######## block 1 ########
==> src/rtl/fmul_norm.sv <==
// ---------------------------------------------------------------------------
// fmul_norm -- post-multiplier normalise/round stage of the FP multiply path.
//
// Accepts per-operation metadata in the same cycle the unpacker drives the
// mantissas into the pipelined multiplier, books the completion slot, carries
// the metadata through a latency-matched delay line and, in the cycle the
// truncated product appears on R32/R64/R128, normalises/rounds it and
// registers a packed result.
//
// Latencies (issue to product): single 2, double 3, quad 6.
// Result RDY: issue cycle + 3 / + 4 / + 7.
//
// Ports
//   CLK, RESET         clock, synchronous active-high reset
//   STB / ACK          issue request / issue accepted
//   FMT                0 single, 1 double, 2 quad, 3 reserved (never ACKed)
//   SA, SB             operand signs
//   EA, EB             biased exponents, right-aligned per format
//   ZA, ZB             operand-is-zero flags
//   TAG                opaque id returned on RTAG
//   R32, R64, R128     multiplier product buses (25 / 54 / 114 bits)
//   RDY                one-cycle result-valid pulse
//   RFMT, RTAG, RS, RE result format, tag, sign, biased exponent
//   RM                 fraction without hidden bit, right-aligned, upper 0
//   OVF, UNF           overflow / underflow, valid with RDY
//
// Configuration macro
//   FMUL_NORM_ROUND_EN  defined: round-half-up on the guard bit (with
//                       exponent bump on fraction carry); undefined: plain
//                       truncation.
//
// Handshake: an operation issues on a rising edge where STB and ACK are both
// high. ACK depends only on FMT and the slot map, never on STB, so upstream
// may hold STB and operands until it is accepted.
// ---------------------------------------------------------------------------
module fmul_norm (
   input  logic         CLK,
   input  logic         RESET,
   input  logic         STB,
   output logic         ACK,
   input  logic [1:0]   FMT,
   input  logic         SA,
   input  logic         SB,
   input  logic [14:0]  EA,
   input  logic [14:0]  EB,
   input  logic         ZA,
   input  logic         ZB,
   input  logic [5:0]   TAG,
   input  logic [24:0]  R32,
   input  logic [53:0]  R64,
   input  logic [113:0] R128,
   output logic         RDY,
   output logic [1:0]   RFMT,
   output logic [5:0]   RTAG,
   output logic         RS,
   output logic [14:0]  RE,
   output logic [111:0] RM,
   output logic         OVF,
   output logic         UNF
);

   typedef struct packed {
      logic        valid;
      logic [1:0]  fmt;
      logic        sign;
      logic [16:0] expSum;   // EA+EB-bias, two's complement
      logic        zero;
      logic [5:0]  tag;
   } meta_t;

   logic [6:0]   slotMap;
   logic [6:0]   slotShift;
   logic [6:0]   slotSet;
   logic [2:0]   issueLat;
   logic [16:0]  bias;
   logic         issue;
   meta_t        newMeta;
   meta_t        delayLine [6];
   meta_t        tapMeta;
   logic         tapHit;

   logic         lead;
   logic [111:0] frac;
   logic [111:0] fracOut;
   logic         fracCarry;
   logic [16:0]  emax;
   logic [16:0]  expFinal;
   logic [14:0]  resE;
   logic [111:0] resM;
   logic         resOvf;
   logic         resUnf;

   // ---------------- issue side ----------------
   always_comb begin
      issueLat = 3'd0;
      bias     = 17'd0;
      case (FMT)
         2'd0:    begin issueLat = 3'd2; bias = 17'd127;   end
         2'd1:    begin issueLat = 3'd3; bias = 17'd1023;  end
         2'd2:    begin issueLat = 3'd6; bias = 17'd16383; end
         default: begin issueLat = 3'd0; bias = 17'd0;     end
      endcase
   end

   // Bit k of the shifted map is the completion cycle the new operation
   // would occupy if issued now with latency k.
   assign slotShift = {1'b0, slotMap[6:1]};
   assign ACK       = (FMT != 2'd3) & ~slotShift[issueLat];
   assign issue     = STB & ACK;
   assign slotSet   = issue ? (7'd1 << issueLat) : 7'd0;

   always_comb begin
      newMeta.valid  = issue;
      newMeta.fmt    = FMT;
      newMeta.sign   = SA ^ SB;
      newMeta.expSum = {2'b00, EA} + {2'b00, EB} - bias;
      newMeta.zero   = ZA | ZB;
      newMeta.tag    = TAG;
   end

   always_ff @(posedge CLK) begin
      if (RESET) begin
         slotMap <= '0;
         for (int i = 0; i < 6; i++) delayLine[i] <= '0;
      end else begin
         slotMap      <= slotShift | slotSet;
         delayLine[0] <= newMeta;
         for (int i = 1; i < 6; i++) delayLine[i] <= delayLine[i-1];
      end
   end

   // ---------------- product capture ----------------
   // An operation sits in delayLine[L-1] during its product cycle. The slot
   // map guarantees at most one of these taps is live in any cycle.
   always_comb begin
      tapHit  = 1'b0;
      tapMeta = '0;
      if (delayLine[1].valid && delayLine[1].fmt == 2'd0) begin
         tapHit  = 1'b1;
         tapMeta = delayLine[1];
      end
      if (delayLine[2].valid && delayLine[2].fmt == 2'd1) begin
         tapHit  = 1'b1;
         tapMeta = delayLine[2];
      end
      if (delayLine[5].valid && delayLine[5].fmt == 2'd2) begin
         tapHit  = 1'b1;
         tapMeta = delayLine[5];
      end
   end

   // Normalise: product is in [1,4); a set top bit means shift right by one.
   always_comb begin
      lead = 1'b0;
      frac = '0;
      emax = 17'd255;
      case (tapMeta.fmt)
         2'd1: begin
            lead = R64[53];
            frac = lead ? {60'd0, R64[52:1]} : {60'd0, R64[51:0]};
            emax = 17'd2047;
         end
         2'd2: begin
            lead = R128[113];
            frac = lead ? R128[112:1] : R128[111:0];
            emax = 17'd32767;
         end
         default: begin
            lead = R32[24];
            frac = lead ? {89'd0, R32[23:1]} : {89'd0, R32[22:0]};
            emax = 17'd255;
         end
      endcase
   end

`ifdef FMUL_NORM_ROUND_EN
   logic         guard;
   logic [111:0] fracMask;

   // Guard exists only when the product was shifted right.
   always_comb begin
      guard    = 1'b0;
      fracMask = '0;
      case (tapMeta.fmt)
         2'd1: begin
            guard    = R64[53] & R64[0];
            fracMask = {60'd0, {52{1'b1}}};
         end
         2'd2: begin
            guard    = R128[113] & R128[0];
            fracMask = {112{1'b1}};
         end
         default: begin
            guard    = R32[24] & R32[0];
            fracMask = {89'd0, {23{1'b1}}};
         end
      endcase
      // Rounding an all-ones fraction up carries into the hidden bit:
      // mantissa becomes 2.0, i.e. fraction 0 with exponent + 1.
      fracCarry = guard & (frac == fracMask);
      fracOut   = fracCarry ? '0 : frac + {111'd0, guard};
   end
`else
   assign fracCarry = 1'b0;
   assign fracOut   = frac;
`endif

   assign expFinal = tapMeta.expSum + {16'd0, lead} + {16'd0, fracCarry};

   always_comb begin
      resE   = '0;
      resM   = '0;
      resOvf = 1'b0;
      resUnf = 1'b0;
      if (tapMeta.zero) begin
         resE = '0;
      end else if ($signed(expFinal) >= $signed(emax)) begin
         resE   = emax[14:0];
         resOvf = 1'b1;
      end else if ($signed(expFinal) <= 17'sd0) begin
         resUnf = 1'b1;
      end else begin
         resE = expFinal[14:0];
         resM = fracOut;
      end
   end

   // ---------------- result register ----------------
   always_ff @(posedge CLK) begin
      if (RESET) begin
         RDY  <= 1'b0;
         RFMT <= '0;
         RTAG <= '0;
         RS   <= 1'b0;
         RE   <= '0;
         RM   <= '0;
         OVF  <= 1'b0;
         UNF  <= 1'b0;
      end else begin
         RDY <= tapHit;
         if (tapHit) begin
            RFMT <= tapMeta.fmt;
            RTAG <= tapMeta.tag;
            RS   <= tapMeta.sign;
            RE   <= resE;
            RM   <= resM;
            OVF  <= resOvf;
            UNF  <= resUnf;
         end
      end
   end

endmodule

==> config.mk <==
export PLATFORM = sky130hd
export DESIGN_NAME = fmul_norm
export DESIGN_NICKNAME = d
export VERILOG_FILES = /design/src/rtl/fmul_norm.sv
export SDC_FILE = /design/constraint.sdc
export NUM_CORES = 1
export LEC_CHECK = 0
export ABC_CLOCK_PERIOD_IN_PS = 13900
export CAP_MARGIN = 20
export CORE_UTILIZATION = 50
export DETAILED_ROUTE_END_ITERATION = 16
export PLACE_DENSITY_LB_ADDON = 0.1
export SKIP_CTS_REPAIR_TIMING = 1
export SKIP_LAST_GASP = 1
export SLEW_MARGIN = 40
export SYNTH_ARGS = -nofsm -noshare
export SYNTH_HDL_FRONTEND = slang
export SYNTH_SLANG_ARGS = --single-unit
==> constraint.sdc <==
create_clock -name CLK -period 13.9 [get_ports CLK]
set_clock_uncertainty 0.15 [all_clocks]
set_input_delay 3.475 -clock CLK [delete_from_list [all_inputs] [get_ports CLK]]
set_output_delay 3.475 -clock CLK [all_outputs]
set_load 0.01 [all_outputs]
######## block 2 ########
--- src/rtl/instr_loader.sv ---
// Instruction-store writer: parses framed host bytes into imem and label-table writes.
// Optional INSTR_LOADER_CHKSUM_EN adds a trailing mod-256 checksum byte after the data.
module instr_loader #(
    parameter int          ADDR_W   = 16,
    parameter int          MAX_LEN  = 256,
    parameter logic [7:0]  CMD_PROG = 8'hA5,
    parameter logic [7:0]  CMD_LBL  = 8'h5A
) (
    input  logic              clk,
    input  logic              reset,
    input  logic              in_valid,
    input  logic [7:0]        in_data,
    output logic              in_ready,
    input  logic              err_clr,
    output logic              imem_we,
    output logic [ADDR_W-1:0] imem_addr,
    output logic [7:0]        imem_wdata,
    output logic              lbl_we,
    output logic [1:0]        lbl_idx,
    output logic [15:0]       lbl_data,
    output logic              prog_loaded,
    output logic              cpu_start,
    output logic              err
);

    localparam logic [3:0] S_IDLE    = 4'd0;
    localparam logic [3:0] S_LEN_H   = 4'd1;
    localparam logic [3:0] S_LEN_L   = 4'd2;
    localparam logic [3:0] S_DATA    = 4'd3;
`ifdef INSTR_LOADER_CHKSUM_EN
    localparam logic [3:0] S_CHK     = 4'd4;
`endif
    localparam logic [3:0] S_LBL_IDX = 4'd5;
    localparam logic [3:0] S_LBL_H   = 4'd6;
    localparam logic [3:0] S_LBL_L   = 4'd7;
    localparam logic [3:0] S_DONE_P  = 4'd8;
    localparam logic [3:0] S_ERR     = 4'd9;

    localparam logic [16:0] LP_MAX = 17'(MAX_LEN);

    logic [3:0]        r_state;
    logic [3:0]        w_state_nxt;
    logic [3:0]        w_fin;
    logic [7:0]        r_len_h;
    logic [15:0]       r_remain;
    logic [ADDR_W-1:0] r_wr_addr;
    logic              r_imem_we;
    logic [ADDR_W-1:0] r_imem_addr;
    logic [7:0]        r_imem_wdata;
    logic              r_lbl_we;
    logic [1:0]        r_lbl_idx;
    logic [15:0]       r_lbl_data;
    logic              r_loaded;
    logic              w_xfer;
    logic [15:0]       w_len;
    logic              w_len_ok;
    logic              w_last;

`ifdef INSTR_LOADER_CHKSUM_EN
    logic [7:0]        r_sum;
    assign w_fin = S_CHK;
`else
    assign w_fin = S_DONE_P;
`endif

    assign in_ready    = (r_state != S_ERR) && (r_state != S_DONE_P);
    assign err         = (r_state == S_ERR);
    assign cpu_start   = (r_state == S_DONE_P);
    assign w_xfer      = in_valid && in_ready;
    assign w_len       = {r_len_h, in_data};
    assign w_len_ok    = {1'b0, w_len} <= LP_MAX;
    assign w_last      = (r_remain == 16'd1);
    assign imem_we     = r_imem_we;
    assign imem_addr   = r_imem_addr;
    assign imem_wdata  = r_imem_wdata;
    assign lbl_we      = r_lbl_we;
    assign lbl_idx     = r_lbl_idx;
    assign lbl_data    = r_lbl_data;
    assign prog_loaded = r_loaded;

    always_comb begin
        w_state_nxt = r_state;
        unique case (r_state)
            S_IDLE: if (w_xfer) begin
                if (in_data == CMD_PROG)     w_state_nxt = S_LEN_H;
                else if (in_data == CMD_LBL) w_state_nxt = S_LBL_IDX;
                else                         w_state_nxt = S_ERR;
            end
            S_LEN_H: if (w_xfer) w_state_nxt = S_LEN_L;
            S_LEN_L: if (w_xfer) begin
                if (!w_len_ok)          w_state_nxt = S_ERR;
                else if (w_len == 16'd0) w_state_nxt = w_fin;
                else                    w_state_nxt = S_DATA;
            end
            S_DATA: if (w_xfer && w_last) w_state_nxt = w_fin;
`ifdef INSTR_LOADER_CHKSUM_EN
            S_CHK: if (w_xfer) w_state_nxt = (in_data == r_sum) ? S_DONE_P : S_ERR;
`endif
            S_LBL_IDX: if (w_xfer) w_state_nxt = S_LBL_H;
            S_LBL_H:   if (w_xfer) w_state_nxt = S_LBL_L;
            S_LBL_L:   if (w_xfer) w_state_nxt = S_IDLE;
            S_DONE_P:  w_state_nxt = S_IDLE;
            S_ERR:     if (err_clr) w_state_nxt = S_IDLE;
            default:   w_state_nxt = S_IDLE;
        endcase
    end

    always_ff @(posedge clk) begin
        if (reset) begin
            r_state      <= S_IDLE;
            r_len_h      <= 8'd0;
            r_remain     <= 16'd0;
            r_wr_addr    <= '0;
            r_imem_we    <= 1'b0;
            r_imem_addr  <= '0;
            r_imem_wdata <= 8'd0;
            r_lbl_we     <= 1'b0;
            r_lbl_idx    <= 2'd0;
            r_lbl_data   <= 16'd0;
            r_loaded     <= 1'b0;
`ifdef INSTR_LOADER_CHKSUM_EN
            r_sum        <= 8'd0;
`endif
        end else begin
            r_state   <= w_state_nxt;
            r_imem_we <= w_xfer && (r_state == S_DATA);
            r_lbl_we  <= w_xfer && (r_state == S_LBL_L);
            if (w_xfer && r_state == S_IDLE && in_data == CMD_PROG)
                r_loaded <= 1'b0;
            if (r_state == S_DONE_P)
                r_loaded <= 1'b1;
            if (w_xfer) begin
                unique case (r_state)
                    S_LEN_H: begin
                        r_len_h <= in_data;
`ifdef INSTR_LOADER_CHKSUM_EN
                        r_sum   <= 8'd0;
`endif
                    end
                    S_LEN_L: begin
                        r_remain  <= w_len;
                        r_wr_addr <= '0;
                    end
                    S_DATA: begin
                        r_imem_addr  <= r_wr_addr;
                        r_imem_wdata <= in_data;
                        r_wr_addr    <= r_wr_addr + ADDR_W'(1);
                        r_remain     <= r_remain - 16'd1;
`ifdef INSTR_LOADER_CHKSUM_EN
                        r_sum        <= r_sum + in_data;
`endif
                    end
                    S_LBL_IDX: r_lbl_idx <= in_data[1:0];
                    S_LBL_H:   r_lbl_data[15:8] <= in_data;
                    S_LBL_L:   r_lbl_data[7:0] <= in_data;
                    default: ;
                endcase
            end
        end
    end

endmodule

--- config.mk ---
export PLATFORM = sky130hd
export DESIGN_NAME = instr_loader
export DESIGN_NICKNAME = d
export VERILOG_FILES = /design/src/rtl/instr_loader.sv
export SDC_FILE = /design/constraint.sdc
export NUM_CORES = 1
export LEC_CHECK = 0
export ABC_AREA = 1
export CAP_MARGIN = 20
export CORE_MARGIN = 4
export CORE_UTILIZATION = 61
export CTS_BUF_LIST = sky130_fd_sc_hd__clkbuf_2 sky130_fd_sc_hd__clkbuf_4 sky130_fd_sc_hd__clkbuf_8
export DETAILED_ROUTE_END_ITERATION = 6
export PLACE_DENSITY_LB_ADDON = 0.3
export SYNTH_ARGS = -nofsm -noshare
export SYNTH_HDL_FRONTEND = slang
export SYNTH_SLANG_ARGS = --single-unit
--- constraint.sdc ---
create_clock -name clk -period 3.7 [get_ports clk]
set_input_delay 1.11 -clock clk [delete_from_list [all_inputs] [get_ports clk]]
set_output_delay 1.11 -clock clk [all_outputs]
set_load 0.02 [all_outputs]
### Metal 1, block 1

Scale bar: 50 µm.
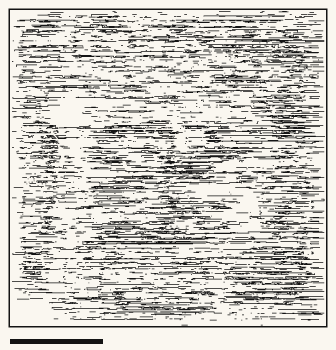
longest straight run: 62.1 µm
wire length on this layer: 15,800 µm
nets with wire on the layer: 1,991
main direction: horizontal
share of all routed wire: 42%
routed wire length: 37.7 mm
total vias in the final route: 12,000
met1 usage in global routing: 29.9%

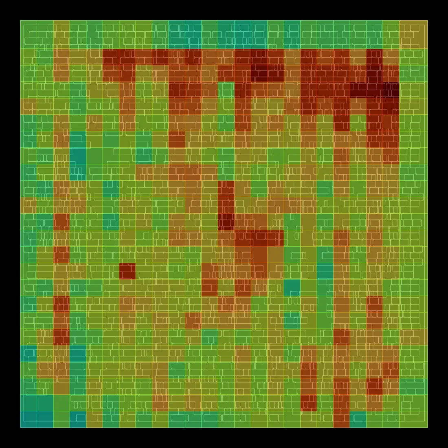
*Congestion heat map, block 1*
routing layer with the top usage in global route: met2
met2 layer usage reported by global route: 41.9%
met3 demand-to-capacity share in global routing: 5.97%

==> Changelog: implementation, block 1 <==
### Changed

- Power attributed to combinational cells: 0.275 mW
- Clock network latency to the later pin of the worst-skew pair: 510 ps
- Post-synthesis chip area from yosys: 14,200 µm²
- Vertical die dimension: 171 µm
- Outcome: finished clean
- Yosys synthesis warning count: 0
- Count of nets after finishing: 2,191
- Tool warnings: 31
- Length of routed met2 wiring: 17.6 mm
- Area share of the largest cell type after synthesis: 44.1%
- Most numerous logic cell after layout: sky130_fd_sc_hd__clkdlybuf4s50_1
- P per Cell Area: 111 nW/µm²
- Clock slew seen by the registers of the worst setup and hold paths: 60 ps
- Dominant non-sequential cell family after synthesis: simple AND/OR/NAND/NOR gates
- Most numerous cell in the Yosys netlist: sky130_fd_sc_hd__dfxtp_1
- Worst Path Class, Setup: in2out
- Multi-input comb cells: 1,115
- Hold path endpoint: delayLine[1][19]$_SDFF_PP0_
- GP Congestion: 0.942
- Pin count of the biggest net entering global routing: 98
- Horizontal extent of the die: 171 µm
- Sw power: 0.495 mW
- Post-Syn Area: 14,200 µm²
- Hold Path Origin: delayLine[0][19]$_SDFF_PP0_
- Sum of buffers and inverters on the critical path: 3
- Power consumed by sequential cells: 0.943 mW
- Post-synthesis compound-gate area fraction: 13.0%
- Depth of the worst hold-timing path: 1
- Final Non-Filler Cells: 2,312
- IO Port Bufs: 377
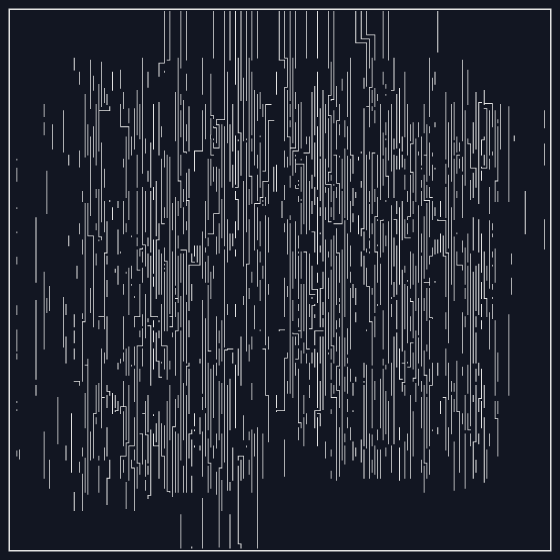
*Metal 2, block 2*
wire length on this layer: 5,230 µm
main direction: vertical
longest straight run: 35.4 µm
met2 layer usage reported by global route: 44.9%
total vias in the final route: 4,205

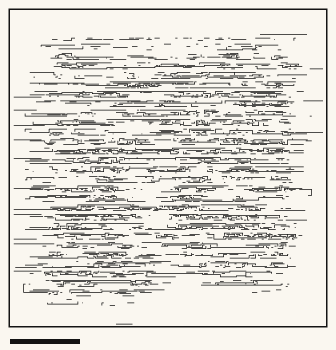
*Metal 1, block 2*
Scale bar: 20 µm.
nets with wire on the layer: 610
main direction: horizontal
wire length on this layer: 4,500 µm
longest straight run: 31.3 µm
routed wire length: 10.9 mm
met1 usage in global routing: 33.2%

==> Changelog: implementation, block 2 <==
### Changed

- Total gr overflow: 0
- Hold-fix buffer count after cts: 0
- Final setup violation count: 0
- Min Tclk post-route: 3000 ps
- Hold path endpoint: r_remain[8]$_SDFFE_PP0P_
- Maximum clock frequency: 333 MHz
- Most numerous cell in the Yosys netlist: sky130_fd_sc_hd__nand2_1
- Total design power: 2.57 mW
- Worst Reg-to-Reg Cells: 8
- TritonCTS Buffers: 9
- Tap Count: 77
- Most numerous logic cell after layout: sky130_fd_sc_hd__nand2_1
- Number of antenna cells inserted: 0
- Seq pwr share: 42.4%
- Remaining number of nets flagged by the antenna check after routing: 0
- Vertical die dimension: 90.9 µm
- Number of distinct library cells after synthesis: 42
- Peak ir drop on the vdd network: 0.267 mV
- Metal-1 WL: 4.50 mm
- Startpoint type of the worst setup path: flip-flop
- GP Congestion: 0.913
- Outcome: finished clean

######## block 3 ########
### M3 wires, block 3

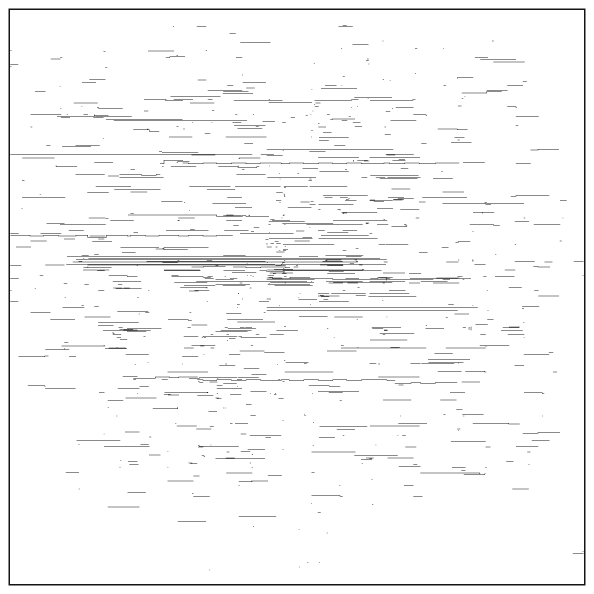

File: src/rtl/data_memory_sized.sv
// Byte-addressable big-endian data memory with byte/half/word access, sign/zero-extended loads,
// a post-reset clearing sweep, and a sticky fault flag for misaligned or out-of-range accesses.
module data_memory_sized #(
    parameter int unsigned DEPTH_WORDS = 64,
    parameter int unsigned ADDR_W      = 32,
    parameter logic [31:0] INIT_VALUE  = 32'h0
) (
    input  logic              clk,
    input  logic              reset,
    input  logic [ADDR_W-1:0] address,
    input  logic [31:0]       write_data,
    input  logic              mem_write,
    input  logic              mem_read,
    input  logic [1:0]        size,
    input  logic              unsigned_ld,
    output logic [31:0]       read_data,
    output logic              ready,
    output logic              misaligned,
    output logic              out_of_range,
    output logic              fault
);
    localparam int unsigned N_BYTES = 4 * DEPTH_WORDS;
    localparam int unsigned WORD_AW = $clog2(DEPTH_WORDS);
    localparam int unsigned BYTE_AW = WORD_AW + 2;

    localparam logic [1:0] SZ_BYTE = 2'b00;
    localparam logic [1:0] SZ_HALF = 2'b01;
    localparam logic [1:0] SZ_WORD = 2'b10;

    typedef enum logic {S_INIT, S_RUN} state_t;

    state_t              r_state;
    state_t              w_state_nxt;
    logic [WORD_AW-1:0]  r_idx;
    logic [31:0]         r_mem [DEPTH_WORDS];
    logic [31:0]         r_hold;
    logic                r_fault;

    logic                w_ready;
    logic                w_init_we;
    logic                w_rw;
    logic [1:0]          w_off;
    logic [WORD_AW-1:0]  w_widx;
    logic                w_mis_raw;
    logic                w_oor_raw;
    logic                w_legal;
    logic                w_store;
    logic                w_load_en;
    logic [3:0]          w_be;
    logic [31:0]         w_wlane;
    logic [31:0]         w_rword;
    logic [7:0]          w_rbyte;
    logic [15:0]         w_rhalf;
    logic [31:0]         w_load;

    // State register
    always_ff @(posedge clk) begin
        if (reset) r_state <= S_INIT;
        else       r_state <= w_state_nxt;
    end

    // Next state: leave INIT once the last word has been written
    always_comb begin
        w_state_nxt = r_state;
        if (r_state == S_INIT && r_idx == WORD_AW'(DEPTH_WORDS - 1))
            w_state_nxt = S_RUN;
    end

    // FSM outputs
    always_comb begin
        w_ready   = 1'b0;
        w_init_we = 1'b0;
        case (r_state)
            S_INIT:  w_init_we = 1'b1;
            S_RUN:   w_ready   = 1'b1;
            default: w_ready   = 1'b0;
        endcase
    end

    always_ff @(posedge clk) begin
        if (reset)          r_idx <= '0;
        else if (w_init_we) r_idx <= r_idx + WORD_AW'(1);
    end

    // Request decode and legality
    assign w_rw      = mem_read | mem_write;
    assign w_off     = address[1:0];
    assign w_widx    = address[BYTE_AW-1:2];
    assign w_mis_raw = (size == SZ_HALF && address[0]) ||
                       (size == SZ_WORD && w_off != 2'b00) ||
                       (size == 2'b11);
    assign w_oor_raw = (address >= ADDR_W'(N_BYTES));
    assign w_legal   = w_ready & ~w_mis_raw & ~w_oor_raw;

    assign misaligned   = w_ready & w_rw & w_mis_raw;
    assign out_of_range = w_ready & w_rw & w_oor_raw;

    // Lane enables and replicated store data; lane 3 holds the lowest byte address
    always_comb begin
        w_be    = 4'b0000;
        w_wlane = write_data;
        case (size)
            SZ_BYTE: begin
                w_wlane = {4{write_data[7:0]}};
                w_be    = 4'b1000 >> w_off;
            end
            SZ_HALF: begin
                w_wlane = {2{write_data[15:0]}};
                w_be    = w_off[1] ? 4'b0011 : 4'b1100;
            end
            SZ_WORD: w_be = 4'b1111;
            default: w_be = 4'b0000;
        endcase
    end

    assign w_store = mem_write & w_legal & ~reset;

    always_ff @(posedge clk) begin
        if (!reset) begin
            if (w_init_we) begin
                r_mem[r_idx] <= INIT_VALUE;
            end else if (w_store) begin
                for (int i = 0; i < 4; i++)
                    if (w_be[i]) r_mem[w_widx][8*i +: 8] <= w_wlane[8*i +: 8];
            end
        end
    end

    // Combinational load path with lane select and extension
    assign w_rword = r_mem[w_widx];
    assign w_rhalf = w_off[1] ? w_rword[15:0] : w_rword[31:16];

    always_comb begin
        case (w_off)
            2'd0:    w_rbyte = w_rword[31:24];
            2'd1:    w_rbyte = w_rword[23:16];
            2'd2:    w_rbyte = w_rword[15:8];
            default: w_rbyte = w_rword[7:0];
        endcase
    end

    always_comb begin
        w_load = w_rword;
        case (size)
            SZ_BYTE: w_load = unsigned_ld ? {24'h0, w_rbyte} : {{24{w_rbyte[7]}}, w_rbyte};
            SZ_HALF: w_load = unsigned_ld ? {16'h0, w_rhalf} : {{16{w_rhalf[15]}}, w_rhalf};
            default: w_load = w_rword;
        endcase
    end

    assign w_load_en = mem_read & w_legal;

    // Hold register keeps read_data stable between loads; fault is sticky until reset
    always_ff @(posedge clk) begin
        if (reset) begin
            r_hold  <= 32'h0;
            r_fault <= 1'b0;
        end else begin
            if (w_load_en)                  r_hold  <= w_load;
            if (misaligned | out_of_range)  r_fault <= 1'b1;
        end
    end

    assign read_data = w_load_en ? w_load : r_hold;
    assign ready     = w_ready;
    assign fault     = r_fault;

endmodule

File: config.mk
export PLATFORM = sky130hd
export DESIGN_NAME = data_memory_sized
export DESIGN_NICKNAME = d
export VERILOG_FILES = /design/src/rtl/data_memory_sized.sv
export SDC_FILE = /design/constraint.sdc
export NUM_CORES = 2
export LEC_CHECK = 0
export ABC_AREA = 1
export CELL_PAD_IN_SITES_DETAIL_PLACEMENT = 2
export CELL_PAD_IN_SITES_GLOBAL_PLACEMENT = 2
export CORE_MARGIN = 3
export CORE_UTILIZATION = 30
export CTS_BUF_LIST = sky130_fd_sc_hd__clkbuf_8
export DETAILED_ROUTE_END_ITERATION = 8
export PLACE_DENSITY = 0.58
export REMOVE_ABC_BUFFERS = 1
export SLEW_MARGIN = 20
export SYNTH_ARGS = -nofsm -noshare
export SYNTH_HDL_FRONTEND = slang
export SYNTH_SLANG_ARGS = --single-unit
File: constraint.sdc
create_clock -name clk -period 11.11 [get_ports clk]
set_clock_uncertainty 0.2 [all_clocks]
set_input_delay 3.333 -clock clk [delete_from_list [all_inputs] [get_ports clk]]
set_output_delay 3.333 -clock clk [all_outputs]
set_load 0.02 [all_outputs]
######## block 4 ########
### config.mk
export PLATFORM = sky130hd
export DESIGN_NAME = seven_seg_capture
export DESIGN_NICKNAME = d
export VERILOG_FILES = /design/src/rtl/seven_seg_pkg.sv /design/src/rtl/seg_pattern_to_hex.sv /design/src/rtl/seven_seg_capture.sv
export SDC_FILE = /design/constraint.sdc
export NUM_CORES = 1
export LEC_CHECK = 0
export CORE_UTILIZATION = 30
export DETAILED_ROUTE_END_ITERATION = 12
export SLEW_MARGIN = 40
export SYNTH_ARGS = -nofsm -noshare
export SYNTH_HDL_FRONTEND = slang
export SYNTH_HIERARCHICAL = 1
export SYNTH_SLANG_ARGS = --single-unit
### constraint.sdc
create_clock -name clk -period 2.4 [get_ports clk]
set_input_delay 0.24 -clock clk [delete_from_list [all_inputs] [get_ports clk]]
set_output_delay 0.24 -clock clk [all_outputs]
set_load 0.01 [all_outputs]
### src/rtl/seven_seg_pkg.sv
// Shared seven-segment definitions: active-low glyph patterns, bus bit positions, capture FSM states.
// Latency: none (constants only).
// Backpressure: not applicable.
package seven_seg_pkg;

    // Active-low {a,b,c,d,e,f,g} patterns as driven by the encoder side.
    localparam logic [6:0] SEG_0 = 7'b0000001;
    localparam logic [6:0] SEG_1 = 7'b1001111;
    localparam logic [6:0] SEG_2 = 7'b0010010;
    localparam logic [6:0] SEG_3 = 7'b0000110;
    localparam logic [6:0] SEG_4 = 7'b1001100;
    localparam logic [6:0] SEG_5 = 7'b0100100;
    localparam logic [6:0] SEG_6 = 7'b0100000;
    localparam logic [6:0] SEG_7 = 7'b0001111;
    localparam logic [6:0] SEG_8 = 7'b0000000;
    localparam logic [6:0] SEG_9 = 7'b0001100;
    localparam logic [6:0] SEG_A = 7'b0001000;
    localparam logic [6:0] SEG_B = 7'b1100000;
    localparam logic [6:0] SEG_C = 7'b0110001;
    localparam logic [6:0] SEG_D = 7'b1000010;
    localparam logic [6:0] SEG_E = 7'b0110000;
    localparam logic [6:0] SEG_F = 7'b0111000;

    // Positions on the 8-bit seg_n bus: a..g occupy [7:1], dp is [0].
    localparam int SEG_A_BIT  = 7;
    localparam int SEG_G_BIT  = 1;
    localparam int SEG_DP_BIT = 0;

    // Capture FSM encoding.
    localparam logic [1:0] ST_IDLE   = 2'd0;
    localparam logic [1:0] ST_SETTLE = 2'd1;
    localparam logic [1:0] ST_HELD   = 2'd2;

endpackage

### src/rtl/seg_pattern_to_hex.sv
// Inverse of the hex-to-segment encoder: 7-bit active-low pattern to nibble, err on unknown glyph.
// Latency: combinational.
// Backpressure: none.
module seg_pattern_to_hex
    import seven_seg_pkg::*;
(
    input  logic [6:0] pattern,
    output logic [3:0] nibble,
    output logic       err
);

    // Table lookup; anything outside the 16 glyphs decodes to 0 with err.
    always_comb begin
        nibble = 4'h0;
        err    = 1'b0;
        case (pattern)
            SEG_0:   nibble = 4'h0;
            SEG_1:   nibble = 4'h1;
            SEG_2:   nibble = 4'h2;
            SEG_3:   nibble = 4'h3;
            SEG_4:   nibble = 4'h4;
            SEG_5:   nibble = 4'h5;
            SEG_6:   nibble = 4'h6;
            SEG_7:   nibble = 4'h7;
            SEG_8:   nibble = 4'h8;
            SEG_9:   nibble = 4'h9;
            SEG_A:   nibble = 4'hA;
            SEG_B:   nibble = 4'hB;
            SEG_C:   nibble = 4'hC;
            SEG_D:   nibble = 4'hD;
            SEG_E:   nibble = 4'hE;
            SEG_F:   nibble = 4'hF;
            default: err    = 1'b1;
        endcase
    end

endmodule

### src/rtl/seven_seg_capture.sv
// Read-back monitor: samples the multiplexed display bus and rebuilds one full scan frame as a hex word.
// Latency: a digit stable for STABLE_CYCLES samples is captured; frame_valid follows the last capture by one cycle.
// Backpressure: none; passive observer, capture_en low aborts the current frame.
module seven_seg_capture
    import seven_seg_pkg::*;
#(
    parameter int NUM_DIGITS    = 4,
    parameter int STABLE_CYCLES = 16
) (
    input  logic                    clk,
    input  logic                    rst,
    input  logic                    capture_en,
    input  logic [NUM_DIGITS-1:0]   an_n,
    input  logic [7:0]              seg_n,
    output logic [4*NUM_DIGITS-1:0] value_out,
    output logic [NUM_DIGITS-1:0]   dp_out,
    output logic [NUM_DIGITS-1:0]   err_out,
    output logic                    frame_valid
);

    localparam int CNT_W = $clog2(STABLE_CYCLES + 1);
    localparam int IDX_W = (NUM_DIGITS > 1) ? $clog2(NUM_DIGITS) : 1;
    localparam logic [CNT_W-1:0] CNT_TGT = CNT_W'(STABLE_CYCLES);

    logic [NUM_DIGITS-1:0]   samp_an, prev_an;
    logic [7:0]              samp_seg, prev_seg;
    logic [1:0]              state, nxt_state;
    logic [CNT_W-1:0]        cnt, nxt_cnt;
    logic [NUM_DIGITS-1:0]   mask, nxt_mask;
    logic [4*NUM_DIGITS-1:0] shadow_val;
    logic [NUM_DIGITS-1:0]   shadow_dp, shadow_err;

    logic [NUM_DIGITS-1:0]   sel_onehot;
    logic                    sel_valid;
    logic [IDX_W-1:0]        sel_idx;
    logic                    changed;
    logic                    capture;
    logic                    complete;
    logic [3:0]              dec_nibble;
    logic                    dec_err;

    seg_pattern_to_hex u_dec (
        .pattern (samp_seg[SEG_A_BIT:SEG_G_BIT]),
        .nibble  (dec_nibble),
        .err     (dec_err)
    );

    // Sample stage plus one-deep history used for the stability comparison.
    always_ff @(posedge clk) begin
        if (rst) begin
            samp_an  <= '1;
            prev_an  <= '1;
            samp_seg <= '1;
            prev_seg <= '1;
        end else begin
            samp_an  <= an_n;
            prev_an  <= samp_an;
            samp_seg <= seg_n;
            prev_seg <= samp_seg;
        end
    end

    // Digit select: exactly one anode low; index of that anode.
    always_comb begin
        sel_onehot = ~samp_an;
        sel_valid  = (sel_onehot != '0) &&
                     ((sel_onehot & (sel_onehot - NUM_DIGITS'(1))) == '0);
        sel_idx    = '0;
        for (int i = 0; i < NUM_DIGITS; i++) begin
            if (sel_onehot[i]) sel_idx = IDX_W'(i);
        end
        changed = (samp_an != prev_an) || (samp_seg != prev_seg);
    end

    // FSM next state and settle counter; capture fires on the cycle the count reaches the target.
    always_comb begin
        nxt_state = state;
        nxt_cnt   = cnt;
        capture   = 1'b0;
        if (!capture_en) begin
            nxt_state = ST_IDLE;
            nxt_cnt   = '0;
        end else begin
            case (state)
                ST_IDLE: begin
                    if (sel_valid) begin
                        nxt_state = ST_SETTLE;
                        nxt_cnt   = CNT_W'(1);
                    end else begin
                        nxt_cnt   = '0;
                    end
                end
                ST_SETTLE: begin
                    if (!sel_valid) begin
                        nxt_state = ST_IDLE;
                        nxt_cnt   = '0;
                    end else if (changed) begin
                        nxt_cnt   = CNT_W'(1);
                    end else if (cnt != CNT_TGT) begin
                        nxt_cnt   = cnt + CNT_W'(1);
                    end
                end
                ST_HELD: begin
                    if (changed) begin
                        if (sel_valid) begin
                            nxt_state = ST_SETTLE;
                            nxt_cnt   = CNT_W'(1);
                        end else begin
                            nxt_state = ST_IDLE;
                            nxt_cnt   = '0;
                        end
                    end
                end
                default: begin
                    nxt_state = ST_IDLE;
                    nxt_cnt   = '0;
                end
            endcase
            if (nxt_state == ST_SETTLE && nxt_cnt == CNT_TGT) begin
                capture   = 1'b1;
                nxt_state = ST_HELD;
            end
        end
    end

    // Frame completion clears the mask first; a same-cycle capture lands in the new frame.
    always_comb begin
        complete = (&mask) && !frame_valid;
        nxt_mask = complete ? '0 : mask;
        if (!capture_en) begin
            nxt_mask = '0;
        end else if (capture) begin
            nxt_mask = nxt_mask | sel_onehot;
        end
    end

    // FSM, counter and seen-mask registers.
    always_ff @(posedge clk) begin
        if (rst) begin
            state <= ST_IDLE;
            cnt   <= '0;
            mask  <= '0;
        end else begin
            state <= nxt_state;
            cnt   <= nxt_cnt;
            mask  <= nxt_mask;
        end
    end

    // Shadow slots: a recapture of the same digit simply overwrites.
    always_ff @(posedge clk) begin
        if (rst) begin
            shadow_val <= '0;
            shadow_dp  <= '0;
            shadow_err <= '0;
        end else if (capture) begin
            for (int i = 0; i < NUM_DIGITS; i++) begin
                if (sel_idx == IDX_W'(i)) begin
                    shadow_val[4*i +: 4] <= dec_nibble;
                    shadow_dp[i]         <= ~samp_seg[SEG_DP_BIT];
                    shadow_err[i]        <= dec_err;
                end
            end
        end
    end

    // Publish a complete frame; outputs hold until the next one.
    always_ff @(posedge clk) begin
        if (rst) begin
            value_out   <= '0;
            dp_out      <= '0;
            err_out     <= '0;
            frame_valid <= 1'b0;
        end else begin
            frame_valid <= complete;
            if (complete) begin
                value_out <= shadow_val;
                dp_out    <= shadow_dp;
                err_out   <= shadow_err;
            end
        end
    end

endmodule

######## block 5 ########
File: src/rtl/uart_rx_os_if.sv
// uart_rx_os bus: serial input, tick and received-word outputs.
// UART_RX_PARITY_EN adds the parity_err signal.
interface uart_rx_os_if #(
  parameter int D_BIT = 8
);
  logic             rx;
  logic             s_tick;
  logic [D_BIT-1:0] dout;
  logic             rx_done_tick;
  logic             frame_err;
`ifdef UART_RX_PARITY_EN
  logic             parity_err;
`endif

  modport master (
    input  rx,
    input  s_tick,
    output dout,
    output rx_done_tick,
`ifdef UART_RX_PARITY_EN
    output parity_err,
`endif
    output frame_err
  );

  modport slave (
    output rx,
    output s_tick,
    input  dout,
    input  rx_done_tick,
`ifdef UART_RX_PARITY_EN
    input  parity_err,
`endif
    input  frame_err
  );
endinterface

File: src/rtl/uart_rx_os.sv
// 16x oversampling UART receiver with stop-bit check.
// UART_RX_PARITY_EN adds an even-parity bit and parity_err.
module uart_rx_os #(
  parameter int D_BIT   = 8,
  parameter int SB_TICK = 16
) (
  input  logic          clk,
  input  logic          rst,
  uart_rx_os_if.master  bus
);
  localparam int SW = (SB_TICK > 16) ? $clog2(SB_TICK) : 4;
  localparam int NW = (D_BIT > 1) ? $clog2(D_BIT) : 1;

  typedef enum logic [2:0] {
    IDLE,
    START,
    DATA,
    PARITY,
    STOP
  } state_t;

  state_t           state_q;
  logic [1:0]       sync_q;
  logic [SW-1:0]    s_cnt_q;
  logic [NW-1:0]    n_cnt_q;
  logic [D_BIT-1:0] b_q;
  logic [D_BIT-1:0] dout_q;
  logic             done_q;
  logic             ferr_q;
  logic             rx_s;
`ifdef UART_RX_PARITY_EN
  logic             par_q;
  logic             perr_q;
`endif

  assign rx_s             = sync_q[1];
  assign bus.dout         = dout_q;
  assign bus.rx_done_tick = done_q;
  assign bus.frame_err    = ferr_q;
`ifdef UART_RX_PARITY_EN
  assign bus.parity_err   = perr_q;
`endif

  // two-flop synchroniser for the asynchronous serial line
  always_ff @(posedge clk) begin
    if (rst) begin
      sync_q <= 2'b11;
    end else begin
      sync_q <= {sync_q[0], bus.rx};
    end
  end

  // receive FSM with counters, shifter and registered outputs
  always_ff @(posedge clk) begin
    if (rst) begin
      state_q <= IDLE;
      s_cnt_q <= '0;
      n_cnt_q <= '0;
      b_q     <= '0;
      dout_q  <= '0;
      done_q  <= 1'b0;
      ferr_q  <= 1'b0;
`ifdef UART_RX_PARITY_EN
      par_q   <= 1'b0;
      perr_q  <= 1'b0;
`endif
    end else begin
      done_q <= 1'b0;
      unique case (state_q)
        IDLE: begin
          if (!rx_s) begin
            state_q <= START;
            s_cnt_q <= '0;
          end
        end
        START: begin
          if (bus.s_tick) begin
            if (s_cnt_q == SW'(7)) begin
              if (!rx_s) begin
                state_q <= DATA;
                s_cnt_q <= '0;
                n_cnt_q <= '0;
              end else begin
                state_q <= IDLE;
              end
            end else begin
              s_cnt_q <= s_cnt_q + 1'b1;
            end
          end
        end
        DATA: begin
          if (bus.s_tick) begin
            if (s_cnt_q == SW'(15)) begin
              s_cnt_q <= '0;
              b_q     <= {rx_s, b_q[D_BIT-1:1]};
              if (n_cnt_q == NW'(D_BIT-1)) begin
`ifdef UART_RX_PARITY_EN
                state_q <= PARITY;
`else
                state_q <= STOP;
`endif
              end else begin
                n_cnt_q <= n_cnt_q + 1'b1;
              end
            end else begin
              s_cnt_q <= s_cnt_q + 1'b1;
            end
          end
        end
`ifdef UART_RX_PARITY_EN
        PARITY: begin
          if (bus.s_tick) begin
            if (s_cnt_q == SW'(15)) begin
              s_cnt_q <= '0;
              par_q   <= rx_s;
              state_q <= STOP;
            end else begin
              s_cnt_q <= s_cnt_q + 1'b1;
            end
          end
        end
`endif
        STOP: begin
          if (bus.s_tick) begin
            if (s_cnt_q == SW'(SB_TICK-1)) begin
              dout_q  <= b_q;
              ferr_q  <= ~rx_s;
              done_q  <= 1'b1;
              state_q <= IDLE;
`ifdef UART_RX_PARITY_EN
              perr_q  <= (^b_q) ^ par_q;
`endif
            end else begin
              s_cnt_q <= s_cnt_q + 1'b1;
            end
          end
        end
        default: begin
          state_q <= IDLE;
        end
      endcase
    end
  end
endmodule

File: src/flat_wrapper.sv
// flat-port wrapper written by rule: the top's interface ports become plain ports
module uart_rx_os_flat 
#(
  parameter int D_BIT   = 8,
  parameter int SB_TICK = 16
)
  (clk, rst, bus_rx, bus_s_tick, bus_dout, bus_rx_done_tick, bus_frame_err);
  uart_rx_os_if #(.D_BIT(D_BIT)) bus_i ();
  input  logic clk;
  input  logic rst;
  input wire logic [$bits(bus_i.rx)-1:0] bus_rx;
  input wire logic [$bits(bus_i.s_tick)-1:0] bus_s_tick;
  output wire logic [$bits(bus_i.dout)-1:0] bus_dout;
  output wire logic [$bits(bus_i.rx_done_tick)-1:0] bus_rx_done_tick;
  output wire logic [$bits(bus_i.frame_err)-1:0] bus_frame_err;
  assign bus_i.rx = bus_rx;
  assign bus_i.s_tick = bus_s_tick;
  assign bus_dout = bus_i.dout;
  assign bus_rx_done_tick = bus_i.rx_done_tick;
  assign bus_frame_err = bus_i.frame_err;
  uart_rx_os #(.D_BIT(D_BIT), .SB_TICK(SB_TICK)) u_core (.clk(clk), .rst(rst), .bus(bus_i));
endmodule
File: config.mk
export PLATFORM = sky130hd
export DESIGN_NAME = uart_rx_os_flat
export DESIGN_NICKNAME = d
export VERILOG_FILES = /design/src/rtl/uart_rx_os_if.sv /design/src/rtl/uart_rx_os.sv /design/src/flat_wrapper.sv
export SDC_FILE = /design/constraint.sdc
export NUM_CORES = 1
export LEC_CHECK = 0
export CORE_UTILIZATION = 59
export CTS_CLUSTER_DIAMETER = 50
export CTS_CLUSTER_SIZE = 12
export DETAILED_ROUTE_END_ITERATION = 12
export GPL_TIMING_DRIVEN = 1
export PLACE_DENSITY = 0.82
export REMOVE_ABC_BUFFERS = 1
export SLEW_MARGIN = 20
export SYNTH_ARGS = -nofsm -noshare
export SYNTH_HDL_FRONTEND = slang
export SYNTH_SLANG_ARGS = --single-unit
File: constraint.sdc
create_clock -name clk -period 2.9 [get_ports clk]
set_input_delay 0.435 -clock clk [delete_from_list [all_inputs] [get_ports clk]]
set_output_delay 0.435 -clock clk [all_outputs]
set_load 0.02 [all_outputs]
######## block 6 ########
<file path="src/rtl/implication_monitor_pkg.sv">
// -----------------------------------------------------------------------------
// implication_monitor_pkg
// Shared definitions for the implication monitor:
//   - default parameter values (channel count, max delay, counter width)
//   - calc_dw(): width of a per-channel delay field for a given MAX_DLY
//   - chan_res_t: per-channel registered result (pass / fail pulse pair)
// -----------------------------------------------------------------------------
package implication_monitor_pkg;

  localparam int DEF_NUM_CH  = 4;
  localparam int DEF_MAX_DLY = 7;
  localparam int DEF_CNT_W   = 16;

  // Delay field must hold 0..MAX_DLY inclusive.
  function automatic int calc_dw(input int max_dly);
    return (max_dly < 1) ? 1 : $clog2(max_dly + 1);
  endfunction

  typedef struct packed {
    logic pass;
    logic fail;
  } chan_res_t;

endpackage

</file>
<file path="src/rtl/implication_chan.sv">
// -----------------------------------------------------------------------------
// implication_chan
// One implication channel: checks a |-> ##dly b.
//   i_clk, i_rst   : clock, asynchronous active-high reset
//   i_en           : allows new obligations to be launched
//   i_clr          : synchronous clear of counters and sticky flag
//   i_a, i_b       : antecedent / consequent
//   i_dly          : antecedent-to-consequent delay (values above MAX_DLY clamp)
//   o_res          : registered one-cycle pass / fail pulses
//   o_err_sticky   : set on first fail, held until clear or reset
//   o_pass_cnt     : saturating pass count
//   o_fail_cnt     : saturating fail count
//
// Pending obligations live in an age-indexed bit vector: r_pend[j] means an
// obligation was launched j+1 edges before the upcoming edge. With a fixed
// delay d, the obligation in r_pend[d-1] is due at the upcoming edge. Since a
// delay change flushes the vector, every set bit always belongs to the current
// delay, so at most one obligation is due per edge and launch order is kept.
// MAX_DLY must be at least 1.
// -----------------------------------------------------------------------------
module implication_chan
  import implication_monitor_pkg::*;
#(
  parameter int MAX_DLY = DEF_MAX_DLY,
  parameter int CNT_W   = DEF_CNT_W,
  parameter int DW      = calc_dw(MAX_DLY)
) (
  input  logic             i_clk,
  input  logic             i_rst,
  input  logic             i_en,
  input  logic             i_clr,
  input  logic             i_a,
  input  logic             i_b,
  input  logic [DW-1:0]    i_dly,
  output chan_res_t        o_res,
  output logic             o_err_sticky,
  output logic [CNT_W-1:0] o_pass_cnt,
  output logic [CNT_W-1:0] o_fail_cnt
);

  logic [DW-1:0]      w_d;
  logic [DW-1:0]      r_dly_q;
  logic [MAX_DLY-1:0] r_pend;
  logic [MAX_DLY-1:0] w_pend_nxt;
  logic               w_chg;
  logic               w_launch;
  logic               w_imm;
  logic               w_due;
  logic               w_pass;
  logic               w_fail;

  // Clamp out-of-range delays to the deepest supported window.
  assign w_d = (i_dly > DW'(MAX_DLY)) ? DW'(MAX_DLY) : i_dly;

  // Any change of the raw delay value flushes everything still pending.
  assign w_chg    = (i_dly != r_dly_q);
  assign w_launch = i_en & i_a;
  // Zero delay: antecedent and consequent come from the same edge.
  assign w_imm    = w_launch & (w_d == '0);

  always_comb begin
    w_due = 1'b0;
    for (int j = 0; j < MAX_DLY; j++) begin
      if (int'(w_d) == j + 1) w_due = r_pend[j] & ~w_chg;
    end
  end

  // Age every pending obligation by one; drop those evaluated now (age
  // reaching d) and everything on a delay change. A fresh launch enters at
  // age 1 only when it is not evaluated immediately.
  always_comb begin
    w_pend_nxt    = '0;
    w_pend_nxt[0] = w_launch & (w_d != '0);
    for (int j = 1; j < MAX_DLY; j++) begin
      w_pend_nxt[j] = r_pend[j-1] & ~w_chg & (j < int'(w_d));
    end
  end

  assign w_pass = (w_due | w_imm) &  i_b;
  assign w_fail = (w_due | w_imm) & ~i_b;

  always_ff @(posedge i_clk or posedge i_rst) begin
    if (i_rst) begin
      r_dly_q      <= '0;
      r_pend       <= '0;
      o_res        <= '0;
      o_err_sticky <= 1'b0;
      o_pass_cnt   <= '0;
      o_fail_cnt   <= '0;
    end else begin
      r_dly_q     <= i_dly;
      r_pend      <= w_pend_nxt;
      o_res.pass  <= w_pass;
      o_res.fail  <= w_fail;
      // Clear beats a same-edge increment / set; pulses above still go out.
      if (i_clr) begin
        o_err_sticky <= 1'b0;
        o_pass_cnt   <= '0;
        o_fail_cnt   <= '0;
      end else begin
        if (w_fail) o_err_sticky <= 1'b1;
        if (w_pass && (o_pass_cnt != '1)) o_pass_cnt <= o_pass_cnt + 1'b1;
        if (w_fail && (o_fail_cnt != '1)) o_fail_cnt <= o_fail_cnt + 1'b1;
      end
    end
  end

endmodule

</file>
<file path="src/rtl/implication_monitor.sv">
// -----------------------------------------------------------------------------
// implication_monitor
// NUM_CH independent implication checkers (a[i] |-> ##dly[i] b[i]).
//   clk, rst   : clock, asynchronous active-high reset
//   en         : enables launch of new obligations (in-flight ones always finish)
//   clr        : synchronous clear of all counters and sticky flags
//   a, b       : per-channel antecedent / consequent
//   dly        : per-channel delay, 0 = overlapped
//   pass, fail : per-channel one-cycle result pulses
//   err_sticky : per-channel sticky fail flag
//   pass_cnt   : per-channel saturating pass count
//   fail_cnt   : per-channel saturating fail count
//   any_err    : OR of all sticky flags
// -----------------------------------------------------------------------------
module implication_monitor
  import implication_monitor_pkg::*;
#(
  parameter  int NUM_CH  = DEF_NUM_CH,
  parameter  int MAX_DLY = DEF_MAX_DLY,
  parameter  int CNT_W   = DEF_CNT_W,
  localparam int DW      = calc_dw(MAX_DLY)
) (
  input  logic                         clk,
  input  logic                         rst,
  input  logic                         en,
  input  logic                         clr,
  input  logic [NUM_CH-1:0]            a,
  input  logic [NUM_CH-1:0]            b,
  input  logic [NUM_CH-1:0][DW-1:0]    dly,
  output logic [NUM_CH-1:0]            pass,
  output logic [NUM_CH-1:0]            fail,
  output logic [NUM_CH-1:0]            err_sticky,
  output logic [NUM_CH-1:0][CNT_W-1:0] pass_cnt,
  output logic [NUM_CH-1:0][CNT_W-1:0] fail_cnt,
  output logic                         any_err
);

  chan_res_t w_res [NUM_CH];

  for (genvar i = 0; i < NUM_CH; i++) begin : g_ch
    implication_chan #(
      .MAX_DLY (MAX_DLY),
      .CNT_W   (CNT_W),
      .DW      (DW)
    ) u_chan (
      .i_clk        (clk),
      .i_rst        (rst),
      .i_en         (en),
      .i_clr        (clr),
      .i_a          (a[i]),
      .i_b          (b[i]),
      .i_dly        (dly[i]),
      .o_res        (w_res[i]),
      .o_err_sticky (err_sticky[i]),
      .o_pass_cnt   (pass_cnt[i]),
      .o_fail_cnt   (fail_cnt[i])
    );
    assign pass[i] = w_res[i].pass;
    assign fail[i] = w_res[i].fail;
  end

  assign any_err = |err_sticky;

endmodule

</file>
<file path="config.mk">
export PLATFORM = sky130hd
export DESIGN_NAME = implication_monitor
export DESIGN_NICKNAME = d
export VERILOG_FILES = /design/src/rtl/implication_monitor_pkg.sv /design/src/rtl/implication_chan.sv /design/src/rtl/implication_monitor.sv
export SDC_FILE = /design/constraint.sdc
export NUM_CORES = 1
export LEC_CHECK = 0
export ABC_AREA = 0
export CAP_MARGIN = 5
export CORE_AREA = 2 2 139 141
export DETAILED_ROUTE_END_ITERATION = 10
export DIE_AREA = 0 0 141 143
export PLACE_DENSITY_LB_ADDON = 0.25
export SYNTH_ARGS = -nofsm -noshare
export SYNTH_HDL_FRONTEND = slang
export SYNTH_SLANG_ARGS = --single-unit
</file>
<file path="constraint.sdc">
create_clock -name clk -period 8 [get_ports clk]
set_clock_uncertainty 0.15 [all_clocks]
set_input_delay 0.8 -clock clk [delete_from_list [all_inputs] [get_ports clk]]
set_output_delay 0.8 -clock clk [all_outputs]
set_load 0.005 [all_outputs]
</file>
### Metal 4, block 3

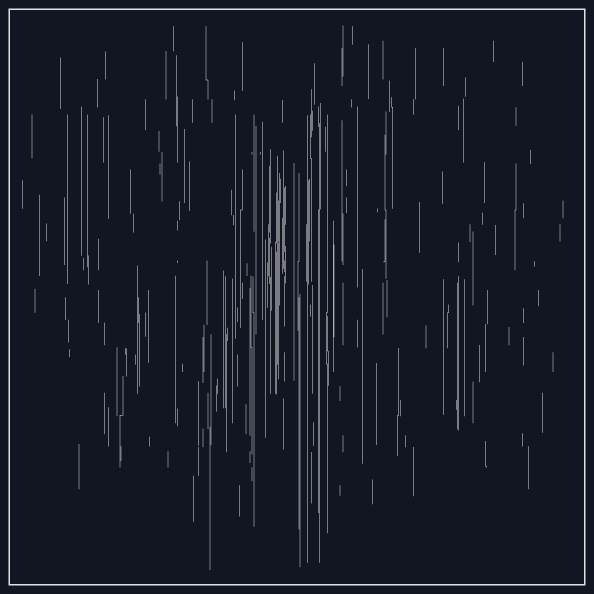
share of all routed wire: 4.2%
nets with wire on the layer: 114
total vias in the final route: 58,900
routed wire length: 334 mm

## Picture notes: 'M3 wires' of block 3
longest straight run: 292 µm
share of all routed wire: 4.3%
met3 demand-to-capacity share in global routing: 3.51%

==> Changelog: implementation, block 3 <==
### Changed

- Most numerous cell in the Yosys netlist: sky130_fd_sc_hd__edfxtp_1
- Biggest register: r_mem
- Number of antenna violations at the first check in global routing: 23
- Outcome: finished clean
- Switching Fraction: 25.1%
- Critical Path Sink Type: primary output
- Buffer count from post-CTS setup fixing: 0
- FFs w/ async S/R, synth: 0%
- Dominant non-sequential cell family after synthesis: simple AND/OR/NAND/NOR gates
- Post-synthesis adder-cell area fraction: 0.0146%
- Multi-input comb cells: 4,323
- Sum of buffers and inverters on the critical path: 6
- Total design power: 16.2 mW
- Final-layout clock buffer total: 389
- Length of routed met2 wiring: 162 mm
- Total clock network power: 6.72 mW
- Min Tclk post-route: 10,750 ps
- Area added between synthesis and finish: 14.6%
- Core box area: 283,000 µm²
- FILL cells: 29,600
- Type of the most critical hold path: reg2reg
- Capture point of the worst path: read_data[3]
- Count of endpoints failing hold in the final timing report: 0
- Area fraction in mux cells: 0%
- Met1 usage in global routing: 29.0%
- Cell family contributing the most delay on the critical path: simple AND/OR/NAND/NOR gates
- XOR/XNOR Fraction of Synth Area: 0%
- IO Port Bufs: 106
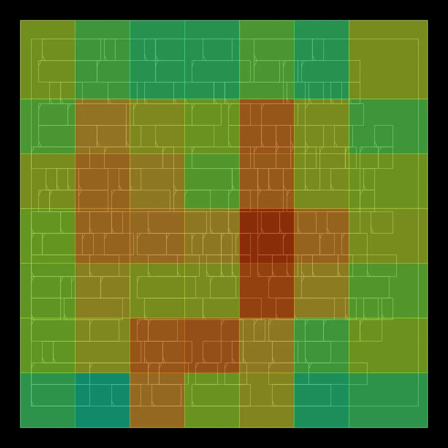
*Congestion heat map, block 5*
met2 layer usage reported by global route: 43.4%
end-of-flow core utilization: 74.8%
routing layer with the top usage in global route: met2

==> Changelog: implementation, block 5 <==
### Changed

- Final critical-path share of the clock period: 66.8%
- Hold path endpoint: u_core.sync_q[1]$_SDFF_PP1_
- Area fraction in mux cells: 12.7%
- Most numerous cell in the Yosys netlist: sky130_fd_sc_hd__dfxtp_1
- Hold Slack: 429 ps
- H-tree depth: 2
- Total die size: 2630 µm²
- Startpoint type of the worst setup path: flip-flop
- Peak ir drop on the vdd network: 0.572 mV
- Top cell types by occurrence after synthesis: sky130_fd_sc_hd__dfxtp_1, sky130_fd_sc_hd__nor2_1, sky130_fd_sc_hd__mux2i_1
- XOR/XNOR Fraction of Synth Area: 0.611%
- Outcome: finished clean
- Via count of the first global-routing pass: 1,127
- Normalized max-slew margin: 59.6%
- Multi-input comb cells: 114
- Core box area: 2250 µm²
- Sum of buffers and inverters on the critical path: 0
- Routed wire length: 2.93 mm
- Final Non-Filler Cells: 197
- GP Congestion: 0.889
- Largest class: logic gates
- Tightest Pin Transition: 605 ps
- Placed wire-length estimate after detailed placement: 1.98 mm
- Cell area reported after detailed placement: 1570 µm²
- Register Area: 601 µm²
- Multi-input combinational cell area: 786 µm²
- Area share of the largest cell type after synthesis: 41.9%
- CTS Sinks: 30
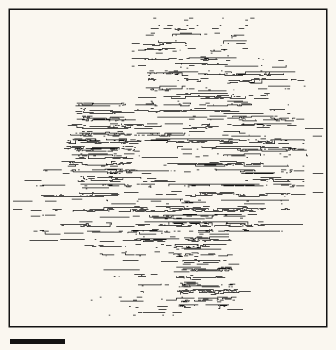
*Metal 1, block 4*
Scale bar: 20 µm.
share of all routed wire: 48%
main direction: horizontal
routed wire length: 7.58 mm
met1 usage in global routing: 15.6%
total vias in the final route: 2,924

==> Changelog: implementation, block 4 <==
### Changed

- Sequential area share after synthesis: 44.7%
- Pin count of the biggest net entering global routing: 48
- Capture point of the worst path: shadow_val[10]$_SDFFE_PP0P_
- Top Layout Cells: sky130_fd_sc_hd__dfxtp_1, sky130_fd_sc_hd__nand2_1, sky130_fd_sc_hd__clkdlybuf4s50_1
- Multi-input comb cells: 298
- Worst Path Class, Setup: reg2reg
- Clock network latency to the later pin of the worst-skew pair: 340 ps
- Yosys cell count: 413
- Outcome: finished clean
- Number of distinct library cells after synthesis: 51
- Critical Path Sink Type: flip-flop
- Worst Setup Slack, final: 237 ps
- Startpoint type of the worst setup path: flip-flop
- FFs w/ async S/R, synth: 0%
- Max Root-Sink Buffers: 2
- Final Max Slew Viols: 0
- Yosys synthesis warning count: 6
- Seq pwr share: 50.0%
- CTS Sinks: 84
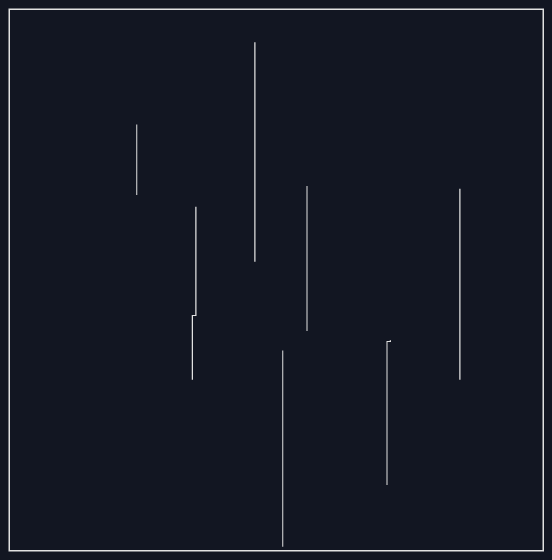
*Metal 4, block 6*
main direction: vertical
nets with wire on the layer: 4
longest straight run: 57.8 µm
wire length on this layer: 302 µm
routed wire length: 21.9 mm
total vias in the final route: 7,592

==> Changelog: implementation, block 6 <==
### Changed

- Outcome: finished clean
- Net count after synthesis: 977
- Final critical-path share of the clock period: 44.7%
- Clk root buf: sky130_fd_sc_hd__clkbuf_16
- CTS tree: yes
- Count of state elements after synthesis: 180
- Register Area: 4500 µm²
- Cell accounting for the most synthesized area: sky130_fd_sc_hd__dfrtp_1
- Source of the worst register-to-register timing path: g_ch[2].u_chan.r_pend[2]$_DFF_PP0_
- Top cell types by occurrence after synthesis: sky130_fd_sc_hd__dfrtp_1, sky130_fd_sc_hd__nor2_1, sky130_fd_sc_hd__nand3_1
- Post-Synth Simple-Gate Area: 27.1%
- Max Used Layer: met4
- Crit path depth: 7
- Overall fraction of global-route tracks in use: 22.3%
- Proportion of cell area spent on the clock network: 4.93%
- Area share of the largest cell type after synthesis: 49.2%
- Metal-1 WL: 10.1 mm
- Tool warnings: 28
- Total gr overflow: 0
- Normalized max-slew margin: 34.8%
- Sw power: 0.449 mW

## Gallery

Metal 2.
Plate I
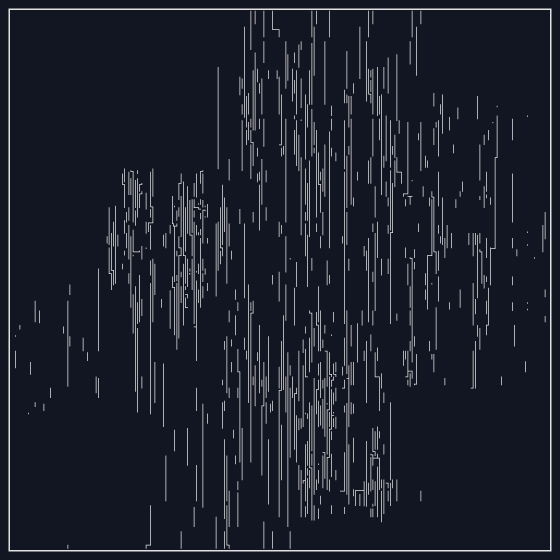
Plate II
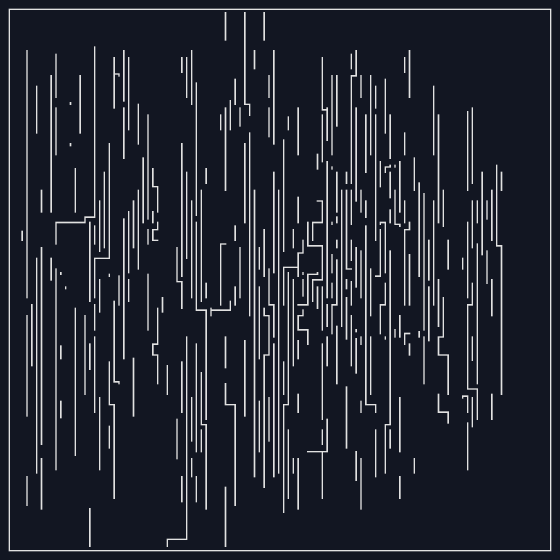
Plate III
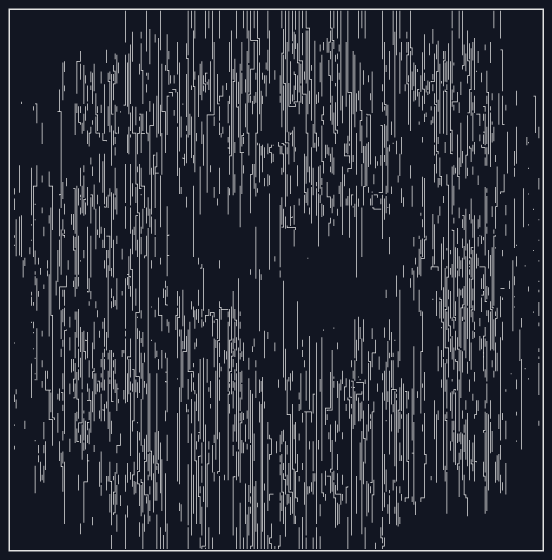
Plate IV
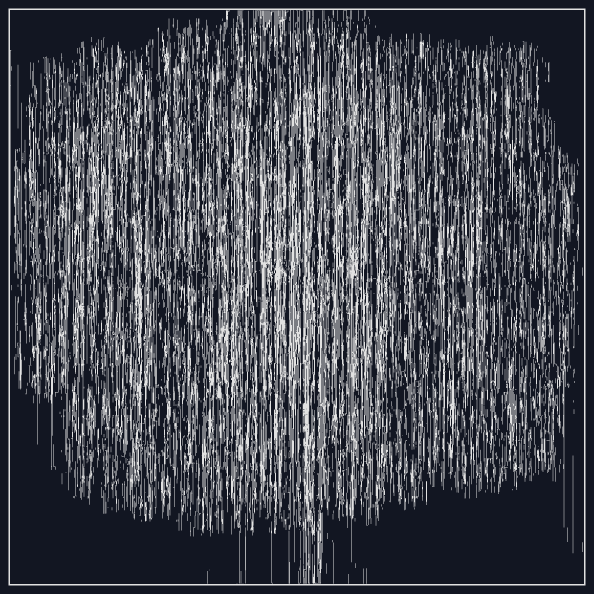
Plate III is block 6.
Plate II is block 5.
Plate IV is block 3.
Plate I is block 4.


######## block 7 ########
## config.mk

```make
export PLATFORM = sky130hd
export DESIGN_NAME = cla_serial_adder
export DESIGN_NICKNAME = d
export VERILOG_FILES = /design/src/rtl/cla_pkg.sv /design/src/rtl/carry_look_ahead_4bit.sv /design/src/rtl/cla_serial_adder.sv
export SDC_FILE = /design/constraint.sdc
export NUM_CORES = 1
export LEC_CHECK = 0
export CORE_UTILIZATION = 40
export CTS_BUF_LIST = sky130_fd_sc_hd__clkbuf_16
export CTS_CLUSTER_SIZE = 8
export DETAILED_ROUTE_END_ITERATION = 10
export PLACE_DENSITY = 0.66
export SLEW_MARGIN = 20
export SYNTH_ARGS = -nofsm -noshare
export SYNTH_HDL_FRONTEND = slang
export SYNTH_HIERARCHICAL = 1
export SYNTH_SLANG_ARGS = --single-unit
export TNS_END_PERCENT = 50
```

## constraint.sdc

```tcl
create_clock -name clk -period 1.6 [get_ports clk]
set_input_delay 0.24 -clock clk [delete_from_list [all_inputs] [get_ports clk]]
set_output_delay 0.24 -clock clk [all_outputs]
set_load 0.01 [all_outputs]
```

## src/rtl/cla_pkg.sv

```systemverilog
// Shared definitions for the nibble-serial CLA adder: state encoding, nibble width
// and the step-count helper.
package cla_pkg;

  localparam int unsigned NIBBLE_W = 4;

  localparam logic [1:0] IDLE = 2'd0;
  localparam logic [1:0] RUN  = 2'd1;
  localparam logic [1:0] DONE = 2'd2;

  function automatic int unsigned nibble_steps(input int unsigned width);
    return width / NIBBLE_W;
  endfunction

endpackage

```

## src/rtl/carry_look_ahead_4bit.sv

```systemverilog
// Four-bit carry-look-ahead adder slice: all internal carries are formed
// directly from generate/propagate terms.
module carry_look_ahead_4bit (
  input  logic [3:0] a,
  input  logic [3:0] b,
  input  logic       c_in,
  output logic [3:0] sum,
  output logic       c_out
);

  logic [3:0] g;
  logic [3:0] p;
  logic [4:0] c;

  always_comb begin
    g    = a & b;
    p    = a ^ b;
    c[0] = c_in;
    c[1] = g[0] | (p[0] & c_in);
    c[2] = g[1] | (p[1] & g[0]) | (p[1] & p[0] & c_in);
    c[3] = g[2] | (p[2] & g[1]) | (p[2] & p[1] & g[0]) | (p[2] & p[1] & p[0] & c_in);
    c[4] = g[3] | (p[3] & g[2]) | (p[3] & p[2] & g[1]) | (p[3] & p[2] & p[1] & g[0])
         | (p[3] & p[2] & p[1] & p[0] & c_in);
    sum   = p ^ c[3:0];
    c_out = c[4];
  end

endmodule

```

## src/rtl/cla_serial_adder.sv

```systemverilog
// Nibble-serial WIDTH-bit adder driving one carry_look_ahead_4bit slice per clock.
// Define CLA_SERIAL_OVF_EN to add the two's-complement overflow output ovf.
module cla_serial_adder
  import cla_pkg::*;
#(
  parameter int unsigned WIDTH = 16
) (
  input  logic             clk,
  input  logic             rst_n,
  input  logic             in_valid,
  output logic             in_ready,
  input  logic [WIDTH-1:0] a,
  input  logic [WIDTH-1:0] b,
  input  logic             c_in,
  output logic             out_valid,
  input  logic             out_ready,
  output logic [WIDTH-1:0] sum,
`ifdef CLA_SERIAL_OVF_EN
  output logic             ovf,
`endif
  output logic             c_out
);

  localparam int unsigned N     = nibble_steps(WIDTH);
  localparam int unsigned CNT_W = $clog2(N);

  if (((WIDTH % NIBBLE_W) != 0) || (WIDTH < 8)) begin : g_bad_width
    $error("cla_serial_adder: WIDTH must be a multiple of 4 and at least 8");
  end

  logic [1:0]          state_q, state_d;
  logic [CNT_W-1:0]    cnt_q, cnt_d;
  logic                carry_q, carry_d;
  logic [WIDTH-1:0]    a_sh_q, a_sh_d;
  logic [WIDTH-1:0]    b_sh_q, b_sh_d;
  logic [WIDTH-1:0]    sum_q, sum_d;
  logic [NIBBLE_W-1:0] slice_sum;
  logic                slice_cout;
  logic                last_step;

  carry_look_ahead_4bit u_slice (
    .a     (a_sh_q[NIBBLE_W-1:0]),
    .b     (b_sh_q[NIBBLE_W-1:0]),
    .c_in  (carry_q),
    .sum   (slice_sum),
    .c_out (slice_cout)
  );

  assign last_step = (cnt_q == CNT_W'(N - 1));

  always_comb begin
    state_d = state_q;
    cnt_d   = cnt_q;
    carry_d = carry_q;
    a_sh_d  = a_sh_q;
    b_sh_d  = b_sh_q;
    sum_d   = sum_q;
    case (state_q)
      IDLE: begin
        if (in_valid) begin
          a_sh_d  = a;
          b_sh_d  = b;
          carry_d = c_in;
          cnt_d   = '0;
          state_d = RUN;
        end
      end
      RUN: begin
        // Result nibbles enter at the top so the LSB nibble lands at bit 0 after N steps.
        a_sh_d  = a_sh_q >> NIBBLE_W;
        b_sh_d  = b_sh_q >> NIBBLE_W;
        sum_d   = {slice_sum, sum_q[WIDTH-1:NIBBLE_W]};
        carry_d = slice_cout;
        cnt_d   = cnt_q + CNT_W'(1);
        if (last_step) state_d = DONE;
      end
      DONE: begin
        if (out_ready) state_d = IDLE;
      end
      default: state_d = IDLE;
    endcase
  end

  always_ff @(posedge clk) begin
    if (!rst_n) begin
      state_q <= IDLE;
      cnt_q   <= '0;
      carry_q <= 1'b0;
      a_sh_q  <= '0;
      b_sh_q  <= '0;
      sum_q   <= '0;
    end else begin
      state_q <= state_d;
      cnt_q   <= cnt_d;
      carry_q <= carry_d;
      a_sh_q  <= a_sh_d;
      b_sh_q  <= b_sh_d;
      sum_q   <= sum_d;
    end
  end

  assign in_ready  = (state_q == IDLE);
  assign out_valid = (state_q == DONE);
  assign sum       = sum_q;
  assign c_out     = carry_q;

`ifdef CLA_SERIAL_OVF_EN
  logic a_msb_q, a_msb_d;
  logic b_msb_q, b_msb_d;
  logic ovf_q, ovf_d;

  // The final slice's top sum bit is the result MSB, so overflow resolves on the last step.
  always_comb begin
    a_msb_d = a_msb_q;
    b_msb_d = b_msb_q;
    ovf_d   = ovf_q;
    if ((state_q == IDLE) && in_valid) begin
      a_msb_d = a[WIDTH-1];
      b_msb_d = b[WIDTH-1];
    end
    if ((state_q == RUN) && last_step) begin
      ovf_d = (a_msb_q == b_msb_q) && (slice_sum[NIBBLE_W-1] != a_msb_q);
    end
  end

  always_ff @(posedge clk) begin
    if (!rst_n) begin
      a_msb_q <= 1'b0;
      b_msb_q <= 1'b0;
      ovf_q   <= 1'b0;
    end else begin
      a_msb_q <= a_msb_d;
      b_msb_q <= b_msb_d;
      ovf_q   <= ovf_d;
    end
  end

  assign ovf = ovf_q;
`endif

endmodule

```

######## block 8 ########
<file path="src/rtl/spi_byte_slave.sv">
// SPI mode-0 byte responder, all SPI pins oversampled in the MasterCLK domain.
// Optional macro SPI_BYTE_SLAVE_OVERRUN_EN adds RxAck/Overrun/Underrun status.
module spi_byte_slave #(
  parameter int unsigned SYNC_STAGES = 2,
  parameter logic [7:0]  IDLE_FILL   = 8'hFF
) (
  input  logic       MasterCLK,
  input  logic       ResetN,
  input  logic       SPI_CLK,
  input  logic       SPI_CS_N,
  input  logic       SPI_MOSI,
  output logic       SPI_MISO,
  output logic [7:0] RxData,
  output logic       RxValid,
  input  logic [7:0] TxData,
  input  logic       TxLoad,
  output logic       TxReady,
  output logic       Busy
`ifdef SPI_BYTE_SLAVE_OVERRUN_EN
  ,
  input  logic       RxAck,
  output logic       Overrun,
  output logic       Underrun
`endif
);

  typedef enum logic {IDLE, ACTIVE} state_t;

  state_t state, state_next;

  logic [SYNC_STAGES-1:0] clk_sync, cs_sync, mosi_sync;
  logic       clk_prev, cs_prev;
  logic       sclk_s, cs_s, mosi_s;
  logic       sclk_rise, sclk_fall, cs_fall, cs_rise;

  logic [7:0] rx_shift, tx_shift, tx_buf, fill_byte;
  logic [2:0] bit_cnt;
  logic       byte_done, tx_full;
  logic       start, stop, shift_in, shift_out, consume, rx_fire, load_ok;

  // Synchronisers preset to idle pin levels so reset never fabricates an edge on SCLK.
  always_ff @(posedge MasterCLK or negedge ResetN) begin
    if (!ResetN) begin
      clk_sync  <= '0;
      cs_sync   <= '1;
      mosi_sync <= '0;
      clk_prev  <= 1'b0;
      cs_prev   <= 1'b1;
    end else begin
      clk_sync  <= {clk_sync[SYNC_STAGES-2:0], SPI_CLK};
      cs_sync   <= {cs_sync[SYNC_STAGES-2:0], SPI_CS_N};
      mosi_sync <= {mosi_sync[SYNC_STAGES-2:0], SPI_MOSI};
      clk_prev  <= clk_sync[SYNC_STAGES-1];
      cs_prev   <= cs_sync[SYNC_STAGES-1];
    end
  end

  assign sclk_s    = clk_sync[SYNC_STAGES-1];
  assign cs_s      = cs_sync[SYNC_STAGES-1];
  assign mosi_s    = mosi_sync[SYNC_STAGES-1];
  assign sclk_rise = sclk_s & ~clk_prev;
  assign sclk_fall = ~sclk_s & clk_prev;
  assign cs_fall   = ~cs_s & cs_prev;
  assign cs_rise   = cs_s & ~cs_prev;

  always_ff @(posedge MasterCLK or negedge ResetN) begin
    if (!ResetN) state <= IDLE;
    else         state <= state_next;
  end

  always_comb begin
    state_next = state;
    start      = 1'b0;
    stop       = 1'b0;
    shift_in   = 1'b0;
    shift_out  = 1'b0;
    case (state)
      IDLE: begin
        if (cs_fall) begin
          start      = 1'b1;
          state_next = ACTIVE;
        end
      end
      ACTIVE: begin
        if (cs_rise) begin
          stop       = 1'b1;
          state_next = IDLE;
        end else begin
          shift_in  = sclk_rise;
          shift_out = sclk_fall;
        end
      end
      default: state_next = IDLE;
    endcase
  end

  assign consume   = start | (shift_out & byte_done);
  assign fill_byte = tx_full ? tx_buf : IDLE_FILL;
  assign rx_fire   = shift_in & (bit_cnt == 3'd7);
  assign load_ok   = TxLoad & ~tx_full;

  always_ff @(posedge MasterCLK or negedge ResetN) begin
    if (!ResetN) begin
      rx_shift  <= '0;
      tx_shift  <= '0;
      bit_cnt   <= '0;
      byte_done <= 1'b0;
      RxData    <= '0;
      RxValid   <= 1'b0;
    end else begin
      RxValid <= 1'b0;
      if (start) begin
        bit_cnt   <= '0;
        byte_done <= 1'b0;
        tx_shift  <= fill_byte;
      end else if (stop) begin
        bit_cnt   <= '0;
        byte_done <= 1'b0;
      end else if (shift_in) begin
        rx_shift <= {rx_shift[6:0], mosi_s};
        bit_cnt  <= bit_cnt + 3'd1;
        if (rx_fire) begin
          RxData    <= {rx_shift[6:0], mosi_s};
          RxValid   <= 1'b1;
          byte_done <= 1'b1;
        end
      end else if (shift_out) begin
        if (byte_done) begin
          tx_shift  <= fill_byte;
          byte_done <= 1'b0;
        end else begin
          tx_shift <= {tx_shift[6:0], 1'b1};
        end
      end
    end
  end

  // A load is only accepted while empty, so it never collides with a consume of a full buffer;
  // a same-cycle consume of an empty buffer sends the fill byte and keeps the new load.
  always_ff @(posedge MasterCLK or negedge ResetN) begin
    if (!ResetN) begin
      tx_buf  <= '0;
      tx_full <= 1'b0;
    end else if (load_ok) begin
      tx_buf  <= TxData;
      tx_full <= 1'b1;
    end else if (consume) begin
      tx_full <= 1'b0;
    end
  end

  assign TxReady  = ~tx_full;
  assign Busy     = (state == ACTIVE);
  assign SPI_MISO = (state == ACTIVE) ? tx_shift[7] : 1'b1;

`ifdef SPI_BYTE_SLAVE_OVERRUN_EN
  logic rx_pending;

  always_ff @(posedge MasterCLK or negedge ResetN) begin
    if (!ResetN) begin
      rx_pending <= 1'b0;
      Overrun    <= 1'b0;
      Underrun   <= 1'b0;
    end else begin
      rx_pending <= rx_fire | (rx_pending & ~RxAck);
      if (RxAck) begin
        Overrun  <= 1'b0;
        Underrun <= 1'b0;
      end
      if (rx_fire && rx_pending && !RxAck) Overrun <= 1'b1;
      if (shift_out && byte_done && !tx_full) Underrun <= 1'b1;
    end
  end
`endif

endmodule

</file>
<file path="config.mk">
export PLATFORM = sky130hd
export DESIGN_NAME = spi_byte_slave
export DESIGN_NICKNAME = d
export VERILOG_FILES = /design/src/rtl/spi_byte_slave.sv
export SDC_FILE = /design/constraint.sdc
export NUM_CORES = 1
export LEC_CHECK = 0
export ABC_AREA = 1
export CAP_MARGIN = 40
export CORE_UTILIZATION = 40
export CTS_BUF_LIST = sky130_fd_sc_hd__clkbuf_16
export DETAILED_ROUTE_END_ITERATION = 6
export RECOVER_POWER = 50
export SLEW_MARGIN = 20
export SYNTH_ARGS = -nofsm -noshare
export SYNTH_HDL_FRONTEND = slang
export SYNTH_SLANG_ARGS = --single-unit
export TNS_END_PERCENT = 50
</file>
<file path="constraint.sdc">
create_clock -name MasterCLK -period 1.7 [get_ports MasterCLK]
set_input_delay 0.17 -clock MasterCLK [delete_from_list [all_inputs] [get_ports MasterCLK]]
set_output_delay 0.17 -clock MasterCLK [all_outputs]
set_load 0.005 [all_outputs]
</file>
######## block 9 ########
File: src/rtl/time_report_tx.sv
// time_report_tx
// Snapshots the time fields on a trigger and streams them into the UART TX FIFO
// as "HH:MM:SS.CC" followed by a line terminator, one byte per non-full cycle.
//
// Optional build macro: TIME_REPORT_CRLF_EN
//   defined   -> terminator 0D 0A, 13 bytes per line
//   undefined -> terminator 0A,    12 bytes per line
//
// Ports
//   clk, rst        clock, asynchronous active-high reset
//   trigger         single-cycle report request
//   hour/min/sec    binary time fields (5/6/6 bits)
//   msec            centiseconds, binary (7 bits, values >99 saturate to 99)
//   tx_full         TX FIFO full flag
//   tx_push         FIFO write strobe (combinational, gated by tx_full)
//   tx_data         byte to write, valid with tx_push
//   busy            high from LOAD through the last byte of the line
//   dropped         registered pulse for a trigger ignored while busy
module time_report_tx (
  input  logic       clk,
  input  logic       rst,
  input  logic       trigger,
  input  logic [4:0] hour,
  input  logic [5:0] min,
  input  logic [5:0] sec,
  input  logic [6:0] msec,
  input  logic       tx_full,
  output logic       tx_push,
  output logic [7:0] tx_data,
  output logic       busy,
  output logic       dropped
);

  localparam logic [7:0] FIELD_SEP = 8'h3A;
  localparam logic [7:0] DEC_SEP   = 8'h2E;

`ifdef TIME_REPORT_CRLF_EN
  localparam int N = 13;
`else
  localparam int N = 12;
`endif
  localparam logic [3:0] LAST_IDX = 4'(N - 1);

  typedef enum logic [1:0] {IDLE, LOAD, SEND} state_t;

  state_t      state_q, state_d;
  logic [4:0]  hour_q, hour_d;
  logic [5:0]  min_q, min_d;
  logic [5:0]  sec_q, sec_d;
  logic [6:0]  msec_q, msec_d;
  // digit order: [7]=H1 [6]=H0 [5]=M1 [4]=M0 [3]=S1 [2]=S0 [1]=C1 [0]=C0
  logic [7:0][3:0] dig_q, dig_d;
  logic [3:0]  idx_q, idx_d;
  logic        dropped_q, dropped_d;
  logic [7:0]  byte_sel;

  // Binary (0..127) to two BCD digits without a divider: tens is the highest
  // multiple of ten not above v; ones only needs the low nibble because the
  // true remainder is below ten, so modulo-16 arithmetic gives it exactly.
  function automatic logic [7:0] to_bcd(input logic [6:0] v);
    logic [3:0] tens;
    logic [3:0] ones;
    tens = 4'd0;
    for (int i = 1; i <= 9; i++) begin
      if (v >= 7'(10 * i)) tens = 4'(i);
    end
    ones = v[3:0] - tens * 4'd10;
    if (v > 7'd99) return 8'h99;
    return {tens, ones};
  endfunction

  // Byte decode straight from registered digits and index.
  always_comb begin
    byte_sel = 8'h00;
    case (idx_q)
      4'd0:  byte_sel = {4'h3, dig_q[7]};
      4'd1:  byte_sel = {4'h3, dig_q[6]};
      4'd2:  byte_sel = FIELD_SEP;
      4'd3:  byte_sel = {4'h3, dig_q[5]};
      4'd4:  byte_sel = {4'h3, dig_q[4]};
      4'd5:  byte_sel = FIELD_SEP;
      4'd6:  byte_sel = {4'h3, dig_q[3]};
      4'd7:  byte_sel = {4'h3, dig_q[2]};
      4'd8:  byte_sel = DEC_SEP;
      4'd9:  byte_sel = {4'h3, dig_q[1]};
      4'd10: byte_sel = {4'h3, dig_q[0]};
`ifdef TIME_REPORT_CRLF_EN
      4'd11: byte_sel = 8'h0D;
      4'd12: byte_sel = 8'h0A;
`else
      4'd11: byte_sel = 8'h0A;
`endif
      default: byte_sel = 8'h00;
    endcase
  end

  always_comb begin
    state_d   = state_q;
    hour_d    = hour_q;
    min_d     = min_q;
    sec_d     = sec_q;
    msec_d    = msec_q;
    dig_d     = dig_q;
    idx_d     = idx_q;
    dropped_d = trigger && (state_q != IDLE);
    tx_push   = 1'b0;
    tx_data   = 8'h00;
    busy      = (state_q != IDLE);
    case (state_q)
      IDLE: begin
        if (trigger) begin
          state_d = LOAD;
          hour_d  = hour;
          min_d   = min;
          sec_d   = sec;
          msec_d  = msec;
        end
      end
      LOAD: begin
        {dig_d[7], dig_d[6]} = to_bcd({2'b00, hour_q});
        {dig_d[5], dig_d[4]} = to_bcd({1'b0, min_q});
        {dig_d[3], dig_d[2]} = to_bcd({1'b0, sec_q});
        {dig_d[1], dig_d[0]} = to_bcd(msec_q);
        idx_d   = 4'd0;
        state_d = SEND;
      end
      SEND: begin
        tx_data = byte_sel;
        tx_push = !tx_full;
        if (tx_push) begin
          if (idx_q == LAST_IDX) begin
            idx_d   = 4'd0;
            state_d = IDLE;
          end else begin
            idx_d = idx_q + 4'd1;
          end
        end
      end
      default: state_d = IDLE;
    endcase
  end

  assign dropped = dropped_q;

  always_ff @(posedge clk or posedge rst) begin
    if (rst) begin
      state_q   <= IDLE;
      hour_q    <= '0;
      min_q     <= '0;
      sec_q     <= '0;
      msec_q    <= '0;
      dig_q     <= '0;
      idx_q     <= '0;
      dropped_q <= 1'b0;
    end else begin
      state_q   <= state_d;
      hour_q    <= hour_d;
      min_q     <= min_d;
      sec_q     <= sec_d;
      msec_q    <= msec_d;
      dig_q     <= dig_d;
      idx_q     <= idx_d;
      dropped_q <= dropped_d;
    end
  end

endmodule

File: config.mk
export PLATFORM = sky130hd
export DESIGN_NAME = time_report_tx
export DESIGN_NICKNAME = d
export VERILOG_FILES = /design/src/rtl/time_report_tx.sv
export SDC_FILE = /design/constraint.sdc
export NUM_CORES = 1
export LEC_CHECK = 0
export CAP_MARGIN = 15
export CORE_MARGIN = 2
export CORE_UTILIZATION = 55
export CTS_CLUSTER_SIZE = 25
export DETAILED_ROUTE_END_ITERATION = 10
export GPL_ROUTABILITY_DRIVEN = 0
export PLACE_DENSITY = 0.81
export SYNTH_ARGS = -nofsm -noshare
export SYNTH_HDL_FRONTEND = slang
export SYNTH_SLANG_ARGS = --single-unit
File: constraint.sdc
create_clock -name clk -period 3 [get_ports clk]
set_clock_uncertainty 0.05 [all_clocks]
set_input_delay 0.45 -clock clk [delete_from_list [all_inputs] [get_ports clk]]
set_output_delay 0.45 -clock clk [all_outputs]
set_load 0.02 [all_outputs]
######## block 10 ########
## config.mk

```make
export PLATFORM = sky130hd
export DESIGN_NAME = seq_magnitude_comparator
export DESIGN_NICKNAME = d
export VERILOG_FILES = /design/src/rtl/seq_magnitude_comparator.sv
export SDC_FILE = /design/constraint.sdc
export NUM_CORES = 1
export LEC_CHECK = 0
export CAP_MARGIN = 25
export CORE_ASPECT_RATIO = 2
export CORE_UTILIZATION = 54
export CTS_BUF_LIST = sky130_fd_sc_hd__clkbuf_2 sky130_fd_sc_hd__clkbuf_4 sky130_fd_sc_hd__clkbuf_8
export DETAILED_ROUTE_END_ITERATION = 7
export PLACE_DENSITY = 0.92
export SLEW_MARGIN = 20
export SYNTH_ARGS = -nofsm -noshare
export SYNTH_HDL_FRONTEND = slang
export SYNTH_SLANG_ARGS = --single-unit
```

## constraint.sdc

```tcl
create_clock -name clk -period 3.26 [get_ports clk]
set_input_delay 0.652 -clock clk [delete_from_list [all_inputs] [get_ports clk]]
set_output_delay 0.652 -clock clk [all_outputs]
set_load 0.005 [all_outputs]
```

## src/rtl/seq_magnitude_comparator.sv

```systemverilog
`default_nettype none
// ============================================================================
// Module   : seq_magnitude_comparator
// Purpose  : Multi-cycle MSB-first digit-serial magnitude comparator with
//            signed/unsigned mode, optional early exit and valid/ready I/O.
// Revision : 1.0 - initial release
// ============================================================================
module seq_magnitude_comparator #(
   parameter int WIDTH      = 16,
   parameter int DIGIT      = 2,
   parameter bit EARLY_EXIT = 1'b1
) (
   input  logic             clk,
   input  logic             rst_n,
   input  logic             start_valid,
   output logic             start_ready,
   input  logic [WIDTH-1:0] a,
   input  logic [WIDTH-1:0] b,
   input  logic             signed_mode,
   output logic             busy,
   output logic             res_valid,
   input  logic             res_ready,
   output logic             gt,
   output logic             eq,
   output logic             lt
);

   localparam int N  = WIDTH / DIGIT;
   localparam int CW = (N > 1) ? $clog2(N) : 1;

   typedef enum logic [1:0] {
      S_IDLE = 2'd0,
      S_RUN  = 2'd1,
      S_DONE = 2'd2
   } state_t;

   state_t           r_state;
   logic [WIDTH-1:0] r_a;
   logic [WIDTH-1:0] r_b;
   logic [CW-1:0]    r_cnt;
   logic             r_decided;
   logic             r_dec_gt;
   logic             r_gt;
   logic             r_eq;
   logic             r_lt;

   logic [DIGIT-1:0] w_da;
   logic [DIGIT-1:0] w_db;
   logic             w_diff;
   logic             w_dgt;
   logic [WIDTH-1:0] w_sign_flip;

   // Flipping the sign bit maps two's complement onto offset binary,
   // so the serial engine only ever performs an unsigned compare.
   assign w_sign_flip = {signed_mode, {(WIDTH-1){1'b0}}};

   always_comb begin
      w_da = '0;
      w_db = '0;
      for (int i = 0; i < N; i++) begin
         if (r_cnt == CW'(i)) begin
            w_da = r_a[i*DIGIT +: DIGIT];
            w_db = r_b[i*DIGIT +: DIGIT];
         end
      end
   end

   assign w_diff = (w_da != w_db);
   assign w_dgt  = (w_da > w_db);

   always_ff @(posedge clk) begin
      if (!rst_n) begin
         r_state   <= S_IDLE;
         r_a       <= '0;
         r_b       <= '0;
         r_cnt     <= '0;
         r_decided <= 1'b0;
         r_dec_gt  <= 1'b0;
         r_gt      <= 1'b0;
         r_eq      <= 1'b0;
         r_lt      <= 1'b0;
      end else begin
         case (r_state)
            S_IDLE: begin
               if (start_valid) begin
                  r_a       <= a ^ w_sign_flip;
                  r_b       <= b ^ w_sign_flip;
                  r_cnt     <= CW'(N - 1);
                  r_decided <= 1'b0;
                  r_dec_gt  <= 1'b0;
                  r_state   <= S_RUN;
               end
            end
            S_RUN: begin
               if (EARLY_EXIT && w_diff) begin
                  r_gt    <= w_dgt;
                  r_lt    <= !w_dgt;
                  r_eq    <= 1'b0;
                  r_state <= S_DONE;
               end else if (r_cnt == '0) begin
                  if (r_decided) begin
                     r_gt <= r_dec_gt;
                     r_lt <= !r_dec_gt;
                  end else if (w_diff) begin
                     r_gt <= w_dgt;
                     r_lt <= !w_dgt;
                  end else begin
                     r_eq <= 1'b1;
                  end
                  r_state <= S_DONE;
               end else begin
                  // First difference wins; less significant digits never override it.
                  if (w_diff && !r_decided) begin
                     r_decided <= 1'b1;
                     r_dec_gt  <= w_dgt;
                  end
                  r_cnt <= r_cnt - 1'b1;
               end
            end
            S_DONE: begin
               if (res_ready) begin
                  r_gt    <= 1'b0;
                  r_eq    <= 1'b0;
                  r_lt    <= 1'b0;
                  r_state <= S_IDLE;
               end
            end
            default: r_state <= S_IDLE;
         endcase
      end
   end

   assign start_ready = (r_state == S_IDLE);
   assign busy        = (r_state == S_RUN) || (r_state == S_DONE);
   assign res_valid   = (r_state == S_DONE);
   assign gt          = r_gt;
   assign eq          = r_eq;
   assign lt          = r_lt;

endmodule
`default_nettype wire

```

######## block 11 ########
File: config.mk
export PLATFORM = sky130hd
export DESIGN_NAME = fft_r2sdf_bf
export DESIGN_NICKNAME = d
export VERILOG_FILES = /design/src/rtl/fft_r2sdf_bf.sv
export SDC_FILE = /design/constraint.sdc
export NUM_CORES = 1
export LEC_CHECK = 0
export CORE_MARGIN = 2
export CORE_UTILIZATION = 30
export CTS_CLUSTER_SIZE = 12
export DETAILED_ROUTE_END_ITERATION = 10
export DONT_BUFFER_PORTS = 1
export PLACE_DENSITY = 0.46
export SLEW_MARGIN = 20
export SYNTH_ARGS = -nofsm -noshare
export SYNTH_HDL_FRONTEND = slang
export SYNTH_SLANG_ARGS = --single-unit
File: constraint.sdc
create_clock -name clk -period 4.6 [get_ports clk]
set_input_delay 0.69 -clock clk [delete_from_list [all_inputs] [get_ports clk]]
set_output_delay 0.69 -clock clk [all_outputs]
set_load 0.01 [all_outputs]
File: src/rtl/fft_r2sdf_bf.sv
// fft_r2sdf_bf: radix-2 single-path delay-feedback butterfly stage.
// Routes samples through an external LEN-deep delay line, forms sum/difference
// butterflies and emits one registered complex sample per clock, with
// frame counter, IDLE/FILL/RUN sequencing and frame-start marking.
// Optional build macro: FFT_R2SDF_BF_SCALE_EN scales sums and differences by
// 1/2 with round-half-up before storage/output.
module fft_r2sdf_bf #(
    parameter int DATA_WIDTH = 25,
    parameter int LEN        = 512
) (
    input  logic                         clk,
    input  logic                         rst,
    input  logic                         valid_i,
    input  logic signed [DATA_WIDTH-1:0] xr_i,
    input  logic signed [DATA_WIDTH-1:0] xi_i,
    input  logic signed [DATA_WIDTH:0]   delay_r_i,
    input  logic signed [DATA_WIDTH:0]   delay_i_i,
    output logic signed [DATA_WIDTH:0]   delay_r_o,
    output logic signed [DATA_WIDTH:0]   delay_i_o,
    output logic signed [DATA_WIDTH:0]   zr_o,
    output logic signed [DATA_WIDTH:0]   zi_o,
    output logic                         valid_o,
    output logic                         frame_start_o
);

    localparam int CW = $clog2(LEN) + 1;
    localparam int OW = DATA_WIDTH + 1;
    localparam int AW = DATA_WIDTH + 2;
    localparam logic [CW-1:0]        LAST_FILL = CW'(LEN - 1);
    localparam logic [CW-1:0]        FIRST_SUM = CW'(LEN);
    localparam logic [CW-1:0]        CTR_ONE   = CW'(1);
    localparam logic signed [AW-1:0] ONE       = AW'(1);

    typedef enum logic [1:0] {S_IDLE, S_FILL, S_RUN} state_t;

    state_t         r_state;
    state_t         w_state_nxt;
    logic [CW-1:0]  r_ctr;
    logic [CW-1:0]  w_ctr_nxt;

    logic                 w_phase;
    logic                 w_out_en;
    logic signed [AW-1:0] w_ar, w_br, w_ai, w_bi;
    logic signed [OW-1:0] w_sum_r, w_dif_r, w_sum_i, w_dif_i;
    logic signed [OW-1:0] w_ext_r, w_ext_i;
    logic signed [OW-1:0] w_cand_r, w_cand_i;

    // Result is exact at AW bits; narrowing to OW is lossless because one
    // operand is always a sign-extended DATA_WIDTH value.
    function automatic logic signed [OW-1:0] f_fit(input logic signed [AW-1:0] v);
`ifdef FFT_R2SDF_BF_SCALE_EN
        return OW'((v + ONE) >>> 1);
`else
        return OW'(v);
`endif
    endfunction

    // State register and frame counter
    always_ff @(posedge clk or posedge rst) begin
        if (rst) begin
            r_state <= S_IDLE;
            r_ctr   <= '0;
        end else begin
            r_state <= w_state_nxt;
            r_ctr   <= w_ctr_nxt;
        end
    end

    // Next-state and next-count logic; a dropped valid always wins
    always_comb begin
        w_state_nxt = r_state;
        w_ctr_nxt   = r_ctr + CTR_ONE;
        if (!valid_i) begin
            w_state_nxt = S_IDLE;
            w_ctr_nxt   = '0;
        end else begin
            case (r_state)
                S_IDLE:  w_state_nxt = S_FILL;
                S_FILL:  w_state_nxt = (r_ctr == LAST_FILL) ? S_RUN : S_FILL;
                S_RUN:   w_state_nxt = S_RUN;
                default: w_state_nxt = S_IDLE;
            endcase
        end
    end

    // Butterfly datapath and delay-line routing
    always_comb begin
        w_phase  = r_ctr[CW-1];
        w_out_en = valid_i && (r_state == S_RUN);
        w_ext_r  = {xr_i[DATA_WIDTH-1], xr_i};
        w_ext_i  = {xi_i[DATA_WIDTH-1], xi_i};
        w_ar     = {delay_r_i[OW-1], delay_r_i};
        w_ai     = {delay_i_i[OW-1], delay_i_i};
        w_br     = {{2{xr_i[DATA_WIDTH-1]}}, xr_i};
        w_bi     = {{2{xi_i[DATA_WIDTH-1]}}, xi_i};
        w_sum_r  = f_fit(w_ar + w_br);
        w_dif_r  = f_fit(w_ar - w_br);
        w_sum_i  = f_fit(w_ai + w_bi);
        w_dif_i  = f_fit(w_ai - w_bi);
        if (w_phase) begin
            delay_r_o = w_dif_r;
            delay_i_o = w_dif_i;
            w_cand_r  = w_sum_r;
            w_cand_i  = w_sum_i;
        end else begin
            delay_r_o = w_ext_r;
            delay_i_o = w_ext_i;
            w_cand_r  = delay_r_i;
            w_cand_i  = delay_i_i;
        end
        // The start edge is taken from IDLE, so sample 0 must already be on
        // the delay-line input then; only an idle, non-valid cycle drives 0.
        if ((r_state == S_IDLE) && !valid_i) begin
            delay_r_o = '0;
            delay_i_o = '0;
        end
    end

    // Output register: butterfly result, valid and frame-start marker
    always_ff @(posedge clk or posedge rst) begin
        if (rst) begin
            zr_o          <= '0;
            zi_o          <= '0;
            valid_o       <= 1'b0;
            frame_start_o <= 1'b0;
        end else begin
            valid_o       <= w_out_en;
            frame_start_o <= w_out_en && (r_ctr == FIRST_SUM);
            if (w_out_en) begin
                zr_o <= w_cand_r;
                zi_o <= w_cand_i;
            end
        end
    end

endmodule


## Gallery

Metal 1.
panel A
Scale bar: 50 µm.
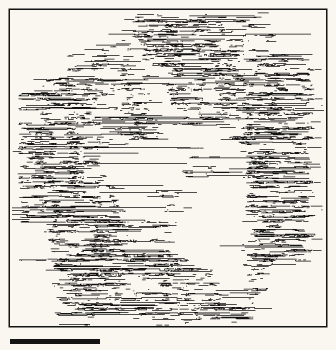
panel B
Scale bar: 10 µm.
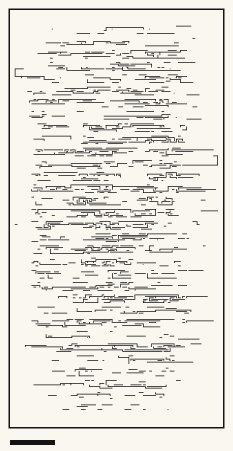
panel C
Scale bar: 20 µm.
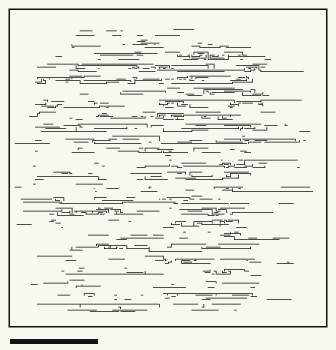
panel D
Scale bar: 20 µm.
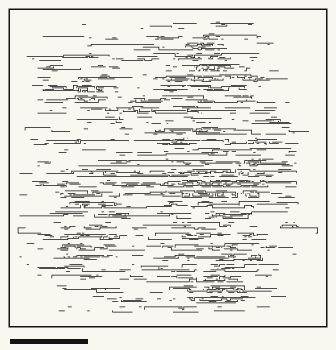
panel E
Scale bar: 20 µm.
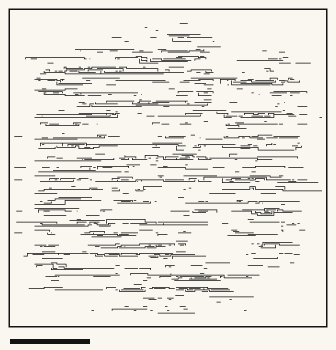
Panel D is block 9.
Panel C is block 8.
Panel A is block 11.
Panel E is block 7.
Panel B is block 10.
- largest die: panel A
- smallest die: panel B

### Congestion heat map, block 9

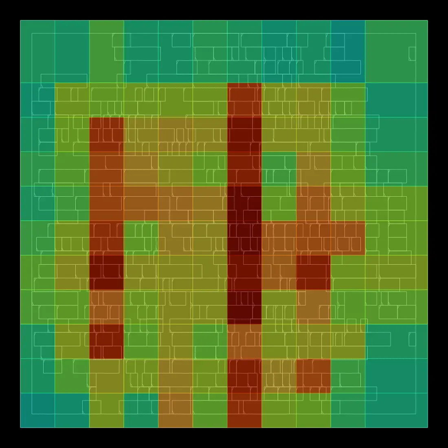
met3 demand-to-capacity share in global routing: 4.29%
met1 usage in global routing: 30.6%

==> Changelog: implementation, block 9 <==
### Changed

- Multi-input combinational cell area: 1640 µm²
- IO Count: 39
- Detailed-route DRC error count: 0
- Core utilization before placement: 56.4%
- Crit Path Max Fanout: 7
- Post-Syn Area: 3300 µm²
- Largest registers: dig_q (28), msec_q (7)
- Final Cell Area: 3920 µm²
- Biggest power consumer among the groups: combinational cells
- Sequential area share after synthesis: 44.7%
- Tool warnings: 29
- Proportion of power drawn by the clock network: 14.7%
- CP Data Arrival Time: 2430 ps
- Top Layout Cells: sky130_fd_sc_hd__nand2_1, sky130_fd_sc_hd__dfrtp_1, sky130_fd_sc_hd__o21ai_0
- Power attributed to combinational cells: 2.12 mW
- Vias per cell: 5.82
- Max-cap violations: 0
- Total gr overflow: 0
- WP data required: 2500 ps
- Largest class: logic gates
- Dominant register cell: sky130_fd_sc_hd__dfrtp_1
- Buffers excl. clock: 45
- Biggest register: dig_q
- Most numerous logic cell after layout: sky130_fd_sc_hd__nand2_1
- Max Root-Sink Buffers: 2
- Remaining number of nets flagged by the antenna check after routing: 0
- Cell area reported after detailed placement: 3720 µm²
- Length of routed met2 wiring: 3.27 mm
- Outcome: finished clean
- Crit path depth: 7
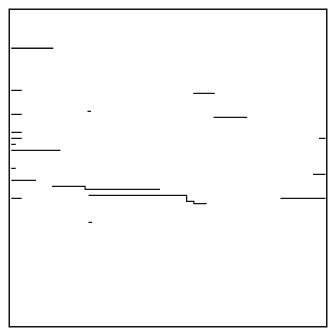
*M3 wires, block 8*
wire length on this layer: 116 µm
longest straight run: 22.1 µm
total vias in the final route: 1,377
met3 demand-to-capacity share in global routing: 4.08%
routed wire length: 3.47 mm

==> Changelog: implementation, block 8 <==
### Changed

- FILL cells: 432
- Max Root-Sink Buffers: 2
- Seq pwr share: 47.2%
- Post-synthesis chip area from yosys: 1940 µm²
- Outcome: finished clean
- Switching Fraction: 30.0%
- GP Congestion: 0.763
- Dominant non-sequential cell family after synthesis: simple AND/OR/NAND/NOR gates
- Total clock network power: 0.957 mW
- Net count after synthesis: 220
- Hold-fix buffer count after cts: 1
- Min Tclk post-route: 1620 ps
- Routing layer with the top usage in global route: met2
- Fraction of power consumed by combinational cells: 23.0%
- Number of cells in the design after placement: 278
- RSZ-0062 raised after global routing: false
- Tightest Pin Transition: 1150 ps
- Startpoint type of the worst setup path: flip-flop
- TritonCTS Buffers: 5
- Metal-1 WL: 1.77 mm
- Type of the most critical hold path: reg2reg
- Sum of buffers and inverters on the critical path: 2
- Number of antenna cells inserted: 0
- Fraction of final layout cells sized beyond drive strength 1: 14.4%
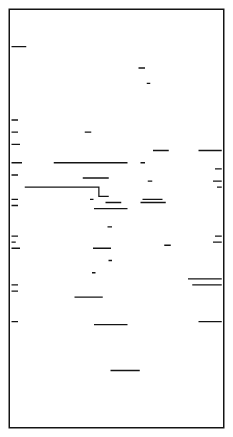
*M3 wires, block 10*
longest straight run: 16.3 µm
share of all routed wire: 2.8%
routed wire length: 5.12 mm
total vias in the final route: 2,035
met3 demand-to-capacity share in global routing: 4.29%

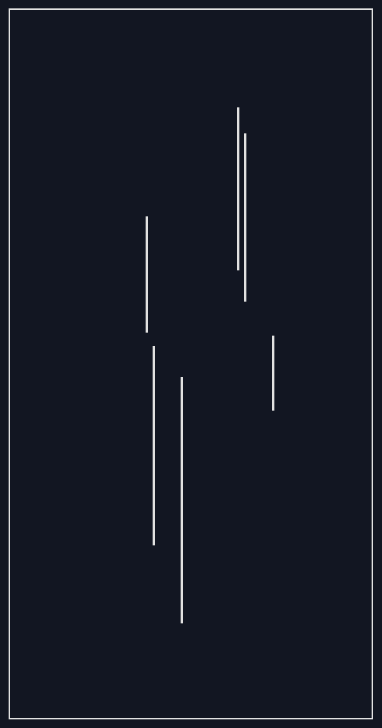
*Metal 4, block 10*
main direction: vertical
share of all routed wire: 2.4%
longest straight run: 32.0 µm
nets with wire on the layer: 6
wire length on this layer: 125 µm

==> Changelog: implementation, block 10 <==
### Changed

- Outcome: finished clean
- Area fraction in mux cells: 2.02%
- Post-synthesis compound-gate area fraction: 26.2%
- Maximum clock frequency: 353 MHz
- XOR/XNOR Fraction of Synth Area: 0.787%
- Cell with the largest stage delay on the worst path: sky130_fd_sc_hd__ha_1
- Number of flip-flops and latches: 42
- Source of the worst register-to-register timing path: r_cnt[0]$_SDFFE_PN0P_
- Top cell types by occurrence after synthesis: sky130_fd_sc_hd__nand2_1, sky130_fd_sc_hd__dfxtp_1, sky130_fd_sc_hd__a21boi_0, sky130_fd_sc_hd__a21oi_1
- Final Max Slew Viols: 0
- Normalized max-slew margin: 53.6%
- Dominant non-sequential cell family after synthesis: AND-OR/OR-AND gates
- Cell area reported after detailed placement: 2640 µm²
- Seq pwr share: 29.9%
- Proportion of power drawn by the clock network: 14.1%
- Total design power: 2.46 mW
- Average wire per standard cell: 14.0 µm
- Max Root-Sink Buffers: 2
- Met1 usage in global routing: 28.4%
- Reg2Reg Setup Slack: 430 ps
- Critical Path Sink Type: flip-flop
- Pin count of the biggest net entering global routing: 38
- Yosys cell count: 282
- Startpoint type of the worst setup path: flip-flop
- FFs w/ async S/R, synth: 0%
- Net count after synthesis: 329
- Quantity of gates resized following cts: 0
- Total clock network power: 0.347 mW
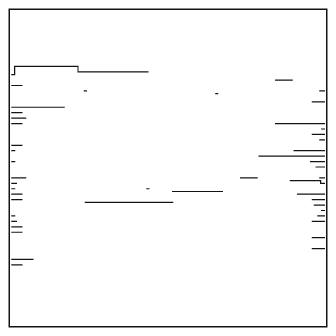
*M3 wires, block 7*
share of all routed wire: 4.5%
nets with wire on the layer: 42
routed wire length: 4.90 mm
met3 demand-to-capacity share in global routing: 3.45%
total vias in the final route: 1,866

==> Changelog: implementation, block 7 <==
### Changed

- Hold Slack: 407 ps
- Switching Fraction: 25.2%
- GP Congestion: 0.703
- Dominant non-sequential cell family after synthesis: AND-OR/OR-AND gates
- Vias per cell: 4.98
- Final setup violation count: 0
- XOR/XNOR Fraction of Synth Area: 1.11%
- H-tree depth: 2
- Top Layout Cells: sky130_fd_sc_hd__clkdlybuf4s50_1, sky130_fd_sc_hd__nor2_1, sky130_fd_sc_hd__dfxtp_1
- Post-placement worst setup slack: -100 ps
- Outcome: finished clean
- Total design power: 3.03 mW
- Buffers excl. clock: 67
- Fraction of power consumed by combinational cells: 17.5%
- Fraction of final layout cells sized beyond drive strength 1: 16.2%
- Cell area reported after detailed placement: 3030 µm²
- Count of state elements after synthesis: 53
- Pin count of the biggest net entering global routing: 36
- Worst Setup Slack, final: 84.9 ps
- Net count after synthesis: 292
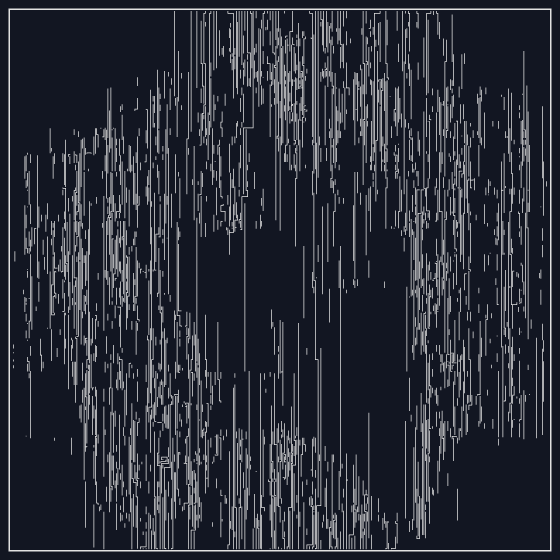
*Metal 2, block 11*
main direction: vertical
share of all routed wire: 46%
nets with wire on the layer: 1,017
longest straight run: 75.1 µm
wire length on this layer: 13,800 µm
met2 layer usage reported by global route: 31.0%
total vias in the final route: 8,208
routed wire length: 29.7 mm

==> Changelog: implementation, block 11 <==
### Changed

- Data buffer area share: 0.790%
- Most common cell type on the critical path: sky130_fd_sc_hd__inv_1
- Vertical die dimension: 176 µm
- Final-layout clock buffer total: 10
- CTS tree: yes
- Post-placement worst setup slack: 301 ps
- Clk root buf: sky130_fd_sc_hd__clkbuf_16
- Max Root-Sink Buffers: 2
- Number of distinct library cells after synthesis: 71
- Final Cell Area: 9510 µm²
- Tool warnings: 77
- Total gr overflow: 0
- Startpoint type of the worst setup path: input port
- Average cell area after synthesis: 7.43 µm²
- Worst Setup Slack, final: 229 ps
- Routing layer with the top usage in global route: met2
- Outcome: finished clean
- H-tree depth: 3
- Terminus of the critical flop-to-flop path: zr_o[11]$_DFFE_PP0P_
- Count of state elements after synthesis: 66
- Met1 usage in global routing: 24.6%
- Lkg Pwr: 4.17 nW
- Area added between synthesis and finish: 6.92%
- IO Port Bufs: 0
- Clock network latency to the later pin of the worst-skew pair: 360 ps
- Top cell types by occurrence after synthesis: sky130_fd_sc_hd__nor2_1, sky130_fd_sc_hd__a21oi_1, sky130_fd_sc_hd__ha_1

######## block 12 ########
### src/rtl/sb_pkg.sv
// Store buffer shared definitions: default geometry and the buffered-entry record.
package sb_pkg;

  localparam int SB_DEPTH = 4;
  localparam int SB_AW    = 32;
  localparam int SB_DW    = 32;

  // One buffered store: word address plus the data to be written there.
  typedef struct packed {
    logic [SB_AW-1:0] addr;
    logic [SB_DW-1:0] data;
  } sb_entry_t;

endpackage

### src/rtl/sb_fwd_match.sv
// Store-to-load forwarding match: finds the youngest valid entry whose address
// equals the load address and returns its data.
module sb_fwd_match
  import sb_pkg::*;
#(
  parameter int DEPTH = SB_DEPTH,
  parameter int AW    = SB_AW,
  parameter int DW    = SB_DW
) (
  input  logic [AW-1:0]              ent_addr [DEPTH],
  input  logic [DW-1:0]              ent_data [DEPTH],
  input  logic [DEPTH-1:0]           ent_vld,
  input  logic [$clog2(DEPTH)-1:0]   head,
  input  logic [AW-1:0]              ld_addr,
  output logic                       hit,
  output logic [DW-1:0]              data
);

  localparam int PW = $clog2(DEPTH);

  logic [PW-1:0] idx;

  // Walk from oldest (head) to youngest so a later match overrides an earlier one.
  always_comb begin
    hit  = 1'b0;
    data = '0;
    idx  = '0;
    for (int i = 0; i < DEPTH; i++) begin
      idx = head + PW'(i);
      if (ent_vld[idx] && (ent_addr[idx] == ld_addr)) begin
        hit  = 1'b1;
        data = ent_data[idx];
      end
    end
  end

endmodule

### src/rtl/store_buffer.sv
// Store buffer: circular FIFO of pending stores between the MEM stage and the
// data memory. Drains one store per cycle when the memory port is free and
// forwards buffered data to loads that hit a pending address.
module store_buffer
  import sb_pkg::*;
#(
  parameter int DEPTH = SB_DEPTH,
  parameter int AW    = SB_AW,
  parameter int DW    = SB_DW
) (
  input  logic                     CLK,
  input  logic                     SB_reset,
  input  logic                     st_valid,
  input  logic [AW-1:0]            st_addr,
  input  logic [DW-1:0]            st_data,
  output logic                     st_ready,
  input  logic                     ld_valid,
  input  logic [AW-1:0]            ld_addr,
  output logic                     ld_hit,
  output logic [DW-1:0]            ld_data,
  input  logic                     DM_busy,
  output logic                     DM_WE,
  output logic [AW-1:0]            DM_A,
  output logic [DW-1:0]            DM_WD,
  output logic [$clog2(DEPTH):0]   count,
  output logic                     empty
);

  localparam int PW = $clog2(DEPTH);
  localparam int CW = PW + 1;
  localparam logic [CW-1:0] FULL = CW'(DEPTH);

  logic [PW-1:0]    head;
  logic [PW-1:0]    tail;
  logic [AW-1:0]    ent_addr [DEPTH];
  logic [DW-1:0]    ent_data [DEPTH];
  logic [DEPTH-1:0] ent_vld;
  logic [PW-1:0]    off;
  logic             do_enq;
  logic             do_deq;
  logic             fwd_hit;
  logic [DW-1:0]    fwd_data;

  // Handshake and drain decisions; st_ready depends only on registered count.
  always_comb begin
    empty    = (count == '0);
    st_ready = (count != FULL);
    do_enq   = st_valid && st_ready;
    DM_WE    = !empty && !DM_busy;
    do_deq   = DM_WE;
    DM_A     = empty ? '0 : ent_addr[head];
    DM_WD    = empty ? '0 : ent_data[head];
  end

  // Pointer and occupancy state; reset discards everything that is buffered.
  always_ff @(posedge CLK or negedge SB_reset) begin
    if (!SB_reset) begin
      head  <= '0;
      tail  <= '0;
      count <= '0;
    end else begin
      if (do_enq) tail <= tail + PW'(1);
      if (do_deq) head <= head + PW'(1);
      case ({do_enq, do_deq})
        2'b10:   count <= count + CW'(1);
        2'b01:   count <= count - CW'(1);
        default: count <= count;
      endcase
    end
  end

  // Entry storage needs no reset: the valid mask keeps stale slots off the outputs.
  always_ff @(posedge CLK) begin
    if (do_enq) begin
      ent_addr[tail] <= st_addr;
      ent_data[tail] <= st_data;
    end
  end

  // A slot is live when its distance from head is below the occupancy.
  always_comb begin
    ent_vld = '0;
    off     = '0;
    for (int k = 0; k < DEPTH; k++) begin
      off        = PW'(k) - head;
      ent_vld[k] = ({1'b0, off} < count);
    end
  end

  sb_fwd_match #(
    .DEPTH (DEPTH),
    .AW    (AW),
    .DW    (DW)
  ) u_fwd (
    .ent_addr (ent_addr),
    .ent_data (ent_data),
    .ent_vld  (ent_vld),
    .head     (head),
    .ld_addr  (ld_addr),
    .hit      (fwd_hit),
    .data     (fwd_data)
  );

  // Forwarding is only reported for an active load; data is zero on a miss.
  always_comb begin
    ld_hit  = ld_valid && fwd_hit;
    ld_data = ld_hit ? fwd_data : '0;
  end

endmodule

### config.mk
export PLATFORM = sky130hd
export DESIGN_NAME = store_buffer
export DESIGN_NICKNAME = d
export VERILOG_FILES = /design/src/rtl/sb_pkg.sv /design/src/rtl/sb_fwd_match.sv /design/src/rtl/store_buffer.sv
export SDC_FILE = /design/constraint.sdc
export NUM_CORES = 1
export LEC_CHECK = 0
export CAP_MARGIN = 20
export CORE_UTILIZATION = 52
export DETAILED_ROUTE_END_ITERATION = 6
export GPL_ROUTABILITY_DRIVEN = 0
export PLACE_DENSITY = 0.75
export SLEW_MARGIN = 10
export SYNTH_ARGS = -nofsm -noshare
export SYNTH_HDL_FRONTEND = slang
export SYNTH_SLANG_ARGS = --single-unit
### constraint.sdc
create_clock -name CLK -period 11.1 [get_ports CLK]
set_input_delay 1.11 -clock CLK [delete_from_list [all_inputs] [get_ports CLK]]
set_output_delay 1.11 -clock CLK [all_outputs]
set_load 0.03 [all_outputs]
######## block 13 ########
[src/rtl/bin2bcd_seq.sv]
// Sequential binary-to-BCD converter (double-dabble, one bit per clock)
// with valid/ready handshakes on both the input and the result.
module bin2bcd_seq #(
    parameter int unsigned BIN_W  = 8,
    parameter int unsigned DIGITS = 3
) (
    input  logic                  clk,
    input  logic                  rst_n,
    input  logic                  in_valid,
    output logic                  in_ready,
    input  logic [BIN_W-1:0]      bin_in,
    output logic                  out_valid,
    input  logic                  out_ready,
    output logic [4*DIGITS-1:0]   bcd_out,
    output logic                  busy
);

    localparam int unsigned CNT_W = $clog2(BIN_W + 1);
    localparam int unsigned ACC_W = 4 * DIGITS;

    // 10^n, saturating at all-ones so large DIGITS values still compare sanely
    function automatic logic [63:0] pow10_sat(input int unsigned n);
        logic [63:0] r;
        r = 64'd1;
        for (int unsigned i = 0; i < n; i++) begin
            r = (r > 64'd1844674407370955161) ? '1 : r * 64'd10;
        end
        return r;
    endfunction

    localparam logic [63:0] MAX_BIN = (64'd1 << BIN_W) - 64'd1;

    if (BIN_W < 1 || BIN_W > 32) begin : g_bad_width
        $error("bin2bcd_seq: BIN_W must be in 1..32");
    end
    if (pow10_sat(DIGITS) <= MAX_BIN) begin : g_bad_digits
        $error("bin2bcd_seq: DIGITS too small to hold 2^BIN_W-1");
    end

    typedef enum logic [1:0] {
        S_IDLE  = 2'd0,
        S_SHIFT = 2'd1,
        S_DONE  = 2'd2
    } state_e;

    state_e             state_q, state_d;
    logic [CNT_W-1:0]   cnt_q, cnt_d;
    logic [BIN_W-1:0]   bin_q, bin_d;
    logic [ACC_W-1:0]   acc_q, acc_d;
    logic [ACC_W-1:0]   bcd_q, bcd_d;
    logic               in_ready_q, in_ready_d;
    logic               busy_q, busy_d;
    logic               out_valid_q, out_valid_d;
    logic [ACC_W-1:0]   adj_c;
    logic [ACC_W-1:0]   shifted_c;

    // Add-3 correction on every digit >= 5, then shift in the next binary MSB
    always_comb begin
        adj_c = '0;
        for (int unsigned i = 0; i < DIGITS; i++) begin
            adj_c[4*i +: 4] = (acc_q[4*i +: 4] >= 4'd5) ? acc_q[4*i +: 4] + 4'd3
                                                        : acc_q[4*i +: 4];
        end
        shifted_c = {adj_c[ACC_W-2:0], bin_q[BIN_W-1]};
    end

    always_comb begin
        state_d = state_q;
        cnt_d   = cnt_q;
        bin_d   = bin_q;
        acc_d   = acc_q;
        bcd_d   = bcd_q;
        case (state_q)
            S_IDLE: begin
                if (in_valid) begin
                    bin_d   = bin_in;
                    acc_d   = '0;
                    cnt_d   = '0;
                    state_d = S_SHIFT;
                end
            end
            S_SHIFT: begin
                acc_d = shifted_c;
                bin_d = bin_q << 1;
                cnt_d = cnt_q + CNT_W'(1);
                if (cnt_q == CNT_W'(BIN_W - 1)) begin
                    bcd_d   = shifted_c;
                    state_d = S_DONE;
                end
            end
            S_DONE: begin
                if (out_ready) begin
                    state_d = S_IDLE;
                end
            end
            default: state_d = S_IDLE;
        endcase
        // Handshake flags are registered copies of the next-state decode
        in_ready_d  = (state_d == S_IDLE);
        busy_d      = (state_d == S_SHIFT);
        out_valid_d = (state_d == S_DONE);
    end

    always_ff @(posedge clk or negedge rst_n) begin
        if (!rst_n) begin
            state_q     <= S_IDLE;
            cnt_q       <= '0;
            bin_q       <= '0;
            acc_q       <= '0;
            bcd_q       <= '0;
            in_ready_q  <= 1'b1;
            busy_q      <= 1'b0;
            out_valid_q <= 1'b0;
        end else begin
            state_q     <= state_d;
            cnt_q       <= cnt_d;
            bin_q       <= bin_d;
            acc_q       <= acc_d;
            bcd_q       <= bcd_d;
            in_ready_q  <= in_ready_d;
            busy_q      <= busy_d;
            out_valid_q <= out_valid_d;
        end
    end

    assign in_ready  = in_ready_q;
    assign busy      = busy_q;
    assign out_valid = out_valid_q;
    assign bcd_out   = bcd_q;

endmodule
[config.mk]
export PLATFORM = sky130hd
export DESIGN_NAME = bin2bcd_seq
export DESIGN_NICKNAME = d
export VERILOG_FILES = /design/src/rtl/bin2bcd_seq.sv
export SDC_FILE = /design/constraint.sdc
export NUM_CORES = 1
export LEC_CHECK = 0
export ABC_AREA = 1
export CORE_UTILIZATION = 47
export CTS_CLUSTER_SIZE = 28
export DETAILED_ROUTE_END_ITERATION = 16
export HOLD_SLACK_MARGIN = 0.1
export PLACE_DENSITY = 0.69
export SYNTH_ARGS = -nofsm -noshare
export SYNTH_HDL_FRONTEND = slang
export SYNTH_SLANG_ARGS = --single-unit
[constraint.sdc]
create_clock -name clk -period 2 [get_ports clk]
set_clock_uncertainty 0.15 [all_clocks]
set_input_delay 0.3 -clock clk [delete_from_list [all_inputs] [get_ports clk]]
set_output_delay 0.3 -clock clk [all_outputs]
set_load 0.005 [all_outputs]

==> layout pictures side by side <==
Metal 2.
image #1
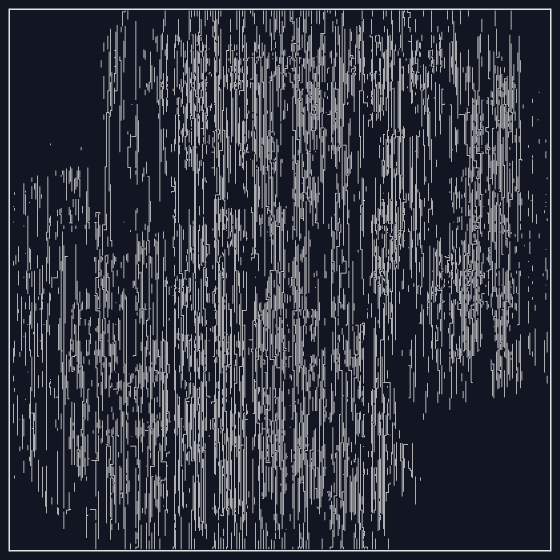
image #2
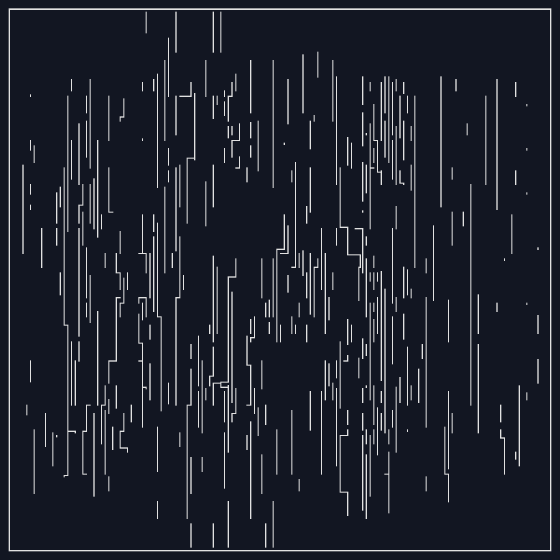
For block 13, see image #2.
For block 12, see image #1.

### Metal 4, block 12

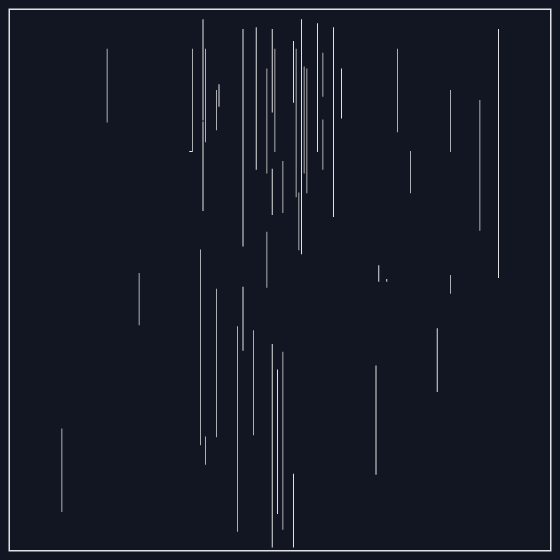
longest straight run: 85.7 µm
main direction: vertical
share of all routed wire: 3.5%
total vias in the final route: 13,100
routed wire length: 46.6 mm

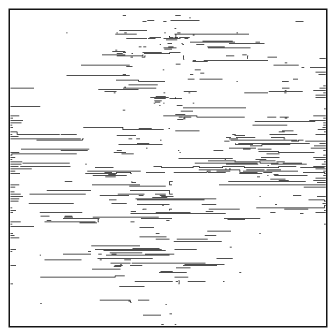
*M3 wires, block 12*
longest straight run: 62.8 µm
wire length on this layer: 4,100 µm
met3 demand-to-capacity share in global routing: 4.25%

==> Changelog: implementation, block 12 <==
### Changed

- Multi-input combinational cell area: 9050 µm²
- Final critical-path share of the clock period: 70.2%
- Data buffer area share: 10.7%
- Proportion of power drawn by the clock network: 16.5%
- Overall fraction of global-route tracks in use: 26.5%
- Count of state elements after synthesis: 263
- Switching Fraction: 42.6%
- Final-layout clock buffer total: 34
- Routing layer with the top usage in global route: met2
- Outcome: finished clean
- Final Cell Area: 20,700 µm²
- IO Port Bufs: 203
- Worst Reg-to-Reg Cells: 4
- Hold-fix buffer count after cts: 0
- Biggest power consumer among the groups: combinational cells
- Quantity of gates resized following cts: 0
- Worst Setup Slack, final: 3310 ps
- FFs w/ async S/R, synth: 2.66%
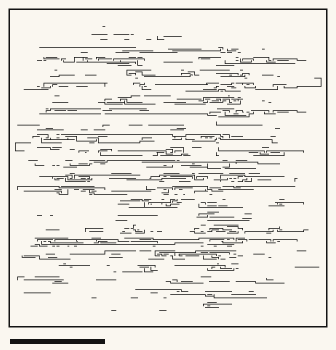
*Metal 1, block 13*
Scale bar: 20 µm.
nets with wire on the layer: 244
main direction: horizontal
wire length on this layer: 1,750 µm
routed wire length: 3.51 mm
met1 usage in global routing: 24.6%

==> Changelog: implementation, block 13 <==
### Changed

- Final setup violation count: 0
- Detailed-route DRC error count: 0
- Sequential portion of the cell area: 43.5%
- Area added between synthesis and finish: 20.5%
- Worst setup path start: in_ready$_DFF_PN1_
- Number of antenna cells inserted: 0
- Depth of the worst hold-timing path: 2
- Sequential area share after synthesis: 52.4%
- Hold Path Origin: bcd_out[11]$_DFFE_PN0P_
- Post-Synth Simple-Gate Area: 30.1%
- Outcome: finished clean
- Top Layout Cells: sky130_fd_sc_hd__nand2_1, sky130_fd_sc_hd__dfrtp_1, sky130_fd_sc_hd__clkdlybuf4s50_1
- Fraction of area in multi-input gates: 33.5%
- Count of endpoints failing hold in the final timing report: 0
- GP Congestion: 0.860
- XOR/XNOR Fraction of Synth Area: 0%
- Final Max Slew Viols: 0
- Proportion of cell area spent on the clock network: 4.93%
- Crit path largest cell delay: 520 ps
- Multi-input combinational cell area: 792 µm²
- Sum of buffers and inverters on the critical path: 1
- Data buffer area share: 12.1%
- Post-synthesis adder-cell area fraction: 4.47%
- Crit Path Max Fanout: 1
- Number of cells in the design after placement: 300


==> layout pictures side by side <==
M3 wires.
shot_01.png
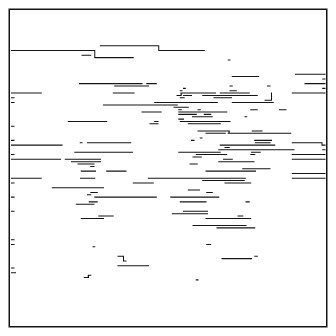
shot_02.png
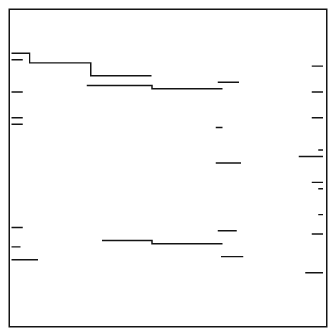
shot_03.png
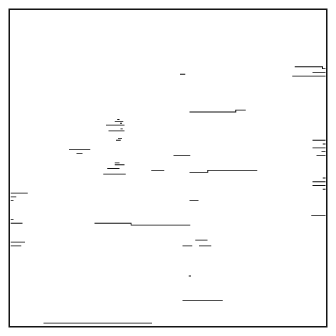
shot_04.png
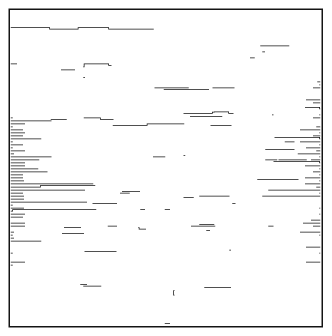
shot_05.png
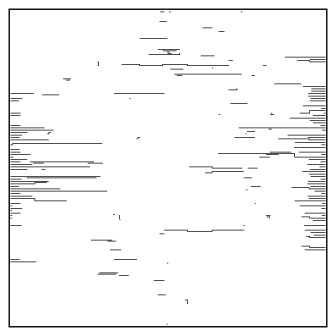
shot_06.png
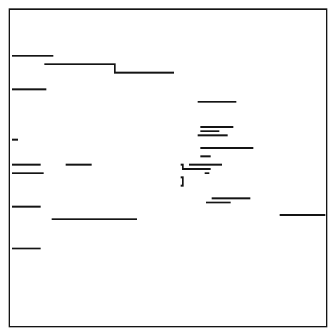
- block 13 = shot_02.png
- block 5 = shot_06.png
- block 6 = shot_04.png
- block 2 = shot_01.png
- block 11 = shot_05.png
- block 4 = shot_03.png

Key to shot_03.png:
wire length on this layer: 281 µm
nets with wire on the layer: 38


==> notes/layouts.md <==
Pictures saved along the way, in no particular order.

Metal 4.
(a)
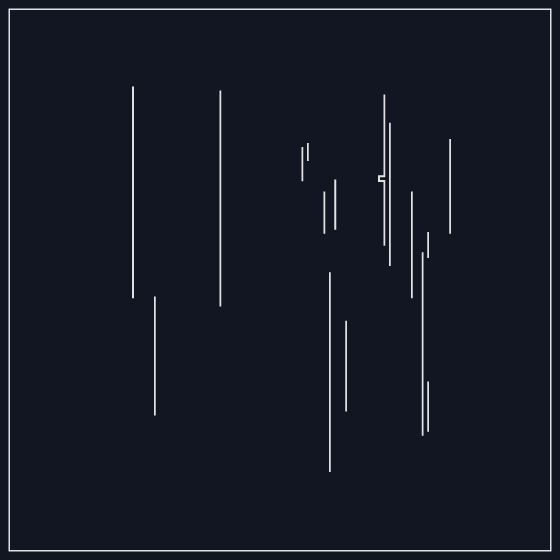
(b)
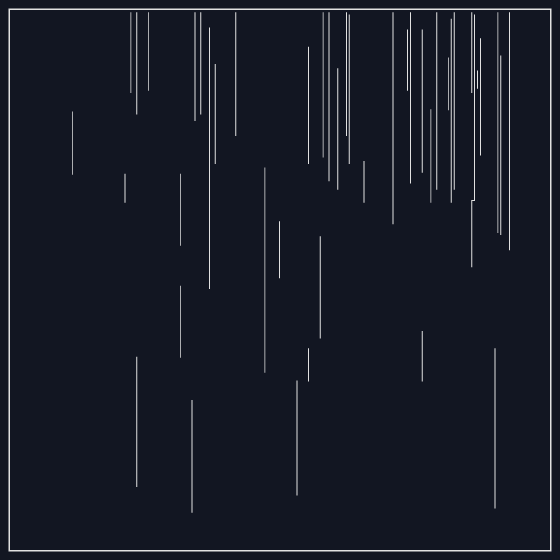
(c)
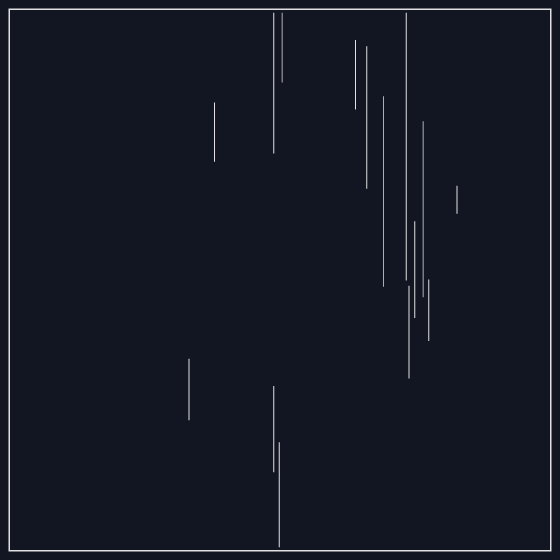
For block 11, see (c).
For block 1, see (b).
For block 2, see (a).

No activity file was given, so power comes from the tool's default toggle rates.
